==================== mips_mc_control
mips_mc_control/cell_density.png
Bar = 20 um. 9 x 9 tiles, from black (low) to pale yellow (high), 0 to 100% covered.
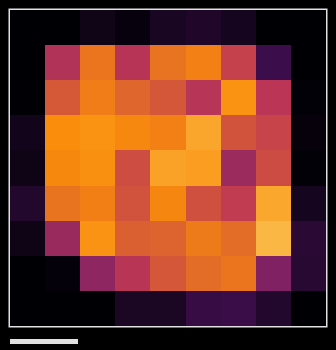

`src/rtl/mips_mc_control.sv`:
```
// Multi-cycle MIPS controller: sequences each instruction through a shared ALU and
// memory port, with a ready/request memory handshake, timeout trap and retire counter.
module mips_mc_control #(
  parameter int MEM_TIMEOUT = 16,
  parameter int CNT_WIDTH   = 32
) (
  input  logic                 clock,
  input  logic                 reset,
  input  logic [5:0]           opcode,
  input  logic [5:0]           funct,
  input  logic                 zero,
  input  logic                 mem_ready,
  output logic                 mem_req,
  output logic                 mem_write,
  output logic                 i_or_d,
  output logic                 ir_write,
  output logic                 pc_en,
  output logic [1:0]           pc_source,
  output logic                 reg_write,
  output logic [1:0]           reg_dst,
  output logic                 mem_to_reg,
  output logic                 is_jal,
  output logic                 alu_src_a,
  output logic [1:0]           alu_src_b,
  output logic [2:0]           ula_operation,
  output logic [3:0]           state,
  output logic                 error,
  output logic [CNT_WIDTH-1:0] retired
);

  typedef enum logic [3:0] {
    S_FETCH    = 4'd0,
    S_DECODE   = 4'd1,
    S_MEMADDR  = 4'd2,
    S_MEMREAD  = 4'd3,
    S_MEMWB    = 4'd4,
    S_MEMWRITE = 4'd5,
    S_EXEC     = 4'd6,
    S_RWB      = 4'd7,
    S_BRANCH   = 4'd8,
    S_JUMP     = 4'd9,
    S_JR       = 4'd10,
    S_IMMEXEC  = 4'd11,
    S_IMMWB    = 4'd12,
    S_ERROR    = 4'd15
  } state_t;

  localparam logic [5:0] OP_RTYPE = 6'b000000;
  localparam logic [5:0] OP_LW    = 6'b100011;
  localparam logic [5:0] OP_SW    = 6'b101011;
  localparam logic [5:0] OP_BEQ   = 6'b000100;
  localparam logic [5:0] OP_BNE   = 6'b000101;
  localparam logic [5:0] OP_J     = 6'b000010;
  localparam logic [5:0] OP_JAL   = 6'b000011;
  localparam logic [5:0] OP_ADDI  = 6'b001000;
  localparam logic [5:0] FN_JR    = 6'b001000;

  // Counter only needs to reach MEM_TIMEOUT-1; the trap fires before it could wrap.
  localparam int             WCW      = (MEM_TIMEOUT > 1) ? $clog2(MEM_TIMEOUT) : 1;
  localparam int             LIM      = (MEM_TIMEOUT > 0) ? MEM_TIMEOUT - 1 : 0;
  localparam logic [WCW-1:0] WAIT_LIM = WCW'(LIM);
  localparam bit             TO_EN    = (MEM_TIMEOUT > 0);

  state_t         cur, nxt;
  logic [WCW-1:0] wait_cnt;
  logic           mem_state;
  logic           timeout;

  assign mem_state = (cur == S_FETCH) || (cur == S_MEMREAD) || (cur == S_MEMWRITE);
  assign timeout   = TO_EN && mem_state && !mem_ready && (wait_cnt == WAIT_LIM);
  assign state     = cur;
  assign error     = (cur == S_ERROR);

  always_ff @(posedge clock) begin
    if (reset) begin
      cur      <= S_FETCH;
      wait_cnt <= '0;
      retired  <= '0;
    end else begin
      cur <= nxt;
      if ((nxt != cur) || mem_ready || !mem_state) wait_cnt <= '0;
      else                                         wait_cnt <= wait_cnt + 1'b1;
      // An instruction retires on its return to FETCH; fetch stalls do not count.
      if ((nxt == S_FETCH) && (cur != S_FETCH)) retired <= retired + 1'b1;
    end
  end

  always_comb begin
    nxt = cur;
    case (cur)
      S_FETCH:    if (mem_ready) nxt = S_DECODE;
      S_DECODE: begin
        case (opcode)
          OP_RTYPE:       nxt = (funct == FN_JR) ? S_JR : S_EXEC;
          OP_LW, OP_SW:   nxt = S_MEMADDR;
          OP_BEQ, OP_BNE: nxt = S_BRANCH;
          OP_J, OP_JAL:   nxt = S_JUMP;
          OP_ADDI:        nxt = S_IMMEXEC;
          default:        nxt = S_ERROR;
        endcase
      end
      S_MEMADDR:  nxt = (opcode == OP_SW) ? S_MEMWRITE : S_MEMREAD;
      S_MEMREAD:  if (mem_ready) nxt = S_MEMWB;
      S_MEMWB:    nxt = S_FETCH;
      S_MEMWRITE: if (mem_ready) nxt = S_FETCH;
      S_EXEC:     nxt = S_RWB;
      S_RWB:      nxt = S_FETCH;
      S_BRANCH:   nxt = S_FETCH;
      S_JUMP:     nxt = S_FETCH;
      S_JR:       nxt = S_FETCH;
      S_IMMEXEC:  nxt = S_IMMWB;
      S_IMMWB:    nxt = S_FETCH;
      S_ERROR:    nxt = S_ERROR;
      default:    nxt = S_ERROR;
    endcase
    if (timeout) nxt = S_ERROR;
  end

  always_comb begin
    mem_req       = 1'b0;
    mem_write     = 1'b0;
    i_or_d        = 1'b0;
    ir_write      = 1'b0;
    pc_en         = 1'b0;
    pc_source     = 2'b00;
    reg_write     = 1'b0;
    reg_dst       = 2'b00;
    mem_to_reg    = 1'b0;
    is_jal        = 1'b0;
    alu_src_a     = 1'b0;
    alu_src_b     = 2'b00;
    ula_operation = 3'b000;
    case (cur)
      S_FETCH: begin
        mem_req   = 1'b1;
        alu_src_b = 2'b01;
        ir_write  = mem_ready;
        pc_en     = mem_ready;
      end
      S_DECODE:   alu_src_b = 2'b11;
      S_MEMADDR: begin
        alu_src_a = 1'b1;
        alu_src_b = 2'b10;
      end
      S_MEMREAD: begin
        mem_req = 1'b1;
        i_or_d  = 1'b1;
      end
      S_MEMWB: begin
        reg_write  = 1'b1;
        mem_to_reg = 1'b1;
      end
      S_MEMWRITE: begin
        mem_req   = 1'b1;
        mem_write = 1'b1;
        i_or_d    = 1'b1;
      end
      S_EXEC: begin
        alu_src_a     = 1'b1;
        ula_operation = 3'b010;
      end
      S_RWB: begin
        reg_write = 1'b1;
        reg_dst   = 2'b01;
      end
      S_BRANCH: begin
        alu_src_a     = 1'b1;
        ula_operation = 3'b001;
        pc_source     = 2'b01;
        pc_en         = (opcode == OP_BEQ) ? zero : !zero;
      end
      S_JUMP: begin
        pc_source = 2'b10;
        pc_en     = 1'b1;
        // PC already advanced in FETCH, so the link value is the live PC.
        if (opcode == OP_JAL) begin
          reg_write = 1'b1;
          reg_dst   = 2'b10;
          is_jal    = 1'b1;
        end
      end
      S_JR: begin
        pc_source = 2'b11;
        pc_en     = 1'b1;
      end
      S_IMMEXEC: begin
        alu_src_a = 1'b1;
        alu_src_b = 2'b10;
      end
      S_IMMWB:    reg_write = 1'b1;
      default: ;
    endcase
    // Nothing architectural may be written while reset aborts the instruction.
    if (reset) begin
      mem_req   = 1'b0;
      mem_write = 1'b0;
      ir_write  = 1'b0;
      pc_en     = 1'b0;
      reg_write = 1'b0;
    end
  end

endmodule

```
`config.mk`:
```
export PLATFORM = sky130hd
export DESIGN_NAME = mips_mc_control
export DESIGN_NICKNAME = d
export VERILOG_FILES = /design/src/rtl/mips_mc_control.sv
export SDC_FILE = /design/constraint.sdc
export NUM_CORES = 1
export LEC_CHECK = 0
export CORE_MARGIN = 8
export CORE_UTILIZATION = 45
export DETAILED_ROUTE_END_ITERATION = 7
export MAX_ROUTING_LAYER = met4
export PLACE_DENSITY = 0.72
export SYNTH_ARGS = -nofsm -noshare
export SYNTH_HDL_FRONTEND = slang
export SYNTH_SLANG_ARGS = --single-unit
```
`constraint.sdc`:
```
create_clock -name clock -period 7.6 [get_ports clock]
set_input_delay 1.9 -clock clock [delete_from_list [all_inputs] [get_ports clock]]
set_output_delay 1.9 -clock clock [all_outputs]
set_load 0.02 [all_outputs]
```
==================== banco_registradores_param_flat
### config.mk
export PLATFORM = sky130hd
export DESIGN_NAME = banco_registradores_param_flat
export DESIGN_NICKNAME = d
export VERILOG_FILES = /design/src/rtl/banco_registradores_param_if.sv /design/src/rtl/banco_registradores_param.sv /design/src/flat_wrapper.sv
export SDC_FILE = /design/constraint.sdc
export NUM_CORES = 1
export LEC_CHECK = 0
export CORE_UTILIZATION = 54
export DETAILED_ROUTE_END_ITERATION = 10
export HOLD_SLACK_MARGIN = 0.05
export PLACE_DENSITY = 0.72
export SLEW_MARGIN = 20
export SYNTH_ARGS = -nofsm -noshare
export SYNTH_HDL_FRONTEND = slang
export SYNTH_SLANG_ARGS = --single-unit
### constraint.sdc
create_clock -name clock_i -period 16.3 [get_ports clock_i]
set_input_delay 2.445 -clock clock_i [delete_from_list [all_inputs] [get_ports clock_i]]
set_output_delay 2.445 -clock clock_i [all_outputs]
set_load 0.01 [all_outputs]
### src/rtl/banco_registradores_param_if.sv
`default_nettype none
// ============================================================================
// Module   : banco_registradores_param_if
// Purpose  : Read/write/issue/clear bus of the parametrised register bank.
// Revision : 1.0  initial release
// ============================================================================
interface banco_registradores_param_if #(
  parameter int DATA_W = 32,
  parameter int ADDR_W = 4
);
  logic [ADDR_W-1:0] rd_addr1;
  logic [ADDR_W-1:0] rd_addr2;
  logic [DATA_W-1:0] rd_data1;
  logic [DATA_W-1:0] rd_data2;
  logic              rd_pend1;
  logic              rd_pend2;
  logic              wr_en;
  logic [ADDR_W-1:0] wr_addr;
  logic [DATA_W-1:0] wr_data;
  logic              issue_en;
  logic [ADDR_W-1:0] issue_addr;
  logic              clear_req;
  logic              busy;

  modport master (
    output rd_addr1, rd_addr2, wr_en, wr_addr, wr_data, issue_en, issue_addr, clear_req,
    input  rd_data1, rd_data2, rd_pend1, rd_pend2, busy
  );

  modport slave (
    input  rd_addr1, rd_addr2, wr_en, wr_addr, wr_data, issue_en, issue_addr, clear_req,
    output rd_data1, rd_data2, rd_pend1, rd_pend2, busy
  );
endinterface
`default_nettype wire

### src/rtl/banco_registradores_param.sv
`default_nettype none
// ============================================================================
// Module   : banco_registradores_param
// Purpose  : 2R/1W register bank (reg 0 = 0) with pending scoreboard,
//            optional write-to-read bypass and a sequential clear sweep.
// Revision : 1.0  initial release
// ============================================================================
module banco_registradores_param #(
  parameter int DATA_W = 32,
  parameter int DEPTH  = 16,
  parameter int ADDR_W = $clog2(DEPTH),
  parameter int BYPASS = 1
) (
  input  logic                      clock_i,
  input  logic                      reset_i,
  banco_registradores_param_if.slave bus_io
);

  typedef enum logic [0:0] {
    S_IDLE  = 1'b0,
    S_SWEEP = 1'b1
  } state_e;

  state_e            state_q, state_d;
  logic [ADDR_W-1:0] ptr_q, ptr_d;
  logic [DATA_W-1:0] regs_q [1:DEPTH-1];
  logic [DATA_W-1:0] regs_d [1:DEPTH-1];
  logic [DATA_W-1:0] w_mem  [DEPTH];
  logic [DEPTH-1:0]  pend_q, pend_d;
  logic              w_busy;
  logic              w_wr_fire;
  logic              w_iss_fire;
  logic [DATA_W-1:0] w_raw_d1, w_raw_d2;
  logic              w_raw_p1, w_raw_p2;

  assign w_busy     = (state_q == S_SWEEP);
  assign w_wr_fire  = bus_io.wr_en    && !w_busy && (bus_io.wr_addr    != '0);
  assign w_iss_fire = bus_io.issue_en && !w_busy && (bus_io.issue_addr != '0);
  assign bus_io.busy = w_busy;

  always_comb begin
    state_d = state_q;
    ptr_d   = ptr_q;
    case (state_q)
      S_IDLE: begin
        if (bus_io.clear_req) begin
          state_d = S_SWEEP;
          ptr_d   = ADDR_W'(1);
        end
      end
      S_SWEEP: begin
        ptr_d = ptr_q + ADDR_W'(1);
        // Leave before the pointer can wrap back onto reg 0.
        if (ptr_q == ADDR_W'(DEPTH - 1)) begin
          state_d = S_IDLE;
          ptr_d   = ADDR_W'(1);
        end
      end
      default: begin
        state_d = S_IDLE;
        ptr_d   = ADDR_W'(1);
      end
    endcase
  end

  always_ff @(posedge clock_i or posedge reset_i) begin
    if (reset_i) begin
      state_q <= S_IDLE;
      ptr_q   <= ADDR_W'(1);
    end else begin
      state_q <= state_d;
      ptr_q   <= ptr_d;
    end
  end

  always_comb begin
    for (int i = 1; i < DEPTH; i++) begin
      regs_d[i] = regs_q[i];
      if (w_busy) begin
        if (ptr_q == ADDR_W'(i)) regs_d[i] = '0;
      end else if (w_wr_fire && (bus_io.wr_addr == ADDR_W'(i))) begin
        regs_d[i] = bus_io.wr_data;
      end
    end
  end

  always_ff @(posedge clock_i or posedge reset_i) begin
    if (reset_i) begin
      for (int i = 1; i < DEPTH; i++) regs_q[i] <= '0;
    end else begin
      for (int i = 1; i < DEPTH; i++) regs_q[i] <= regs_d[i];
    end
  end

  // Issue is applied after the write so a same-address pair leaves pend set.
  always_comb begin
    pend_d = pend_q;
    if (w_busy) begin
      pend_d[ptr_q] = 1'b0;
    end else begin
      if (w_wr_fire)  pend_d[bus_io.wr_addr]    = 1'b0;
      if (w_iss_fire) pend_d[bus_io.issue_addr] = 1'b1;
    end
    pend_d[0] = 1'b0;
  end

  always_ff @(posedge clock_i or posedge reset_i) begin
    if (reset_i) pend_q <= '0;
    else         pend_q <= pend_d;
  end

  always_comb begin
    w_mem[0] = '0;
    for (int i = 1; i < DEPTH; i++) w_mem[i] = regs_q[i];
  end

  assign w_raw_d1 = w_mem[bus_io.rd_addr1];
  assign w_raw_d2 = w_mem[bus_io.rd_addr2];
  assign w_raw_p1 = pend_q[bus_io.rd_addr1];
  assign w_raw_p2 = pend_q[bus_io.rd_addr2];

  generate
    if (BYPASS != 0) begin : g_bypass
      logic w_hit1, w_hit2, w_iss_hit1, w_iss_hit2;
      assign w_hit1     = w_wr_fire  && (bus_io.wr_addr    == bus_io.rd_addr1);
      assign w_hit2     = w_wr_fire  && (bus_io.wr_addr    == bus_io.rd_addr2);
      assign w_iss_hit1 = w_iss_fire && (bus_io.issue_addr == bus_io.rd_addr1);
      assign w_iss_hit2 = w_iss_fire && (bus_io.issue_addr == bus_io.rd_addr2);
      assign bus_io.rd_data1 = w_hit1 ? bus_io.wr_data : w_raw_d1;
      assign bus_io.rd_data2 = w_hit2 ? bus_io.wr_data : w_raw_d2;
      assign bus_io.rd_pend1 = w_hit1 ? w_iss_hit1 : w_raw_p1;
      assign bus_io.rd_pend2 = w_hit2 ? w_iss_hit2 : w_raw_p2;
    end else begin : g_no_bypass
      assign bus_io.rd_data1 = w_raw_d1;
      assign bus_io.rd_data2 = w_raw_d2;
      assign bus_io.rd_pend1 = w_raw_p1;
      assign bus_io.rd_pend2 = w_raw_p2;
    end
  endgenerate

endmodule
`default_nettype wire

### src/flat_wrapper.sv
// flat-port wrapper written by rule: the top's interface ports become plain ports
module banco_registradores_param_flat 
#(
  parameter int DATA_W = 32,
  parameter int DEPTH  = 16,
  parameter int ADDR_W = $clog2(DEPTH),
  parameter int BYPASS = 1
)
  (clock_i, reset_i, bus_io_rd_addr1, bus_io_rd_addr2, bus_io_wr_en, bus_io_wr_addr, bus_io_wr_data, bus_io_issue_en, bus_io_issue_addr, bus_io_clear_req, bus_io_rd_data1, bus_io_rd_data2, bus_io_rd_pend1, bus_io_rd_pend2, bus_io_busy);
  banco_registradores_param_if #(.DATA_W(DATA_W), .ADDR_W(ADDR_W)) bus_io_i ();
  input  logic clock_i;
  input  logic reset_i;
  input wire logic [$bits(bus_io_i.rd_addr1)-1:0] bus_io_rd_addr1;
  input wire logic [$bits(bus_io_i.rd_addr2)-1:0] bus_io_rd_addr2;
  input wire logic [$bits(bus_io_i.wr_en)-1:0] bus_io_wr_en;
  input wire logic [$bits(bus_io_i.wr_addr)-1:0] bus_io_wr_addr;
  input wire logic [$bits(bus_io_i.wr_data)-1:0] bus_io_wr_data;
  input wire logic [$bits(bus_io_i.issue_en)-1:0] bus_io_issue_en;
  input wire logic [$bits(bus_io_i.issue_addr)-1:0] bus_io_issue_addr;
  input wire logic [$bits(bus_io_i.clear_req)-1:0] bus_io_clear_req;
  output wire logic [$bits(bus_io_i.rd_data1)-1:0] bus_io_rd_data1;
  output wire logic [$bits(bus_io_i.rd_data2)-1:0] bus_io_rd_data2;
  output wire logic [$bits(bus_io_i.rd_pend1)-1:0] bus_io_rd_pend1;
  output wire logic [$bits(bus_io_i.rd_pend2)-1:0] bus_io_rd_pend2;
  output wire logic [$bits(bus_io_i.busy)-1:0] bus_io_busy;
  assign bus_io_i.rd_addr1 = bus_io_rd_addr1;
  assign bus_io_i.rd_addr2 = bus_io_rd_addr2;
  assign bus_io_i.wr_en = bus_io_wr_en;
  assign bus_io_i.wr_addr = bus_io_wr_addr;
  assign bus_io_i.wr_data = bus_io_wr_data;
  assign bus_io_i.issue_en = bus_io_issue_en;
  assign bus_io_i.issue_addr = bus_io_issue_addr;
  assign bus_io_i.clear_req = bus_io_clear_req;
  assign bus_io_rd_data1 = bus_io_i.rd_data1;
  assign bus_io_rd_data2 = bus_io_i.rd_data2;
  assign bus_io_rd_pend1 = bus_io_i.rd_pend1;
  assign bus_io_rd_pend2 = bus_io_i.rd_pend2;
  assign bus_io_busy = bus_io_i.busy;
  banco_registradores_param #(.DATA_W(DATA_W), .DEPTH(DEPTH), .ADDR_W(ADDR_W), .BYPASS(BYPASS)) u_core (.clock_i(clock_i), .reset_i(reset_i), .bus_io(bus_io_i));
endmodule

==> gallery <==
Nets reached from selected ports.
picture 1
Bar = 50 um.
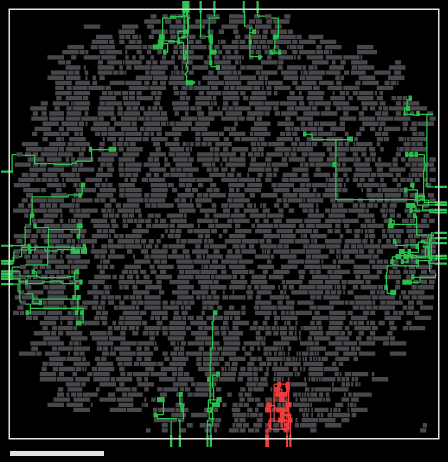
picture 2
Bar = 20 um.
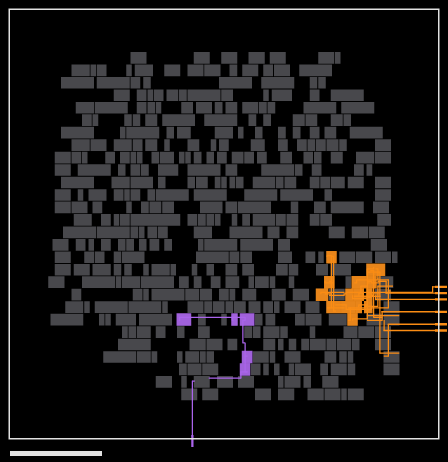
Picture 1 is banco_registradores_param_flat.
Picture 2 is mips_mc_control.

Key to picture 2:
mem_ready -> purple  # direction input, end cells 5, buffers 1, wire 51.7 um
opcode -> orange  # direction input, end cells 14, buffers 6, wire 276 um

banco_registradores_param_flat/power_grid.png
Bar = 50 um. Pins as bars on the die edge.
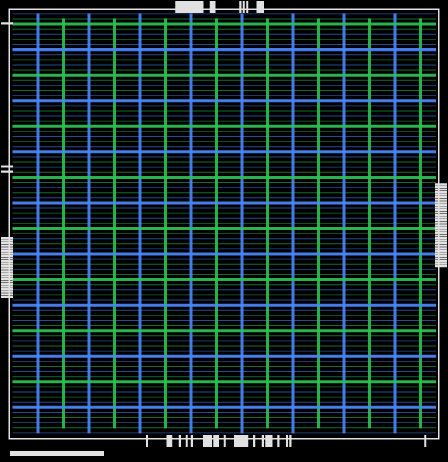
VSS -> blue
VDD -> green
met4 straps = 16
met1 rails = 83
signal pins = 120
met5 straps = 16
Horiz. Die Dim: 228 um
core box area: 50300 um^2
die boundary height: 228 um

banco_registradores_param_flat/congestion.png
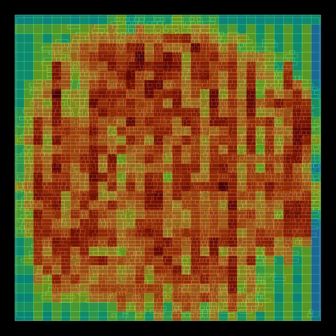
core occupancy in the finished layout: 61.9%
Routed wire per std cell: 32.7 um
met1 usage: 48.2%

==> reports/qor.json, banco_registradores_param_flat <==
{
  "worst_setup_path": {
    "timing.setup.critical_path_class": "input port to output pin",
    "worstSetupStartpointType": "input port",
    "critical_path_required_time_ps": 13860,
    "timing.reg2reg.worst_path_depth": 7,
    "timing.critical_path.slowest_cell_delay_ps": 790
  },
  "final_timing": {
    "finalClockPeriodUsage_pct": 54.9
  },
  "placed_design": {
    "detailedPlacementHpwl_mm": 52.4,
    "placed_cells_incl_taps": 2867
  },
  "yosys": {
    "basic_gates_by_area_pct": 6.73,
    "mux_share_pct": 19.7
  },
  "power_and_ir_drop": {
    "pg_seq_mw": 1.40,
    "clk-power_mw": 1.38
  },
  "layout": {
    "comb_total_area_pct": 45.3,
    "mostFrequentLayoutCell": "dfrtp_1",
    "area.sequential_um2": 12500
  },
  "drt": {
    "drt-pass1-iter-count": 8
  },
  "clock_network": {
    "clock_tree.htree_level_count": 2
  },
  "run": {
    "cap_viol_max_count": 0
  },
  "run_status": {
    "outcome": "complete, no violations"
  },
  "floorplanning": {
    "die_area_um2": 51900
  }
}
mips_mc_control/placement_by_type.png
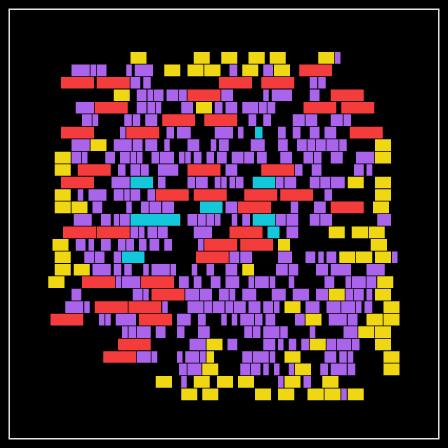
remaining buffers and delay cells -> yellow  # cells 71
clock drivers and dummy loads -> cyan  # cells 8
combinational and other logic -> purple  # cells 281
sequential cells -> red  # cells 40

mips_mc_control/power_grid.png
Bar = 20 um. Pins as bars on the die edge.
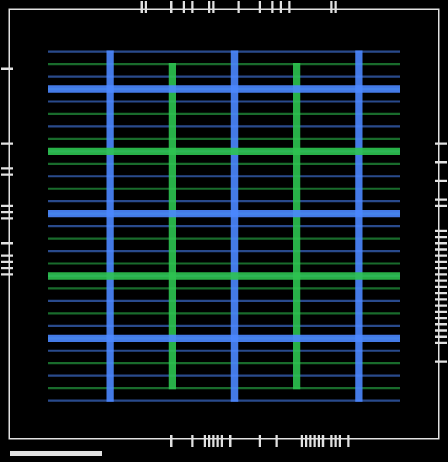
VDD -> green
VSS -> blue
met1 rails = 29
signal pins = 71
rows = 28
met5 straps = 5
met4 straps = 5
core box area: 5850 um^2
peak supply drop: 0.199 mV
die boundary height: 93.4 um

## Picture notes: mips_mc_control/cell_density.png
tiles over 75% full = 12%
nearly empty tiles = 21%
emptiest ninth of the die = lower left
fullest tile = 84%

==> reports/qor.json, mips_mc_control <==
{
  "yosys": {
    "synth_chip_area_um2": 2700,
    "yosysCellCount": 351,
    "synthesis.nets": 369,
    "synth-adder-area-share_pct": 0.928
  },
  "global_route": {
    "top_usage_layer": "met2",
    "grt_pass1_wl_mm": 12.1
  },
  "power_and_ir_drop": {
    "top_power_group": "combinational logic",
    "combinationalPowerShare_pct": 51.6
  },
  "layout": {
    "dominant_cells": "combinational gates",
    "syn_to_final_growth_pct": 28.4,
    "fillerInstances": 560,
    "seq_area_share_pct": 23.1,
    "final.clkbuf_count": 5
  },
  "drt": {
    "wl_met1_mm": 3.57,
    "route.antenna.remaining_nets": 0,
    "drt-pass1-iter-count": 4
  },
  "worst_setup_path": {
    "critical_path.n_buffers_inverters": 2,
    "r2r_start": "state[0]"
  },
  "clock_network": {
    "cts.sink_count": 40
  },
  "floorplanning": {
    "n_tap_cell": 75,
    "die_area_um2": 8720
  },
  "placed_design": {
    "placed_cells_incl_taps": 467
  },
  "run_status": {
    "outcome": "complete, no violations"
  }
}

==================== cs_result_fifo
cs_result_fifo/congestion.png
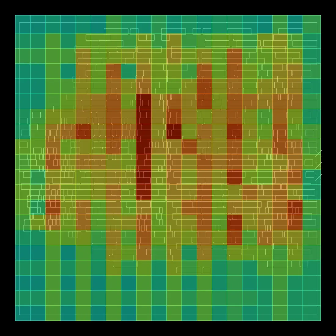

## src/rtl/cs_pkg.sv

```systemverilog
// Shared definitions for the computational-system (CS) result path.
package cs_pkg;

    localparam int CS_Y_W = 10;  // width of the CS result Y
    localparam int CS_X_W = 8;   // width of the CS input samples
    localparam int CS_WIN = 9;   // CS window length in samples

    // Result-path phase: idle, priming the window, or delivering real results.
    typedef enum logic [1:0] {
        ST_IDLE   = 2'd0,
        ST_WARMUP = 2'd1,
        ST_RUN    = 2'd2
    } cs_state_e;

endpackage : cs_pkg

```

## src/rtl/cs_fifo_mem.sv

```systemverilog
// Storage array for the CS result FIFO: DEPTH x Y_W registers with one
// synchronous write port and one combinational read port.
module cs_fifo_mem #(
    parameter int Y_W   = 10,
    parameter int DEPTH = 16,
    parameter int AW    = $clog2(DEPTH)
) (
    input  logic           clk,
    input  logic           we,
    input  logic [AW-1:0]  waddr,
    input  logic [Y_W-1:0] wdata,
    input  logic [AW-1:0]  raddr,
    output logic [Y_W-1:0] rdata
);

    logic [Y_W-1:0] mem [DEPTH];

    // Write the incoming result into its slot.
    // NOTE: the array has no reset; the pointers alone decide which entries are live.
    always_ff @(posedge clk) begin
        if (we) begin
            mem[waddr] <= wdata;
        end
    end

    assign rdata = mem[raddr];

endmodule : cs_fifo_mem

```

## src/rtl/cs_result_fifo.sv

```systemverilog
// CS result FIFO: discards the warm-up results produced before the CS window
// is primed, then buffers every result in a first-word-fall-through FIFO with
// a valid/ready read port and a sticky overflow flag.
// Optional build macro CS_RESULT_STATS_EN adds y_min, y_max and drop_cnt.
module cs_result_fifo
    import cs_pkg::*;
#(
    parameter int Y_W   = CS_Y_W,
    parameter int WIN   = CS_WIN,
    parameter int DEPTH = 16
) (
    input  logic                     clk,
    input  logic                     reset,
    input  logic                     in_valid,
    input  logic [Y_W-1:0]           in_y,
    input  logic                     flush,
    output logic                     out_valid,
    output logic [Y_W-1:0]           out_y,
    input  logic                     out_ready,
    output logic [$clog2(DEPTH):0]   count,
    output logic                     overflow,
    output logic                     warm
`ifdef CS_RESULT_STATS_EN
    ,
    output logic [Y_W-1:0]           y_min,
    output logic [Y_W-1:0]           y_max,
    output logic [7:0]               drop_cnt
`endif
);

    localparam int AW     = $clog2(DEPTH);
    localparam int WCNT_W = $clog2(WIN + 1);
    localparam logic [WCNT_W-1:0] WCNT_LAST = WCNT_W'(WIN - 1);

    cs_state_e         state;
    logic [WCNT_W-1:0] wcnt;
    logic [AW:0]       wr_ptr;
    logic [AW:0]       rd_ptr;
    logic [Y_W-1:0]    head;

    logic empty;
    logic full;
    logic pop;
    logic push;
    logic accept;
    logic drop;

    // Pointer-derived flags: equal pointers mean empty, same slot on opposite laps means full.
    assign empty = (wr_ptr == rd_ptr);
    assign full  = (wr_ptr[AW-1:0] == rd_ptr[AW-1:0]) && (wr_ptr[AW] != rd_ptr[AW]);

    // A flush cancels any push or pop in the same cycle.
    assign pop    = !empty && out_ready && !flush;
    assign push   = in_valid && !flush &&
                    ((state == ST_RUN) || ((state == ST_WARMUP) && (wcnt == WCNT_LAST)));
    // A pop in the same cycle frees the slot a full FIFO needs for the push.
    assign accept = push && (!full || pop);
    assign drop   = push && full && !pop;

    assign out_valid = !empty;
    assign out_y     = out_valid ? head : '0;
    assign count     = wr_ptr - rd_ptr;
    assign warm      = (state == ST_RUN);

    // Warm-up tracking: count beats since idle until the window holds WIN samples.
    // NOTE: sequential state uses non-blocking assignments so every register sees pre-edge values.
    always_ff @(posedge clk or negedge reset) begin
        if (!reset) begin
            state <= ST_IDLE;
            wcnt  <= '0;
        end else if (flush) begin
            state <= ST_IDLE;
            wcnt  <= '0;
        end else if (in_valid) begin
            case (state)
                ST_IDLE: begin
                    state <= ST_WARMUP;
                    wcnt  <= WCNT_W'(1);
                end
                ST_WARMUP: begin
                    wcnt <= wcnt + 1'b1;
                    if (wcnt == WCNT_LAST) begin
                        state <= ST_RUN;
                    end
                end
                ST_RUN: begin
                    state <= ST_RUN;
                end
                default: begin
                    state <= ST_IDLE;
                    wcnt  <= '0;
                end
            endcase
        end
    end

    // Read and write pointers, each with a wrap bit above the slot index.
    always_ff @(posedge clk or negedge reset) begin
        if (!reset) begin
            wr_ptr <= '0;
            rd_ptr <= '0;
        end else if (flush) begin
            wr_ptr <= '0;
            rd_ptr <= '0;
        end else begin
            if (accept) begin
                wr_ptr <= wr_ptr + 1'b1;
            end
            if (pop) begin
                rd_ptr <= rd_ptr + 1'b1;
            end
        end
    end

    // Sticky overflow: set when a result is dropped on a full FIFO.
    always_ff @(posedge clk or negedge reset) begin
        if (!reset) begin
            overflow <= 1'b0;
        end else if (flush) begin
            overflow <= 1'b0;
        end else if (drop) begin
            overflow <= 1'b1;
        end
    end

`ifdef CS_RESULT_STATS_EN
    // Running min/max of accepted results and a saturating count of dropped ones.
    always_ff @(posedge clk or negedge reset) begin
        if (!reset) begin
            y_min    <= '1;
            y_max    <= '0;
            drop_cnt <= '0;
        end else if (flush) begin
            y_min    <= '1;
            y_max    <= '0;
            drop_cnt <= '0;
        end else begin
            if (accept) begin
                if (in_y < y_min) begin
                    y_min <= in_y;
                end
                if (in_y > y_max) begin
                    y_max <= in_y;
                end
            end
            if (drop && (drop_cnt != 8'hFF)) begin
                drop_cnt <= drop_cnt + 8'd1;
            end
        end
    end
`endif

    cs_fifo_mem #(
        .Y_W   (Y_W),
        .DEPTH (DEPTH),
        .AW    (AW)
    ) u_mem (
        .clk   (clk),
        .we    (accept),
        .waddr (wr_ptr[AW-1:0]),
        .wdata (in_y),
        .raddr (rd_ptr[AW-1:0]),
        .rdata (head)
    );

endmodule : cs_result_fifo
```

## config.mk

```make
export PLATFORM = sky130hd
export DESIGN_NAME = cs_result_fifo
export DESIGN_NICKNAME = d
export VERILOG_FILES = /design/src/rtl/cs_pkg.sv /design/src/rtl/cs_fifo_mem.sv /design/src/rtl/cs_result_fifo.sv
export SDC_FILE = /design/constraint.sdc
export NUM_CORES = 1
export LEC_CHECK = 0
export CAP_MARGIN = 10
export CORE_MARGIN = 1.5
export CORE_UTILIZATION = 40
export CTS_CLUSTER_DIAMETER = 80
export CTS_CLUSTER_SIZE = 28
export DETAILED_ROUTE_END_ITERATION = 10
export PLACE_DENSITY = 0.66
export SYNTH_ARGS = -nofsm -noshare
export SYNTH_HDL_FRONTEND = slang
export SYNTH_SLANG_ARGS = --single-unit
```

## constraint.sdc

```tcl
create_clock -name clk -period 5.7 [get_ports clk]
set_clock_uncertainty 0.05 [all_clocks]
set_input_delay 0.855 -clock clk [delete_from_list [all_inputs] [get_ports clk]]
set_output_delay 0.855 -clock clk [all_outputs]
set_load 0.005 [all_outputs]
```

==================== id_ex_stage
**src/rtl/constants_pkg.sv**
```systemverilog
// Shared constants and types for the decode/execute boundary.
package constants_pkg;

  localparam int DATA_WIDTH = 32;
  localparam int REG_ADDR_W = 5;

  // addi x0, x0, 0 -- canonical bubble instruction
  localparam logic [31:0] NOP_INSN = 32'h0000_0013;

  // Payload carried from decode into execute (default widths).
  typedef struct packed {
    logic [31:0]             pc;
    logic [31:0]             insn;
    logic [DATA_WIDTH-1:0]   imm;
    logic [REG_ADDR_W-1:0]   rs1;
    logic [REG_ADDR_W-1:0]   rs2;
    logic [REG_ADDR_W-1:0]   rd;
    logic [DATA_WIDTH-1:0]   rs1data;
    logic [DATA_WIDTH-1:0]   rs2data;
    logic                    regwren;
    logic                    memren;
  } id_ex_payload_t;

endpackage

```
**src/rtl/operand_bypass.sv**
```systemverilog
// Operand select: x0 reads zero, a same-cycle writeback to the addressed
// register overrides the register-file read data.
module operand_bypass
  import constants_pkg::*;
#(
  parameter int DWIDTH = DATA_WIDTH
) (
  input  logic [REG_ADDR_W-1:0] rs_i,
  input  logic [DWIDTH-1:0]     rf_data_i,
  input  logic                  wb_regwren_i,
  input  logic [REG_ADDR_W-1:0] wb_rd_i,
  input  logic [DWIDTH-1:0]     wb_data_i,
  output logic [DWIDTH-1:0]     data_o
);

  // Zero register dominates, then writeback forwarding, then RF data
  always_comb begin
    data_o = rf_data_i;
    if (rs_i == '0) begin
      data_o = '0;
    end else if (wb_regwren_i && (wb_rd_i == rs_i)) begin
      data_o = wb_data_i;
    end
  end

endmodule

```
**src/rtl/id_ex_stage.sv**
```systemverilog
// Decode -> execute pipeline register with load-use stall, bubble
// insertion, flush and writeback forwarding into captured/held operands.
module id_ex_stage
  import constants_pkg::*;
#(
  parameter int DWIDTH = DATA_WIDTH,
  parameter int AWIDTH = 32
) (
  input  logic                  clk,
  input  logic                  rst,
  input  logic                  id_valid_i,
  output logic                  id_ready_o,
  input  logic [AWIDTH-1:0]     pc_i,
  input  logic [31:0]           insn_i,
  input  logic [DWIDTH-1:0]     imm_i,
  input  logic [REG_ADDR_W-1:0] rs1_i,
  input  logic [REG_ADDR_W-1:0] rs2_i,
  input  logic [REG_ADDR_W-1:0] rd_i,
  input  logic                  uses_rs1_i,
  input  logic                  uses_rs2_i,
  input  logic                  regwren_i,
  input  logic                  memren_i,
  input  logic [DWIDTH-1:0]     rs1data_i,
  input  logic [DWIDTH-1:0]     rs2data_i,
  input  logic                  wb_regwren_i,
  input  logic [REG_ADDR_W-1:0] wb_rd_i,
  input  logic [DWIDTH-1:0]     wb_data_i,
  input  logic                  flush_i,
  input  logic                  ex_ready_i,
  output logic                  ex_valid_o,
  output logic [AWIDTH-1:0]     pc_o,
  output logic [31:0]           insn_o,
  output logic [DWIDTH-1:0]     imm_o,
  output logic [REG_ADDR_W-1:0] rs1_o,
  output logic [REG_ADDR_W-1:0] rs2_o,
  output logic [REG_ADDR_W-1:0] rd_o,
  output logic [DWIDTH-1:0]     rs1data_o,
  output logic [DWIDTH-1:0]     rs2data_o,
  output logic                  regwren_o,
  output logic                  memren_o,
  output logic                  load_use_stall_o
);

  logic                  ex_valid_q, ex_valid_d;
  logic [AWIDTH-1:0]     pc_q, pc_d;
  logic [31:0]           insn_q, insn_d;
  logic [DWIDTH-1:0]     imm_q, imm_d;
  logic [REG_ADDR_W-1:0] rs1_q, rs1_d, rs2_q, rs2_d, rd_q, rd_d;
  logic [DWIDTH-1:0]     rs1data_q, rs1data_d, rs2data_q, rs2data_d;
  logic                  regwren_q, regwren_d, memren_q, memren_d;

  logic                  hazard, accept, hold;
  logic [REG_ADDR_W-1:0] byp1_rs, byp2_rs;
  logic [DWIDTH-1:0]     byp1_rf, byp2_rf, byp1_data, byp2_data;

  // Load in EX whose destination feeds an operand decode actually reads
  assign hazard = ex_valid_q & memren_q & (rd_q != '0) &
                  ((uses_rs1_i & (rs1_i == rd_q)) | (uses_rs2_i & (rs2_i == rd_q)));
  assign load_use_stall_o = hazard & id_valid_i;
  assign id_ready_o       = (~ex_valid_q | ex_ready_i) & ~hazard & ~flush_i;
  assign accept           = id_valid_i & id_ready_o;
  assign hold             = ex_valid_q & ~ex_ready_i;

  // The same bypass serves fresh capture (decode operands) and holding
  // (already-captured operands), so a held operand sees later writebacks.
  assign byp1_rs = accept ? rs1_i     : rs1_q;
  assign byp1_rf = accept ? rs1data_i : rs1data_q;
  assign byp2_rs = accept ? rs2_i     : rs2_q;
  assign byp2_rf = accept ? rs2data_i : rs2data_q;

  operand_bypass #(.DWIDTH(DWIDTH)) u_byp_rs1 (
    .rs_i         (byp1_rs),
    .rf_data_i    (byp1_rf),
    .wb_regwren_i (wb_regwren_i),
    .wb_rd_i      (wb_rd_i),
    .wb_data_i    (wb_data_i),
    .data_o       (byp1_data)
  );

  operand_bypass #(.DWIDTH(DWIDTH)) u_byp_rs2 (
    .rs_i         (byp2_rs),
    .rf_data_i    (byp2_rf),
    .wb_regwren_i (wb_regwren_i),
    .wb_rd_i      (wb_rd_i),
    .wb_data_i    (wb_data_i),
    .data_o       (byp2_data)
  );

  // Next-state: flush > accept > drain to bubble > hold with forwarding
  always_comb begin
    ex_valid_d = ex_valid_q;
    pc_d       = pc_q;
    insn_d     = insn_q;
    imm_d      = imm_q;
    rs1_d      = rs1_q;
    rs2_d      = rs2_q;
    rd_d       = rd_q;
    rs1data_d  = rs1data_q;
    rs2data_d  = rs2data_q;
    regwren_d  = regwren_q;
    memren_d   = memren_q;
    if (flush_i) begin
      ex_valid_d = 1'b0;
      regwren_d  = 1'b0;
      memren_d   = 1'b0;
      insn_d     = NOP_INSN;
    end else if (accept) begin
      ex_valid_d = 1'b1;
      pc_d       = pc_i;
      insn_d     = insn_i;
      imm_d      = imm_i;
      rs1_d      = rs1_i;
      rs2_d      = rs2_i;
      rd_d       = rd_i;
      rs1data_d  = byp1_data;
      rs2data_d  = byp2_data;
      regwren_d  = regwren_i;
      memren_d   = memren_i;
    end else if (ex_valid_q && ex_ready_i) begin
      ex_valid_d = 1'b0;
      regwren_d  = 1'b0;
      memren_d   = 1'b0;
      insn_d     = NOP_INSN;
    end else if (hold) begin
      rs1data_d  = byp1_data;
      rs2data_d  = byp2_data;
    end
  end

  // Stage register with synchronous reset to an empty bubble
  always_ff @(posedge clk) begin
    if (rst) begin
      ex_valid_q <= 1'b0;
      pc_q       <= '0;
      insn_q     <= NOP_INSN;
      imm_q      <= '0;
      rs1_q      <= '0;
      rs2_q      <= '0;
      rd_q       <= '0;
      rs1data_q  <= '0;
      rs2data_q  <= '0;
      regwren_q  <= 1'b0;
      memren_q   <= 1'b0;
    end else begin
      ex_valid_q <= ex_valid_d;
      pc_q       <= pc_d;
      insn_q     <= insn_d;
      imm_q      <= imm_d;
      rs1_q      <= rs1_d;
      rs2_q      <= rs2_d;
      rd_q       <= rd_d;
      rs1data_q  <= rs1data_d;
      rs2data_q  <= rs2data_d;
      regwren_q  <= regwren_d;
      memren_q   <= memren_d;
    end
  end

  assign ex_valid_o = ex_valid_q;
  assign pc_o       = pc_q;
  assign insn_o     = insn_q;
  assign imm_o      = imm_q;
  assign rs1_o      = rs1_q;
  assign rs2_o      = rs2_q;
  assign rd_o       = rd_q;
  assign rs1data_o  = rs1data_q;
  assign rs2data_o  = rs2data_q;
  assign regwren_o  = regwren_q;
  assign memren_o   = memren_q;

endmodule
```
**config.mk**
```make
export PLATFORM = sky130hd
export DESIGN_NAME = id_ex_stage
export DESIGN_NICKNAME = d
export VERILOG_FILES = /design/src/rtl/constants_pkg.sv /design/src/rtl/operand_bypass.sv /design/src/rtl/id_ex_stage.sv
export SDC_FILE = /design/constraint.sdc
export NUM_CORES = 1
export LEC_CHECK = 0
export CAP_MARGIN = 40
export CORE_AREA = 4 4 153 155
export CTS_BUF_LIST = sky130_fd_sc_hd__clkbuf_8 sky130_fd_sc_hd__clkbuf_16
export DETAILED_ROUTE_END_ITERATION = 6
export DIE_AREA = 0 0 157 159
export HOLD_SLACK_MARGIN = 0.06
export PLACE_DENSITY = 0.83
export SLEW_MARGIN = 20
export SYNTH_ARGS = -nofsm -noshare
export SYNTH_HDL_FRONTEND = slang
export SYNTH_HIERARCHICAL = 1
export SYNTH_SLANG_ARGS = --single-unit
```
**constraint.sdc**
```tcl
create_clock -name clk -period 5.15 [get_ports clk]
set_clock_uncertainty 0.05 [all_clocks]
set_input_delay 0.7725 -clock clk [delete_from_list [all_inputs] [get_ports clk]]
set_output_delay 0.7725 -clock clk [all_outputs]
set_load 0.01 [all_outputs]
```
==================== fetch_stage
===== config.mk =====
export PLATFORM = sky130hd
export DESIGN_NAME = fetch_stage
export DESIGN_NICKNAME = d
export VERILOG_FILES = /design/src/rtl/fetch_stage_pkg.sv /design/src/rtl/fetch_stage_pc_reg.sv /design/src/rtl/fetch_stage.sv
export SDC_FILE = /design/constraint.sdc
export NUM_CORES = 1
export LEC_CHECK = 0
export CORE_ASPECT_RATIO = 1.4
export CORE_MARGIN = 3
export CORE_UTILIZATION = 46
export CTS_BUF_LIST = sky130_fd_sc_hd__clkbuf_16
export CTS_CLUSTER_SIZE = 40
export DETAILED_ROUTE_END_ITERATION = 12
export PLACE_DENSITY_LB_ADDON = 0.15
export SYNTH_ARGS = -nofsm -noshare
export SYNTH_HDL_FRONTEND = slang
export SYNTH_SLANG_ARGS = --single-unit

===== constraint.sdc =====
create_clock -name clk -period 4.6 [get_ports clk]
set_input_delay 0.92 -clock clk [delete_from_list [all_inputs] [get_ports clk]]
set_output_delay 0.92 -clock clk [all_outputs]
set_load 0.1 [all_outputs]

===== src/rtl/fetch_stage_pkg.sv =====
// Shared fetch-stage definitions: reset/handler addresses, ExcCodes, NOP encoding,
// next-PC source selection and the IF/ID register layout.
package fetch_stage_pkg;

  localparam logic [31:0] START_ADDR_DEF = 32'h0000_3000;
  localparam logic [31:0] ISR_ADDR_DEF   = 32'h0000_4180;
  localparam logic [4:0]  EXC_CODE_NONE  = 5'd0;
  localparam logic [4:0]  EXC_CODE_ADEL  = 5'd4;
  localparam logic [31:0] NOP_INSTR      = 32'h0000_0000;

  typedef enum logic [2:0] {
    NPC_SEQ,
    NPC_REDIRECT,
    NPC_HOLD,
    NPC_ERET,
    NPC_EXC
  } npc_sel_e;

  typedef struct packed {
    logic [31:0] instr;
    logic [31:0] pc;
    logic        valid;
    logic        exc;
    logic [4:0]  exc_code;
    logic        bd;
  } if_id_t;

  // Exceptions and ERET must redirect even while the hazard unit is stalling.
  function automatic npc_sel_e npc_select(input logic exc_req, input logic eret_req,
                                          input logic stall, input logic redirect_valid);
    if (exc_req)             return NPC_EXC;
    else if (eret_req)       return NPC_ERET;
    else if (stall)          return NPC_HOLD;
    else if (redirect_valid) return NPC_REDIRECT;
    else                     return NPC_SEQ;
  endfunction

endpackage


===== src/rtl/fetch_stage_pc_reg.sv =====
// Program counter flop with the prioritised next-PC mux.
module fetch_stage_pc_reg
  import fetch_stage_pkg::*;
#(
  parameter logic [31:0] START_ADDR = START_ADDR_DEF,
  parameter logic [31:0] ISR_ADDR   = ISR_ADDR_DEF
) (
  input  logic        clk,
  input  logic        rst_n,
  input  logic        stall,
  input  logic        exc_req,
  input  logic        eret_req,
  input  logic [31:0] epc,
  input  logic        redirect_valid,
  input  logic [31:0] redirect_pc,
  output logic [31:0] pc
);

  npc_sel_e    npc_sel;
  logic [31:0] pc_reg;
  logic [31:0] pc_next;

  assign npc_sel = npc_select(exc_req, eret_req, stall, redirect_valid);

  always_comb begin
    pc_next = pc_reg + 32'd4;
    case (npc_sel)
      NPC_EXC:      pc_next = ISR_ADDR;
      NPC_ERET:     pc_next = epc;
      NPC_HOLD:     pc_next = pc_reg;
      NPC_REDIRECT: pc_next = redirect_pc;
      default:      pc_next = pc_reg + 32'd4;
    endcase
  end

  always_ff @(posedge clk or negedge rst_n) begin
    if (!rst_n) pc_reg <= START_ADDR;
    else        pc_reg <= pc_next;
  end

  assign pc = pc_reg;

endmodule


===== src/rtl/fetch_stage.sv =====
// MIPS IF stage: drives the instruction address from the PC and captures the fetched
// word (or an AdEL-tagged bubble for a bad address) into the IF/ID register.
module fetch_stage
  import fetch_stage_pkg::*;
#(
  parameter logic [31:0] START_ADDR = START_ADDR_DEF,
  parameter logic [31:0] ISR_ADDR   = ISR_ADDR_DEF,
  parameter logic [4:0]  EXC_ADEL   = EXC_CODE_ADEL
) (
  input  logic        clk,
  input  logic        rst_n,
  input  logic        stall,
  input  logic        flush,
  input  logic        exc_req,
  input  logic        eret_req,
  input  logic [31:0] epc,
  input  logic        redirect_valid,
  input  logic [31:0] redirect_pc,
  input  logic        id_is_branch,
  output logic [31:0] im_addr,
  input  logic [31:0] im_result,
  input  logic        im_valid,
  output logic [31:0] pc,
  output logic [31:0] if_id_instr,
  output logic [31:0] if_id_pc,
  output logic        if_id_valid,
  output logic        if_id_exc,
  output logic [4:0]  if_id_exc_code,
  output logic        if_id_bd
);

  if_id_t if_id_reg;
  if_id_t if_id_next;

  fetch_stage_pc_reg #(
    .START_ADDR (START_ADDR),
    .ISR_ADDR   (ISR_ADDR)
  ) u_pc_reg (
    .clk            (clk),
    .rst_n          (rst_n),
    .stall          (stall),
    .exc_req        (exc_req),
    .eret_req       (eret_req),
    .epc            (epc),
    .redirect_valid (redirect_valid),
    .redirect_pc    (redirect_pc),
    .pc             (pc)
  );

  assign im_addr = pc;

  // A bubble still carries the current PC; a faulting fetch keeps its address for BadVAddr.
  always_comb begin
    if_id_next = if_id_reg;
    if (exc_req || eret_req || flush) begin
      if_id_next = '{instr: NOP_INSTR, pc: pc, valid: 1'b0, exc: 1'b0,
                     exc_code: EXC_CODE_NONE, bd: 1'b0};
    end else if (!stall) begin
      if (!im_valid) begin
        if_id_next = '{instr: NOP_INSTR, pc: pc, valid: 1'b1, exc: 1'b1,
                       exc_code: EXC_ADEL, bd: id_is_branch};
      end else begin
        if_id_next = '{instr: im_result, pc: pc, valid: 1'b1, exc: 1'b0,
                       exc_code: EXC_CODE_NONE, bd: id_is_branch};
      end
    end
  end

  always_ff @(posedge clk or negedge rst_n) begin
    if (!rst_n) begin
      if_id_reg <= '{instr: NOP_INSTR, pc: START_ADDR, valid: 1'b0, exc: 1'b0,
                     exc_code: EXC_CODE_NONE, bd: 1'b0};
    end else begin
      if_id_reg <= if_id_next;
    end
  end

  assign if_id_instr    = if_id_reg.instr;
  assign if_id_pc       = if_id_reg.pc;
  assign if_id_valid    = if_id_reg.valid;
  assign if_id_exc      = if_id_reg.exc;
  assign if_id_exc_code = if_id_reg.exc_code;
  assign if_id_bd       = if_id_reg.bd;

endmodule


fetch_stage/power_grid.png
Bar = 20 um. Pins as bars on the die edge.
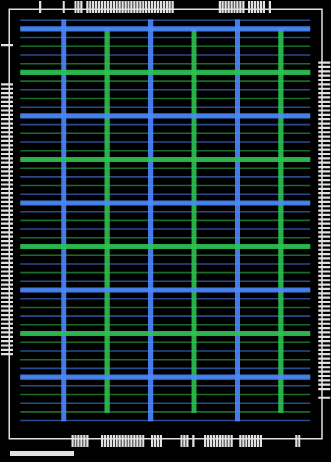
VDD -> green
VSS -> blue
rows = 46
met1 rails = 47
signal pins = 241
met5 straps = 9
met4 straps = 6
die boundary height: 134 um
core box area: 11300 um^2
Horiz. Die Dim: 97.2 um
peak supply drop: 0.216 mV

fetch_stage/congestion.png
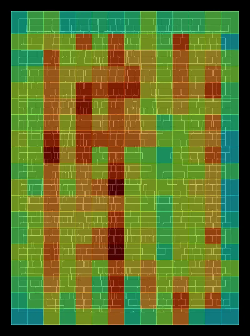
M3 GR Usage: 4.66%
GRT Total Usage: 23.7%

==> reports/qor.json, fetch_stage <==
{
  "run_status": {
    "outcome": "complete, no violations"
  },
  "layout": {
    "final_cell_mix": "clkdlybuf4s50_1, dfrtp_1, nand2_1",
    "layoutNonFillerInstCount": 851,
    "final.clkbuf_count": 9,
    "dominant_cells": "sequential cells",
    "comb_total_area_pct": 28.3
  },
  "drt": {
    "met2_length_mm": 8.01,
    "wirelength_routed_mm": 15.8,
    "met3RoutedLength_mm": 1.00
  },
  "worst_setup_path": {
    "critical_path.n_buffers_inverters": 3,
    "worstSetupStartpointType": "input port"
  },
  "final_timing": {
    "unrepaired_setup_endpoints_after_global_routing": "false",
    "post-route-min-period_ps": 3090
  },
  "floorplanning": {
    "ios": 241
  },
  "yosys": {
    "synth_cells": 546,
    "synth_flops": 99
  },
  "clock_network": {
    "cts_inserted_buffers": 9
  }
}
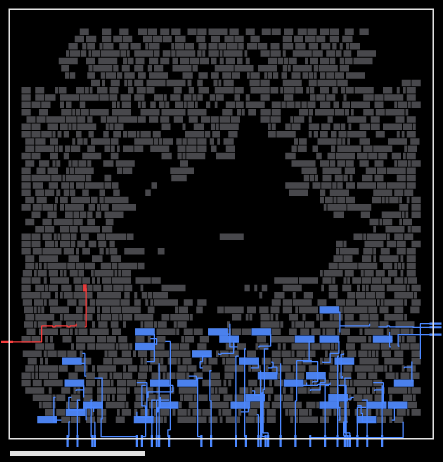
id_ex_stage/io_fan.png
Bar = 50 um.
uses_rs2_i -> red  # direction input, end cells 1, buffers 1, wire 46.9 um
imm_o -> blue  # direction output, end cells 32, buffers 32, wire 1080 um

==> reports/qor.json, id_ex_stage <==
{
  "placed_design": {
    "detailedPlacementHpwl_mm": 22.6,
    "gp_congestion": 0.869
  },
  "yosys": {
    "post_synth_top_cells": "nand2_1, dfxtp_1, mux2i_1",
    "synth_chip_area_um2": 8760,
    "yosysCellCount": 993,
    "basic_gates_by_area_pct": 18.8
  },
  "drt": {
    "wirelength_routed_mm": 31.0,
    "drt-pass1-iter-count": 5,
    "drt-wirelength-per-cell_um": 18.9
  },
  "worst_setup_path": {
    "r2r-end": "rs1data_o[31]",
    "setup.worst_path.end_class": "flip-flop",
    "crit_path_top_delay_cell": "o22ai_1"
  },
  "run_status": {
    "outcome": "complete, no violations"
  },
  "clock_network": {
    "ctsResizeCount": 0,
    "clk_root_buffer_cell": "clkbuf_16",
    "clock_tree.htree_level_count": 4
  },
  "global_route": {
    "m3_gr_usage_pct": 4.78,
    "grt_pass1_wl_mm": 48.1,
    "grt.met1_usage_pct": 29.5
  },
  "layout": {
    "area_share_clock_buf_inv_pct": 4.36,
    "non_clock_inverter_count": 1,
    "final.clkbuf_count": 17
  },
  "run": {
    "cap_viol_max_count": 0
  },
  "power_and_ir_drop": {
    "pwr-share-clk_pct": 37.7,
    "cellPowerDensity_nw_per_um2": 257
  },
  "floorplanning": {
    "floorplan.rows": 54
  },
  "final_timing": {
    "post-route-min-period_ps": 4110,
    "worst-slew-pin-transition_ps": 802
  }
}
cs_result_fifo/io_fan.png
Bar = 50 um.
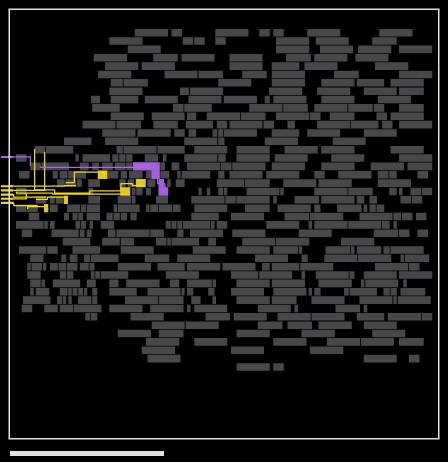
count -> yellow  # direction output, end cells 5, buffers 5, wire 198 um
out_ready -> purple  # direction input, end cells 5, buffers 1, wire 60.1 um
# IOs: 33
count of buffers inserted at the top-level ports: 32

cs_result_fifo/power_grid.png
Bar = 50 um. Pins as bars on the die edge.
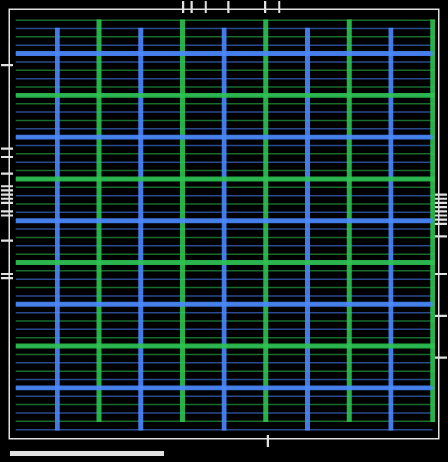
VDD -> green
VSS -> blue
met1 rails = 50
met5 straps = 9
signal pins = 33
rows = 49
met4 straps = 10
die boundary height: 139 um
Horiz. Die Dim: 139 um

Notes on cs_result_fifo/congestion.png above:
global route hottest layer: met2
GRT Total Usage: 16.2%
M3 GR Usage: 4.61%
M2 GR Usage: 25.8%
met1 usage: 22.1%

==> reports/qor.json, cs_result_fifo <==
{
  "run_status": {
    "outcome": "finished, violations left",
    "failing_checks": "design-rule violations"
  },
  "min_path": {
    "timing.hold.worst_endpoint": "overflow"
  },
  "drt": {
    "dr_vias": 3806,
    "drt-initial-drc-count": 241,
    "detail_route.drc_violations": 3
  },
  "yosys": {
    "ys_sh_xor_pct": 0.926,
    "synthesis.nets": 444,
    "largest_area_cell": "edfxtp_1",
    "yosys.area_share.aoi_pct": 3.23,
    "netlist_top_cells_area": "edfxtp_1, mux4_2, dfrtp_1",
    "synth_logic_family": "multiplexers"
  },
  "clock_network": {
    "ctsResizeCount": 0,
    "clk_root_buffer_cell": "clkbuf_16"
  },
  "final_timing": {
    "slew_viols_final": 0,
    "finalWorstSetupSlack_ps": 756,
    "worst-slew-pin-transition_ps": 1020,
    "timing.max_slew.rel_slack_pct": 32.1
  },
  "power_and_ir_drop": {
    "p_sw_mw": 0.576,
    "power_report.internal_total_mw": 2.14
  },
  "layout": {
    "final_cell_area_um2": 8560,
    "mostFrequentLayoutCell": "edfxtp_1",
    "non_clock_inverter_count": 14,
    "syn_to_final_growth_pct": 15.2
  },
  "worst_setup_path": {
    "crit_family": "buffers and inverters",
    "timing.critical_path.from": "rd_ptr[3]",
    "r2r-end": "u_mem.mem[6][9]"
  },
  "placed_design": {
    "post_dp_cell_area_um2": 7980
  }
}

==================== phase1_sequencer
phase1_sequencer/cell_density.png
Bar = 50 um. 13 x 13 tiles, from black (low) to pale yellow (high), 0 to 100% covered.
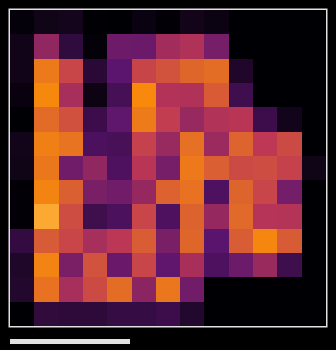

File: src/rtl/phase1_sequencer.sv
// phase1_sequencer
//   Registered control sequencer for the phase-1 force/velocity pass. Reduces the
//   per-cell status vectors under a live enable mask, registers the reduced flags,
//   and walks IDLE -> LOAD -> HOLD -> RUN (-> LOAD ...) -> DRAIN -> DONE while
//   counting batches and guarding RUN/DRAIN with a watchdog.
//
// Ports
//   clk, reset          : single clock, synchronous active-high reset
//   CTL_READY           : start request (level), also releases DONE when low
//   CTL_DOUBLE_BUFFER   : buffer select, latched at start into buffer_sel
//   CTL_DONE            : high while in DONE
//   cell_mask           : 1 = cell participates
//   done_batch/done_all : per-cell batch / all-batches finished
//   in_flight           : per-cell particles still in the ring
//   pipeline_done       : per-cell compute pipeline drained
//   v_rempty            : per-cell velocity ring empty
//   dispatch            : 00 idle, 01 load batch, 10 shift ring
//   buffer_sel          : latched buffer select
//   batch_count         : batches completed this pass (saturating)
//   busy                : state is neither IDLE nor DONE
//   err                 : watchdog expired this pass (sticky until next start)

module phase1_sequencer #(
    parameter int unsigned N_CELL  = 27,
    parameter int unsigned SETTLE  = 2,
    parameter int unsigned BATCH_W = 16,
    parameter int unsigned WAIT_W  = 20
) (
    input  logic               clk,
    input  logic               reset,
    input  logic               CTL_READY,
    input  logic               CTL_DOUBLE_BUFFER,
    output logic               CTL_DONE,
    input  logic [N_CELL-1:0]  cell_mask,
    input  logic [N_CELL-1:0]  done_batch,
    input  logic [N_CELL-1:0]  done_all,
    input  logic [N_CELL-1:0]  in_flight,
    input  logic [N_CELL-1:0]  pipeline_done,
    input  logic [N_CELL-1:0]  v_rempty,
    output logic [1:0]         dispatch,
    output logic               buffer_sel,
    output logic [BATCH_W-1:0] batch_count,
    output logic               busy,
    output logic               err
);

    localparam int unsigned SET_W = (SETTLE < 2) ? 1 : $clog2(SETTLE + 1);
    localparam logic [SET_W-1:0] SETTLE_INIT = SET_W'(SETTLE);

    typedef enum logic [2:0] {
        StIdle,
        StLoad,
        StHold,
        StRun,
        StDrain,
        StDone
    } state_e;

    state_e r_state;
    state_e w_state_next;

    logic               r_fin_batch;
    logic               r_fin_all;
    logic               r_infl;
    logic               r_drained;
    logic [SET_W-1:0]   r_settle;
    logic [WAIT_W-1:0]  r_wd;
    logic               r_buffer_sel;
    logic [BATCH_W-1:0] r_batch_count;
    logic               r_err;

    logic w_fin_batch;
    logic w_fin_all;
    logic w_infl;
    logic w_drained;
    logic w_run_exit;
    logic w_wd_expired;
    logic w_wd_active;

    // Masked-off cells read as done and not in flight.
    assign w_fin_batch = &(done_batch | ~cell_mask);
    assign w_fin_all   = &(done_all | ~cell_mask);
    assign w_infl      = |(in_flight & cell_mask);
    assign w_drained   = &((pipeline_done & v_rempty) | ~cell_mask);

    assign w_run_exit   = r_fin_batch && !r_infl;
    assign w_wd_expired = &r_wd;
    assign w_wd_active  = (r_state == StRun) || (r_state == StDrain);

    // State register.
    always_ff @(posedge clk) begin
        if (reset) begin
            r_state <= StIdle;
        end else begin
            r_state <= w_state_next;
        end
    end

    // Next-state logic. Normal exits are tested before the watchdog so they win a tie.
    always_comb begin
        w_state_next = r_state;
        unique case (r_state)
            StIdle: begin
                if (CTL_READY) begin
                    w_state_next = StLoad;
                end
            end
            StLoad: begin
                w_state_next = StHold;
            end
            StHold: begin
                if (r_settle == SET_W'(1)) begin
                    w_state_next = StRun;
                end
            end
            StRun: begin
                if (w_run_exit) begin
                    w_state_next = r_fin_all ? StDrain : StLoad;
                end else if (w_wd_expired) begin
                    w_state_next = StDone;
                end
            end
            StDrain: begin
                if (r_drained || w_wd_expired) begin
                    w_state_next = StDone;
                end
            end
            StDone: begin
                if (!CTL_READY) begin
                    w_state_next = StIdle;
                end
            end
            default: begin
                w_state_next = StIdle;
            end
        endcase
    end

    // Outputs decoded from the current state.
    always_comb begin
        dispatch = 2'b00;
        CTL_DONE = 1'b0;
        busy     = 1'b0;
        unique case (r_state)
            StIdle:  ;
            StLoad:  begin dispatch = 2'b01; busy = 1'b1; end
            StHold:  busy = 1'b1;
            StRun:   begin dispatch = 2'b10; busy = 1'b1; end
            StDrain: busy = 1'b1;
            StDone:  CTL_DONE = 1'b1;
            default: ;
        endcase
    end

    // Flag registers, settle/watchdog counters and pass bookkeeping.
    always_ff @(posedge clk) begin
        if (reset) begin
            r_fin_batch   <= 1'b0;
            r_fin_all     <= 1'b0;
            r_infl        <= 1'b0;
            r_drained     <= 1'b0;
            r_settle      <= '0;
            r_wd          <= '0;
            r_buffer_sel  <= 1'b0;
            r_batch_count <= '0;
            r_err         <= 1'b0;
        end else begin
            r_fin_batch <= w_fin_batch;
            r_fin_all   <= w_fin_all;
            r_infl      <= w_infl;
            r_drained   <= w_drained;

            if (r_state == StLoad) begin
                r_settle <= SETTLE_INIT;
            end else if (r_state == StHold) begin
                r_settle <= r_settle - SET_W'(1);
            end

            // Counts only while parked in RUN or DRAIN; any transition restarts it.
            if ((w_state_next != r_state) || !w_wd_active) begin
                r_wd <= '0;
            end else begin
                r_wd <= r_wd + WAIT_W'(1);
            end

            if ((r_state == StIdle) && CTL_READY) begin
                r_buffer_sel  <= CTL_DOUBLE_BUFFER;
                r_batch_count <= '0;
                r_err         <= 1'b0;
            end

            if ((r_state == StRun) && w_run_exit && !(&r_batch_count)) begin
                r_batch_count <= r_batch_count + BATCH_W'(1);
            end

            if (((r_state == StRun) && !w_run_exit && w_wd_expired) ||
                ((r_state == StDrain) && !r_drained && w_wd_expired)) begin
                r_err <= 1'b1;
            end
        end
    end

    assign buffer_sel  = r_buffer_sel;
    assign batch_count = r_batch_count;
    assign err         = r_err;

endmodule

File: config.mk
export PLATFORM = sky130hd
export DESIGN_NAME = phase1_sequencer
export DESIGN_NICKNAME = d
export VERILOG_FILES = /design/src/rtl/phase1_sequencer.sv
export SDC_FILE = /design/constraint.sdc
export NUM_CORES = 1
export LEC_CHECK = 0
export ABC_AREA = 1
export CAP_MARGIN = 20
export CORE_MARGIN = 8
export CORE_UTILIZATION = 25
export CTS_CLUSTER_SIZE = 28
export DETAILED_ROUTE_END_ITERATION = 10
export HOLD_SLACK_MARGIN = 0.15
export PLACE_DENSITY = 0.54
export SYNTH_ARGS = -nofsm -noshare
export SYNTH_HDL_FRONTEND = slang
export SYNTH_SLANG_ARGS = --single-unit
export TNS_END_PERCENT = 5
File: constraint.sdc
create_clock -name clk -period 4.7 [get_ports clk]
set_input_delay 1.175 -clock clk [delete_from_list [all_inputs] [get_ports clk]]
set_output_delay 1.175 -clock clk [all_outputs]
set_load 0.02 [all_outputs]
==================== ir_queue
--- src/rtl/ir_pkg.sv ---
// Shared constants and types for the instruction register queue.
// Latency: n/a (declarations only).
// Backpressure: n/a.
package ir_pkg;

    localparam int IR_WIDTH = 12;

    typedef logic [IR_WIDTH-1:0] instr_t;

endpackage

--- src/rtl/edge_det.sv ---
// Rising-edge detector for a single-bit level input (button, strobe).
// Latency: rise is combinational from in and a 1-cycle registered copy of in.
// Backpressure: none; a level held high yields exactly one rise pulse.
module edge_det (
    input  logic clk,
    input  logic rst,
    input  logic in,
    output logic rise
);

    logic in_q;

    // History register; cleared on reset so a level already high after reset counts as an edge.
    always_ff @(posedge clk) begin
        if (rst) begin
            in_q <= 1'b0;
        end else begin
            in_q <= in;
        end
    end

    assign rise = in && !in_q;

endmodule

--- src/rtl/ir_queue.sv ---
// Instruction register queue: captures one of NSRC words on load into a DEPTH-entry FIFO.
// Latency: load to q 1 cycle when empty; pop to next head 1 cycle; outputs from registered state only.
// Backpressure: push while full without pop is dropped and sets sticky ovf. Macro IR_QUEUE_EDGE_EN pushes on load rising edge only.
module ir_queue
    import ir_pkg::*;
#(
    parameter int WIDTH = IR_WIDTH,
    parameter int DEPTH = 4,
    parameter int NSRC  = 2
) (
    input  logic                       clk,
    input  logic                       rst,
    input  logic                       load,
    input  logic [$clog2(NSRC)-1:0]    sel,
    input  logic [NSRC*WIDTH-1:0]      d,
    input  logic                       pop,
    input  logic                       clr_ovf,
    output logic [WIDTH-1:0]           q,
    output logic                       valid,
    output logic                       full,
    output logic [$clog2(DEPTH):0]     count,
    output logic                       ovf
);

    localparam int PW = $clog2(DEPTH);
    localparam int CW = $clog2(DEPTH) + 1;
    localparam int SW = $clog2(NSRC);

    logic [WIDTH-1:0] mem [DEPTH];
    logic [PW-1:0]    wr_ptr;
    logic [PW-1:0]    rd_ptr;
    logic [CW-1:0]    cnt;
    logic             ovf_r;
    logic             push_req;
    logic             push_acc;
    logic             pop_acc;
    logic             drop;
    logic [WIDTH-1:0] word;

`ifdef IR_QUEUE_EDGE_EN
    edge_det u_load_edge (
        .clk  (clk),
        .rst  (rst),
        .in   (load),
        .rise (push_req)
    );
`else
    assign push_req = load;
`endif

    // Source mux; any select outside 0..NSRC-1 falls back to source 0.
    always_comb begin
        word = d[WIDTH-1:0];
        for (int k = 1; k < NSRC; k++) begin
            if (sel == SW'(k)) begin
                word = d[k*WIDTH +: WIDTH];
            end
        end
    end

    assign valid    = (cnt != '0);
    assign full     = (cnt == CW'(DEPTH));
    assign pop_acc  = pop && valid;
    assign push_acc = push_req && (!full || pop);
    assign drop     = push_req && full && !pop;

    // Storage write; contents need no reset since count gates visibility.
    always_ff @(posedge clk) begin
        if (!rst && push_acc) begin
            mem[wr_ptr] <= word;
        end
    end

    // Pointers, explicit occupancy and sticky overflow (a drop beats a same-cycle clear).
    always_ff @(posedge clk) begin
        if (rst) begin
            wr_ptr <= '0;
            rd_ptr <= '0;
            cnt    <= '0;
            ovf_r  <= 1'b0;
        end else begin
            if (push_acc) begin
                wr_ptr <= wr_ptr + PW'(1);
            end
            if (pop_acc) begin
                rd_ptr <= rd_ptr + PW'(1);
            end
            case ({push_acc, pop_acc})
                2'b10:   cnt <= cnt + CW'(1);
                2'b01:   cnt <= cnt - CW'(1);
                default: cnt <= cnt;
            endcase
            if (drop) begin
                ovf_r <= 1'b1;
            end else if (clr_ovf) begin
                ovf_r <= 1'b0;
            end
        end
    end

    assign q     = valid ? mem[rd_ptr] : '0;
    assign count = cnt;
    assign ovf   = ovf_r;

endmodule

--- config.mk ---
export PLATFORM = sky130hd
export DESIGN_NAME = ir_queue
export DESIGN_NICKNAME = d
export VERILOG_FILES = /design/src/rtl/ir_pkg.sv /design/src/rtl/edge_det.sv /design/src/rtl/ir_queue.sv
export SDC_FILE = /design/constraint.sdc
export NUM_CORES = 1
export LEC_CHECK = 0
export ABC_AREA = 0
export CAP_MARGIN = 10
export CORE_ASPECT_RATIO = 0.5
export CORE_UTILIZATION = 45
export DETAILED_ROUTE_END_ITERATION = 16
export GPL_ROUTABILITY_DRIVEN = 0
export GPL_TIMING_DRIVEN = 0
export PLACE_DENSITY_LB_ADDON = 0.3
export SYNTH_ARGS = -nofsm -noshare
export SYNTH_HDL_FRONTEND = slang
export SYNTH_SLANG_ARGS = --single-unit
--- constraint.sdc ---
create_clock -name clk -period 2.65 [get_ports clk]
set_clock_uncertainty 0.2 [all_clocks]
set_input_delay 0.3975 -clock clk [delete_from_list [all_inputs] [get_ports clk]]
set_output_delay 0.3975 -clock clk [all_outputs]
set_load 0.02 [all_outputs]
==================== m68k_bus_ctrl_flat
`src/rtl/m68k_bus_ctrl_if.sv`:
```
`default_nettype none
// ============================================================================
// Module   : m68k_bus_ctrl_if
// Brief    : 68000 CPU-side bus signals and chip-select/DTACK/BERR pads.
// Revision : 1.0 - initial release
// ============================================================================
interface m68k_bus_ctrl_if #(
    parameter int NREGIONS = 4
);
    logic                as_n;
    logic                uds_n;
    logic                lds_n;
    logic                rw;
    logic                boot;
    logic [10:0]         addr;
    logic [NREGIONS-1:0] ext_ack;
    logic [NREGIONS-1:0] cs_n;
    logic                dtack_n;
    logic                dtack_oe;
    logic                berr_n;
    logic                berr_oe;
    logic                overlay;

    modport master (
        output as_n, uds_n, lds_n, rw, boot, addr, ext_ack,
        input  cs_n, dtack_n, dtack_oe, berr_n, berr_oe, overlay
    );

    modport slave (
        input  as_n, uds_n, lds_n, rw, boot, addr, ext_ack,
        output cs_n, dtack_n, dtack_oe, berr_n, berr_oe, overlay
    );
endinterface
`default_nettype wire

```
`src/rtl/m68k_bus_ctrl.sv`:
```
`default_nettype none
// ============================================================================
// Module   : m68k_bus_ctrl
// Brief    : 68000 address decoder with per-region wait states, boot overlay
//            and actively-negated DTACK/BERR. Define M68K_BUS_WATCHDOG_EN to
//            turn a stalled WAIT into a bus error after TIMEOUT cycles.
// Revision : 1.0 - initial release
// ============================================================================
module m68k_bus_ctrl #(
    parameter int                       NREGIONS    = 4,
    parameter logic [NREGIONS*11-1:0]   REGION_BASE = {11'h180, 11'h100, 11'h080, 11'h000},
    parameter logic [NREGIONS*11-1:0]   REGION_MASK = {11'h780, 11'h7F8, 11'h7FE, 11'h780},
    parameter logic [NREGIONS*4-1:0]    REGION_WAIT = {4'hF, 4'd2, 4'd4, 4'd0},
    parameter int                       BOOT_REGION = 1,
    parameter int                       OVL_PAGES   = 2,
    parameter int                       TIMEOUT     = 255
) (
    input  wire logic       clk16,
    input  wire logic       reset_n,
    m68k_bus_ctrl_if.slave  bus
);

    localparam int         IDXW     = (NREGIONS > 1) ? $clog2(NREGIONS) : 1;
    localparam logic [3:0] WAIT_EXT = 4'hF;

    typedef enum logic [2:0] {
        S_IDLE = 3'd0,
        S_WAIT = 3'd1,
        S_ACK  = 3'd2,
        S_BERR = 3'd3,
        S_NEG  = 3'd4
    } state_t;

    state_t          state_q, state_d;
    logic [3:0]      wcnt_q, wcnt_d;
    logic [IDXW-1:0] sel_q, sel_d;
    logic            ext_q, ext_d;
    logic            neg_berr_q, neg_berr_d;
    logic            overlay_q, overlay_d;

    logic [NREGIONS-1:0] hit;
    logic [NREGIONS-1:0] cs_dec_n;
    logic                in_ovl;
    logic                ovl_route;
    logic                mapped;
    logic [IDXW-1:0]     sel;
    logic [3:0]          sel_wait;
    logic                ack_in;
    logic                strobe;

`ifdef M68K_BUS_WATCHDOG_EN
    logic [7:0] wdog_q, wdog_d;
    logic       wdog_expired;
    assign wdog_expired = ({1'b0, wdog_q} + 9'd1) >= 9'(TIMEOUT);
`else
    logic unused_timeout;
    assign unused_timeout = ^9'(TIMEOUT);
`endif

    generate
        for (genvar gi = 0; gi < NREGIONS; gi++) begin : g_hit
            assign hit[gi] = (bus.addr & REGION_MASK[gi*11 +: 11]) == REGION_BASE[gi*11 +: 11];
        end
    endgenerate

    // Overlay decode uses the pre-edge overlay flag, so the clearing write lands in RAM.
    assign in_ovl    = {21'd0, bus.addr} < 32'(OVL_PAGES);
    assign ovl_route = overlay_q & in_ovl & (bus.rw | bus.boot);
    assign strobe    = ~bus.as_n & ~(bus.uds_n & bus.lds_n);

    always_comb begin
        mapped = 1'b0;
        sel    = '0;
        for (int i = NREGIONS - 1; i >= 0; i--) begin
            if (hit[i]) begin
                mapped = 1'b1;
                sel    = IDXW'(i);
            end
        end
        if (ovl_route) begin
            mapped = 1'b1;
            sel    = IDXW'(BOOT_REGION);
        end
    end

    always_comb begin
        sel_wait = 4'd0;
        ack_in   = 1'b0;
        cs_dec_n = '1;
        for (int i = 0; i < NREGIONS; i++) begin
            if (sel == IDXW'(i)) begin
                sel_wait = REGION_WAIT[i*4 +: 4];
                if (!bus.as_n && mapped) begin
                    cs_dec_n[i] = 1'b0;
                end
            end
            if (sel_q == IDXW'(i)) begin
                ack_in = bus.ext_ack[i];
            end
        end
    end

    always_comb begin
        state_d    = state_q;
        wcnt_d     = wcnt_q;
        sel_d      = sel_q;
        ext_d      = ext_q;
        neg_berr_d = neg_berr_q;
        overlay_d  = overlay_q;
`ifdef M68K_BUS_WATCHDOG_EN
        wdog_d     = wdog_q;
`endif

        if (!bus.as_n && !bus.rw && !bus.boot && in_ovl) begin
            overlay_d = 1'b0;
        end

        case (state_q)
            S_IDLE: begin
`ifdef M68K_BUS_WATCHDOG_EN
                wdog_d = 8'd0;
`endif
                if (strobe && !bus.boot) begin
                    if (mapped) begin
                        sel_d   = sel;
                        ext_d   = (sel_wait == WAIT_EXT);
                        wcnt_d  = sel_wait;
                        state_d = (sel_wait == 4'd0) ? S_ACK : S_WAIT;
                    end else begin
                        state_d = S_BERR;
                    end
                end
            end
            S_WAIT: begin
`ifdef M68K_BUS_WATCHDOG_EN
                wdog_d = wdog_q + 8'd1;
`endif
                if (bus.as_n) begin
                    state_d = S_IDLE;
                    wcnt_d  = 4'd0;
                end else if (ext_q) begin
                    if (ack_in) begin
                        state_d = S_ACK;
                    end
                end else if (wcnt_q <= 4'd1) begin
                    wcnt_d  = 4'd0;
                    state_d = S_ACK;
                end else begin
                    wcnt_d = wcnt_q - 4'd1;
                end
`ifdef M68K_BUS_WATCHDOG_EN
                if (!bus.as_n && state_d == S_WAIT && wdog_expired) begin
                    state_d = S_BERR;
                end
`endif
            end
            S_ACK: begin
                if (bus.as_n) begin
                    state_d    = S_NEG;
                    neg_berr_d = 1'b0;
                end
            end
            S_BERR: begin
                if (bus.as_n) begin
                    state_d    = S_NEG;
                    neg_berr_d = 1'b1;
                end
            end
            S_NEG: begin
                state_d = S_IDLE;
            end
            default: begin
                state_d = S_IDLE;
            end
        endcase
    end

    always_ff @(posedge clk16) begin
        if (!reset_n) begin
            state_q    <= S_IDLE;
            wcnt_q     <= 4'd0;
            sel_q      <= '0;
            ext_q      <= 1'b0;
            neg_berr_q <= 1'b0;
            overlay_q  <= 1'b1;
`ifdef M68K_BUS_WATCHDOG_EN
            wdog_q     <= 8'd0;
`endif
        end else begin
            state_q    <= state_d;
            wcnt_q     <= wcnt_d;
            sel_q      <= sel_d;
            ext_q      <= ext_d;
            neg_berr_q <= neg_berr_d;
            overlay_q  <= overlay_d;
`ifdef M68K_BUS_WATCHDOG_EN
            wdog_q     <= wdog_d;
`endif
        end
    end

    // NEG drives the released strobe high for one cycle before the pad floats.
    assign bus.cs_n     = cs_dec_n;
    assign bus.dtack_n  = (state_q != S_ACK);
    assign bus.dtack_oe = (state_q == S_ACK) | ((state_q == S_NEG) & ~neg_berr_q);
    assign bus.berr_n   = (state_q != S_BERR);
    assign bus.berr_oe  = (state_q == S_BERR) | ((state_q == S_NEG) & neg_berr_q);
    assign bus.overlay  = overlay_q;

endmodule
`default_nettype wire

```
`src/flat_wrapper.sv`:
```
// flat-port wrapper written by rule: the top's interface ports become plain ports
module m68k_bus_ctrl_flat 
#(
    parameter int                       NREGIONS    = 4,
    parameter logic [NREGIONS*11-1:0]   REGION_BASE = {11'h180, 11'h100, 11'h080, 11'h000},
    parameter logic [NREGIONS*11-1:0]   REGION_MASK = {11'h780, 11'h7F8, 11'h7FE, 11'h780},
    parameter logic [NREGIONS*4-1:0]    REGION_WAIT = {4'hF, 4'd2, 4'd4, 4'd0},
    parameter int                       BOOT_REGION = 1,
    parameter int                       OVL_PAGES   = 2,
    parameter int                       TIMEOUT     = 255
)
  (clk16, reset_n, bus_as_n, bus_uds_n, bus_lds_n, bus_rw, bus_boot, bus_addr, bus_ext_ack, bus_cs_n, bus_dtack_n, bus_dtack_oe, bus_berr_n, bus_berr_oe, bus_overlay);
  m68k_bus_ctrl_if #(.NREGIONS(NREGIONS)) bus_i ();
  input  wire logic clk16;
  input  wire logic reset_n;
  input wire logic [$bits(bus_i.as_n)-1:0] bus_as_n;
  input wire logic [$bits(bus_i.uds_n)-1:0] bus_uds_n;
  input wire logic [$bits(bus_i.lds_n)-1:0] bus_lds_n;
  input wire logic [$bits(bus_i.rw)-1:0] bus_rw;
  input wire logic [$bits(bus_i.boot)-1:0] bus_boot;
  input wire logic [$bits(bus_i.addr)-1:0] bus_addr;
  input wire logic [$bits(bus_i.ext_ack)-1:0] bus_ext_ack;
  output wire logic [$bits(bus_i.cs_n)-1:0] bus_cs_n;
  output wire logic [$bits(bus_i.dtack_n)-1:0] bus_dtack_n;
  output wire logic [$bits(bus_i.dtack_oe)-1:0] bus_dtack_oe;
  output wire logic [$bits(bus_i.berr_n)-1:0] bus_berr_n;
  output wire logic [$bits(bus_i.berr_oe)-1:0] bus_berr_oe;
  output wire logic [$bits(bus_i.overlay)-1:0] bus_overlay;
  assign bus_i.as_n = bus_as_n;
  assign bus_i.uds_n = bus_uds_n;
  assign bus_i.lds_n = bus_lds_n;
  assign bus_i.rw = bus_rw;
  assign bus_i.boot = bus_boot;
  assign bus_i.addr = bus_addr;
  assign bus_i.ext_ack = bus_ext_ack;
  assign bus_cs_n = bus_i.cs_n;
  assign bus_dtack_n = bus_i.dtack_n;
  assign bus_dtack_oe = bus_i.dtack_oe;
  assign bus_berr_n = bus_i.berr_n;
  assign bus_berr_oe = bus_i.berr_oe;
  assign bus_overlay = bus_i.overlay;
  m68k_bus_ctrl #(.NREGIONS(NREGIONS), .REGION_BASE(REGION_BASE), .REGION_MASK(REGION_MASK), .REGION_WAIT(REGION_WAIT), .BOOT_REGION(BOOT_REGION), .OVL_PAGES(OVL_PAGES), .TIMEOUT(TIMEOUT)) u_core (.clk16(clk16), .reset_n(reset_n), .bus(bus_i));
endmodule
```
`config.mk`:
```
export PLATFORM = sky130hd
export DESIGN_NAME = m68k_bus_ctrl_flat
export DESIGN_NICKNAME = d
export VERILOG_FILES = /design/src/rtl/m68k_bus_ctrl_if.sv /design/src/rtl/m68k_bus_ctrl.sv /design/src/flat_wrapper.sv
export SDC_FILE = /design/constraint.sdc
export NUM_CORES = 1
export LEC_CHECK = 0
export ABC_AREA = 1
export CORE_MARGIN = 5
export CORE_UTILIZATION = 41
export DETAILED_ROUTE_END_ITERATION = 6
export DONT_BUFFER_PORTS = 1
export PLACE_DENSITY = 0.57
export SLEW_MARGIN = 20
export SYNTH_ARGS = -nofsm -noshare
export SYNTH_HDL_FRONTEND = slang
export SYNTH_SLANG_ARGS = --single-unit
```
`constraint.sdc`:
```
create_clock -name clk16 -period 2.07 [get_ports clk16]
set_clock_uncertainty 0.2 [all_clocks]
set_input_delay 0.5175 -clock clk16 [delete_from_list [all_inputs] [get_ports clk16]]
set_output_delay 0.5175 -clock clk16 [all_outputs]
set_load 0.1 [all_outputs]
```
==================== seq_pattern_tx
==> src/rtl/seq_tx_pkg.sv <==
// Shared types and default parameters for the serial pattern transmitter.
//   tx_state_t : transmitter FSM state (IDLE / SHIFT / GAP)
//   *_DEF      : default values for WIDTH, CNT_W and GAP
package seq_tx_pkg;

    typedef enum logic [1:0] {
        TX_IDLE  = 2'b00,
        TX_SHIFT = 2'b01,
        TX_GAP   = 2'b10
    } tx_state_t;

    localparam int unsigned WIDTH_DEF = 3;
    localparam int unsigned CNT_W_DEF = 4;
    localparam int unsigned GAP_DEF   = 1;

endpackage

==> src/rtl/seq_pattern_tx.sv <==
// Serial bit-pattern transmitter. Captures a WIDTH-bit pattern and a repeat
// count on a start/ready handshake, then shifts the pattern out MSB-first,
// one bit per clock, repeating it with GAP idle cycles between frames.
//
// Ports:
//   clk        : clock, all logic on posedge
//   rst        : synchronous active-high reset
//   pat        : pattern to send, MSB first
//   rep        : number of frames to send (0 is treated as 1)
//   start      : request, accepted when start && ready at a posedge
//   ready      : high only while idle
//   out        : serial data, 0 whenever out_valid is low
//   out_valid  : high on every pattern-bit cycle
//   frame_done : pulse on the last bit of each frame
//   all_done   : pulse on the last bit of the last frame
module seq_pattern_tx
    import seq_tx_pkg::*;
#(
    parameter int unsigned WIDTH = WIDTH_DEF,
    parameter int unsigned CNT_W = CNT_W_DEF,
    parameter int unsigned GAP   = GAP_DEF
) (
    input  logic             clk,
    input  logic             rst,
    input  logic [WIDTH-1:0] pat,
    input  logic [CNT_W-1:0] rep,
    input  logic             start,
    output logic             ready,
    output logic             out,
    output logic             out_valid,
    output logic             frame_done,
    output logic             all_done
);

    localparam int unsigned      IDX_W   = $clog2(WIDTH);
    localparam logic [IDX_W-1:0] IDX_TOP = IDX_W'(WIDTH - 1);

    tx_state_t        state_q, state_d;
    logic [WIDTH-1:0] shadow_q, shadow_d;
    logic [IDX_W-1:0] idx_q, idx_d;
    logic [CNT_W-1:0] rem_q, rem_d;
    logic             gap_last;

    logic ready_d, out_d, out_valid_d, frame_done_d, all_done_d;

    // Gap counter: counts cycles spent in TX_GAP, cleared everywhere else.
    if (GAP > 0) begin : g_gap
        localparam int unsigned GAP_W = $clog2(GAP + 1);
        logic [GAP_W-1:0] gap_cnt_q;

        always_ff @(posedge clk) begin
            if (rst || (state_q != TX_GAP)) begin
                gap_cnt_q <= '0;
            end else begin
                gap_cnt_q <= gap_cnt_q + GAP_W'(1);
            end
        end

        assign gap_last = (gap_cnt_q == GAP_W'(GAP - 1));
    end else begin : g_no_gap
        assign gap_last = 1'b1;
    end

    // State and datapath registers, plus the registered outputs.
    always_ff @(posedge clk) begin
        if (rst) begin
            state_q    <= TX_IDLE;
            shadow_q   <= '0;
            idx_q      <= '0;
            rem_q      <= '0;
            ready      <= 1'b1;
            out        <= 1'b0;
            out_valid  <= 1'b0;
            frame_done <= 1'b0;
            all_done   <= 1'b0;
        end else begin
            state_q    <= state_d;
            shadow_q   <= shadow_d;
            idx_q      <= idx_d;
            rem_q      <= rem_d;
            ready      <= ready_d;
            out        <= out_d;
            out_valid  <= out_valid_d;
            frame_done <= frame_done_d;
            all_done   <= all_done_d;
        end
    end

    // Next-state and datapath update.
    always_comb begin
        state_d  = state_q;
        shadow_d = shadow_q;
        idx_d    = idx_q;
        rem_d    = rem_q;
        case (state_q)
            TX_IDLE: begin
                if (start) begin
                    state_d  = TX_SHIFT;
                    shadow_d = pat;
                    idx_d    = IDX_TOP;
                    rem_d    = (rep == '0) ? CNT_W'(1) : rep;
                end
            end
            TX_SHIFT: begin
                if (idx_q == '0) begin
                    rem_d = rem_q - CNT_W'(1);
                    if (rem_q == CNT_W'(1)) begin
                        state_d = TX_IDLE;
                    end else if (GAP > 0) begin
                        state_d = TX_GAP;
                    end else begin
                        idx_d = IDX_TOP;
                    end
                end else begin
                    idx_d = idx_q - IDX_W'(1);
                end
            end
            TX_GAP: begin
                if (gap_last) begin
                    state_d = TX_SHIFT;
                    idx_d   = IDX_TOP;
                end
            end
            default: begin
                state_d = TX_IDLE;
            end
        endcase
    end

    // Output decode from the upcoming state so every output is a flop.
    always_comb begin
        ready_d      = 1'b0;
        out_d        = 1'b0;
        out_valid_d  = 1'b0;
        frame_done_d = 1'b0;
        all_done_d   = 1'b0;
        case (state_d)
            TX_SHIFT: begin
                out_d        = shadow_d[idx_d];
                out_valid_d  = 1'b1;
                frame_done_d = (idx_d == '0);
                // rem_d still counts the frame being sent at this point.
                all_done_d   = (idx_d == '0) && (rem_d == CNT_W'(1));
            end
            TX_GAP: begin
            end
            default: begin
                ready_d = 1'b1;
            end
        endcase
    end

endmodule

==> config.mk <==
export PLATFORM = sky130hd
export DESIGN_NAME = seq_pattern_tx
export DESIGN_NICKNAME = d
export VERILOG_FILES = /design/src/rtl/seq_tx_pkg.sv /design/src/rtl/seq_pattern_tx.sv
export SDC_FILE = /design/constraint.sdc
export NUM_CORES = 1
export LEC_CHECK = 0
export CAP_MARGIN = 10
export CORE_MARGIN = 5
export CORE_UTILIZATION = 30
export CTS_BUF_LIST = sky130_fd_sc_hd__clkbuf_2
export DETAILED_ROUTE_END_ITERATION = 12
export PLACE_DENSITY = 0.59
export SLEW_MARGIN = 20
export SYNTH_ARGS = -nofsm -noshare
export SYNTH_HDL_FRONTEND = slang
export SYNTH_SLANG_ARGS = --single-unit
==> constraint.sdc <==
create_clock -name clk -period 3.55 [get_ports clk]
set_input_delay 0.355 -clock clk [delete_from_list [all_inputs] [get_ports clk]]
set_output_delay 0.355 -clock clk [all_outputs]
set_load 0.02 [all_outputs]

==> gallery <==
Cell classes on the final placement.
panel A
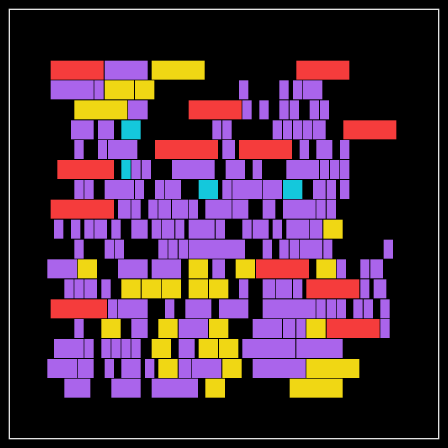
panel B
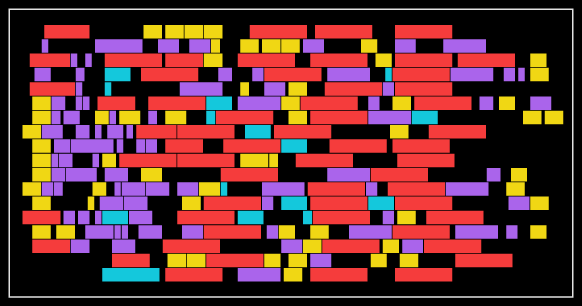
panel C
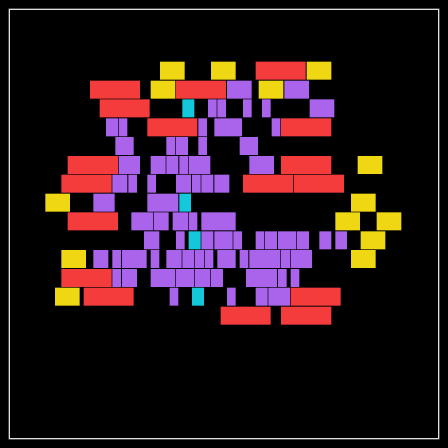
panel D
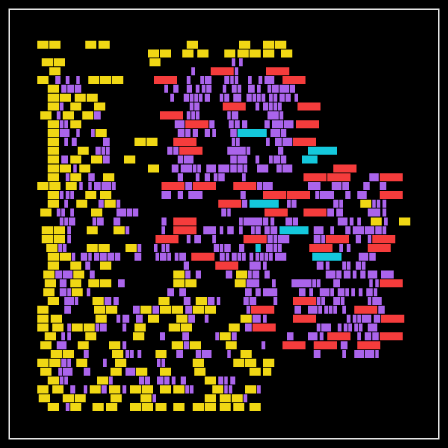
m68k_bus_ctrl_flat -> panel A
seq_pattern_tx -> panel C
phase1_sequencer -> panel D
ir_queue -> panel B

Key to panel D:
clock drivers and dummy loads -> cyan  # cells 7
combinational and other logic -> purple  # cells 443
sequential cells -> red  # cells 47
remaining buffers and delay cells -> yellow  # cells 188

seq_pattern_tx/power_grid.png
Bar = 20 um. Pins as bars on the die edge.
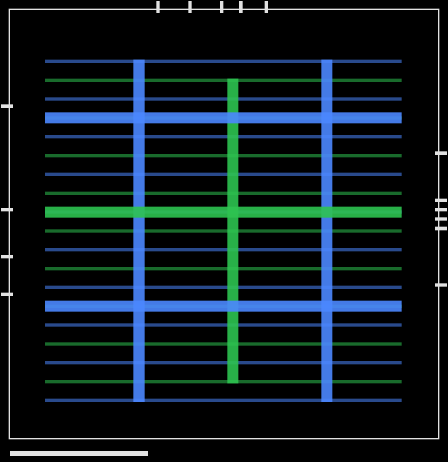
VDD -> green
VSS -> blue
met5 straps = 3
met4 straps = 3
met1 rails = 19
Horiz. Die Dim: 61.8 um
core box area: 2520 um^2
die boundary height: 61.8 um
peak supply drop: 0.202 mV

seq_pattern_tx/cell_density.png
Bar = 20 um. 6 x 6 tiles, from black (low) to pale yellow (high), 0 to 100% covered.
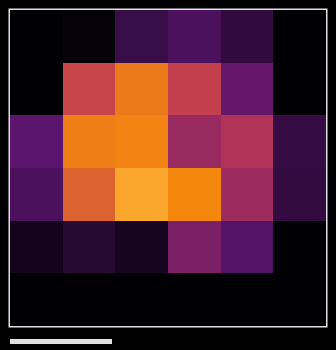
tiles over 75% full = 2.8%
nearly empty tiles = 33%
fullest tile = 81%
mean over tiles = 25%
densest ninth of the die = centre
floorplan-stage core utilization: 31.9%
core occupancy in the finished layout: 39.3%

==> reports/qor.json, seq_pattern_tx <==
{
  "worst_setup_path": {
    "cp.depth": 8,
    "critical_path.cell_chain": "or4b_4, a21oi_1, a31oi_1, ha_1, nor2b_1, o211a_1, a21boi_0, and4_1",
    "critPathMaxFanout": 16,
    "r2r-end": "all_done"
  },
  "drt": {
    "wirelength_routed_mm": 1.76,
    "drt-wirelength-per-cell_um": 12.6,
    "met3RoutedLength_um": 99
  },
  "clock_network": {
    "clock_tree.htree_level_count": 1,
    "clk_pin_slew_worst_paths_ps": 170
  },
  "yosys": {
    "syn_area_um2": 806,
    "yosys_most_used_dff": "dfxtp_1",
    "synth_dominant_cell_count": "dfxtp_1",
    "synth_seq_share_pct": 42.2,
    "largest_area_cell": "dfxtp_1",
    "mean_instance_size_in_the_synthesized_netlist_um2": 8.57,
    "yosys.area_share.aoi_pct": 19.7,
    "ys_async_sr_fraction_pct": 0
  },
  "placed_design": {
    "gp_congestion": 0.758
  },
  "layout": {
    "largestRegisters": "rem_q: 4 flops, shadow_q: 3 flops",
    "final.clkbuf_count": 3
  },
  "floorplanning": {
    "die_area_um2": 3820
  },
  "min_path": {
    "min_from": "g_gap.gap_cnt_q"
  },
  "run_status": {
    "outcome": "complete, no violations"
  },
  "global_route": {
    "grt_residual_overflow": 0
  },
  "final_timing": {
    "timing.max_slew.rel_slack_pct": 64.6
  }
}
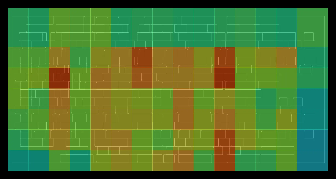
ir_queue/congestion.png
M2 GR Usage: 31.4%
global route hottest layer: met2

==> reports/qor.json, ir_queue <==
{
  "worst_setup_path": {
    "setup.reg_to_reg.worst_slack_ps": 70,
    "worstSetupStartpointType": "flip-flop",
    "crit_path_top_delay_cell": "or3_2",
    "critical_path_required_time_ps": 2700,
    "critical_path.n_buffers_inverters": 2,
    "timing.critical_path.from": "count[1]",
    "r2r_start": "count[1]",
    "timing.setup.critical_path_class": "flip-flop to flip-flop",
    "crit_path_end": "count[2]"
  },
  "drt": {
    "wl_met1_mm": 1.99
  },
  "yosys": {
    "count_of_library_flops_with_an_enable_pin": 48,
    "yosys.area_share.aoi_pct": 1.82,
    "synth_cells": 147
  },
  "min_path": {
    "min_from": "ovf",
    "hold_wc_path_type": "flip-flop to flip-flop"
  },
  "run": {
    "stage_log_warnings": 29
  },
  "clock_network": {
    "insertion_delay_late_pin_ps": 320
  },
  "global_route": {
    "grt_pass1_wl_mm": 6.98,
    "m3_gr_usage_pct": 8.10,
    "largest_net_degree_at_the_start_of_global_routing": 12,
    "grt_residual_overflow": 0
  },
  "power_and_ir_drop": {
    "pg_seq_mw": 1.14
  },
  "final_timing": {
    "hold_worst_slack_ps": 276,
    "unrepaired_setup_endpoints_after_global_routing": "false"
  },
  "floorplanning": {
    "die_width_um": 107
  },
  "layout": {
    "area_share_clock_buf_inv_pct": 5.25,
    "final.clkbuf_count": 11
  },
  "run_status": {
    "outcome": "complete, no violations"
  }
}
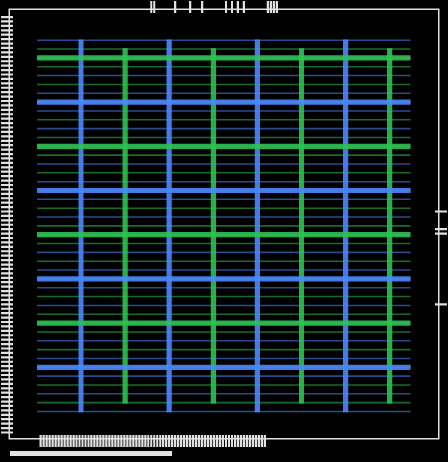
phase1_sequencer/power_grid.png
Bar = 50 um. Pins as bars on the die edge.
VSS -> blue
VDD -> green
met5 straps = 8
met1 rails = 43

phase1_sequencer/io_fan.png
Bar = 50 um.
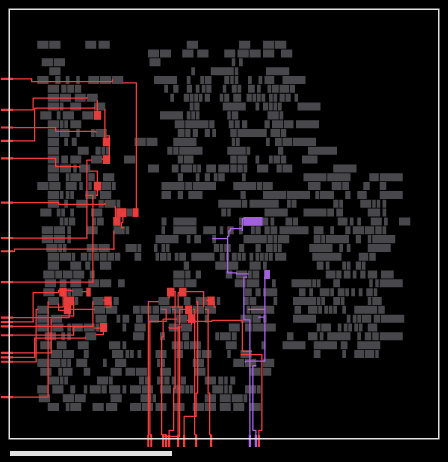
dispatch -> purple  # direction output, end cells 2, buffers 2, wire 149 um
done_all -> red  # direction input, end cells 18, buffers 27, wire 1160 um

About phase1_sequencer/cell_density.png:
tiles over 75% full = 0.60%
emptiest ninth of the die = upper right
mean over tiles = 31%

==> reports/qor.json, phase1_sequencer <==
{
  "yosys": {
    "yosys.area.top_type_share_pct": 28.1,
    "yosys_most_used_dff": "dfxtp_1",
    "post_synth_top_cells": "nand2_1, inv_1, dfxtp_1",
    "synth_logic_family": "simple AND/OR/NAND/NOR gates"
  },
  "drt": {
    "dr_vias": 3927,
    "uppermost_layer_routed": "met4",
    "met2_length_mm": 8.08,
    "vias_per_cell": 4.56
  },
  "final_timing": {
    "post-route-min-period_ps": 3280,
    "fin_worst_skew_ps": 7.69,
    "finalWorstSetupSlack_ps": 1420,
    "setup_violations": 0
  },
  "power_and_ir_drop": {
    "pwr-share-clk_pct": 34.7,
    "power_report.internal_total_mw": 0.773,
    "sw_frac_of_total_pct": 24.6,
    "worst_ir_drop_vdd_mv": 0.124,
    "clk-power_mw": 0.356
  },
  "layout": {
    "comb_cells": 370,
    "final_core_util_pct": 42.1,
    "syn_to_final_growth_pct": 65.2
  },
  "worst_setup_path": {
    "crit_path_top_delay_cell": "clkdlybuf4s50_1",
    "worstSetupStartpointType": "flip-flop",
    "timing.reg2reg.worst_path_depth": 9
  },
  "placed_design": {
    "detailedPlacementHpwl_mm": 13.2
  },
  "min_path": {
    "min_from": "r_settle[1]"
  },
  "run_status": {
    "outcome": "complete, no violations"
  },
  "floorplanning": {
    "floorplanUtilization_pct": 25.5
  }
}
m68k_bus_ctrl_flat/congestion.png
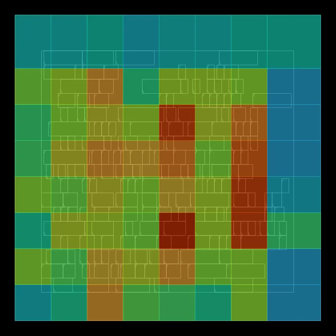
met1 usage: 18.5%
M3 GR Usage: 4.82%

==> reports/qor.json, m68k_bus_ctrl_flat <==
{
  "layout": {
    "largestRegisters": "u_core.wcnt_q: 4 flops, u_core.state_q: 3 flops, u_core.sel_q: 2 flops",
    "final_cell_area_um2": 1480,
    "mostFrequentLayoutCell": "nand2_1",
    "area.sequential_um2": 250
  },
  "run_status": {
    "outcome": "finished, violations left",
    "failing_checks": "negative setup slack"
  },
  "run": {
    "stage_log_warnings": 31
  },
  "placed_design": {
    "detailedPlacementHpwl_mm": 1.89,
    "post_dp_cell_area_um2": 1290
  },
  "drt": {
    "wl_met1_mm": 1.02,
    "drt-wirelength-per-cell_um": 11.6
  },
  "worst_setup_path": {
    "r2r_start": "u_core.wcnt_q[0]"
  },
  "final_timing": {
    "finalWorstSetupSlack_ps": -92.4,
    "setup_violations": 4
  },
  "floorplanning": {
    "placeableCoreArea_um2": 2230,
    "die_boundary_height_um": 58.5
  },
  "min_path": {
    "hold_wc_path_type": "input port to flip-flop"
  }
}


## Gallery

Cell density map.
image #1
Bar = 20 um. 10 x 13 tiles, from black (low) to pale yellow (high), 0 to 100% covered.
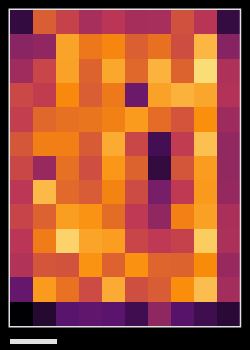
image #2
Bar = 50 um. 16 x 16 tiles, from black (low) to pale yellow (high), 0 to 100% covered.
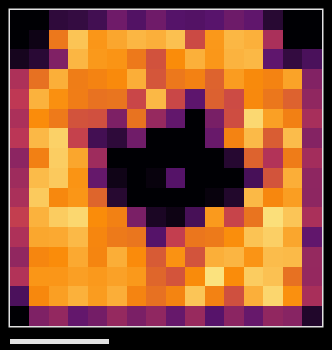
image #3
Bar = 50 um. 23 x 23 tiles, from black (low) to pale yellow (high), 0 to 100% covered.
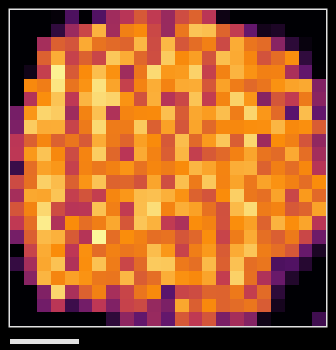
image #4
Bar = 50 um. 14 x 14 tiles, from black (low) to pale yellow (high), 0 to 100% covered.
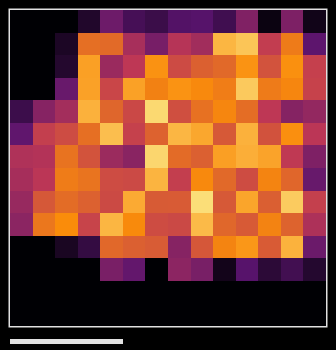
image #5
Bar = 20 um. 11 x 5 tiles, from black (low) to pale yellow (high), 0 to 100% covered.
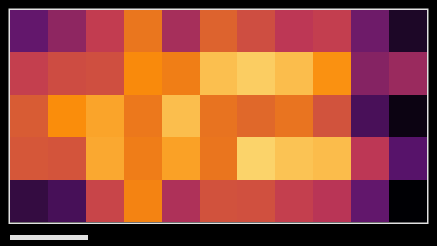
image #6
Bar = 20 um. 12 x 12 tiles, from black (low) to pale yellow (high), 0 to 100% covered.
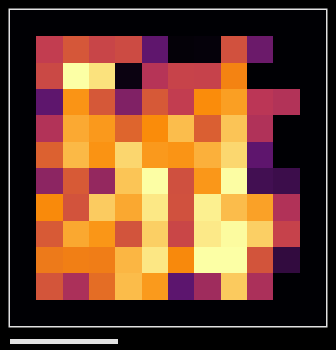
For fetch_stage, see image #1.
For banco_registradores_param_flat, see image #3.
For cs_result_fifo, see image #4.
For m68k_bus_ctrl_flat, see image #6.
For ir_queue, see image #5.
For id_ex_stage, see image #2.
Of these, lowest utilization: image #4
Of these, largest die: image #3

Key to image #4:
tiles over 75% full = 16%
densest ninth of the die = centre
nearly empty tiles = 22%
mean over tiles = 43%
emptiest ninth of the die = lower left
fullest tile = 93%


==> screenshots <==
Nets reached from selected ports.
Bar = 20 um.
(a)
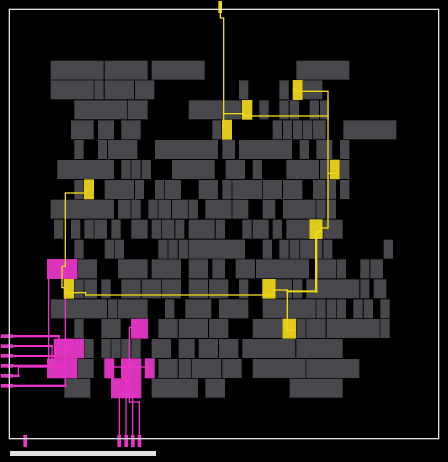
(b)
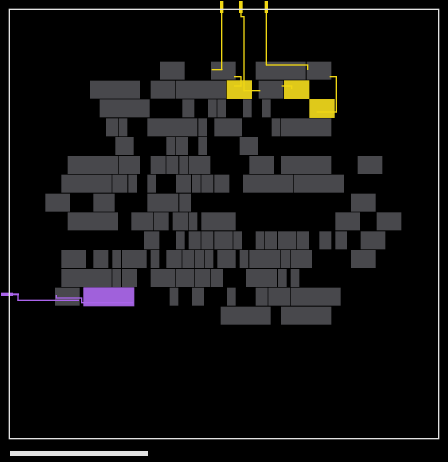
(c)
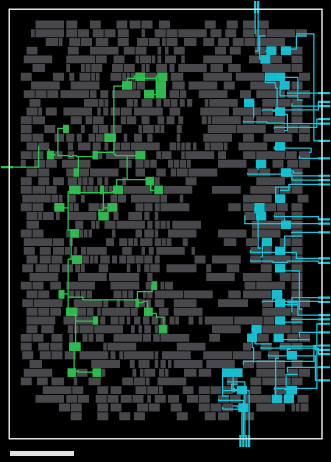
(d)
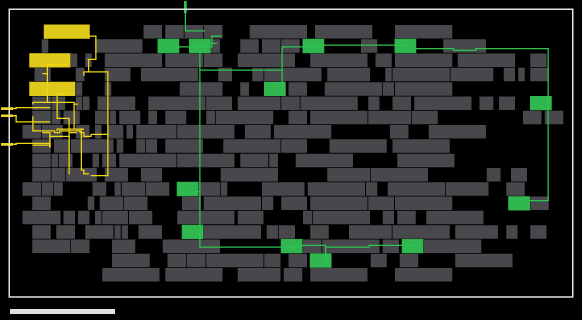
- fewest cells: (b)
fetch_stage: (c)
m68k_bus_ctrl_flat: (a)
seq_pattern_tx: (b)
ir_queue: (d)

Power is estimated from default activity; no workload was simulated.
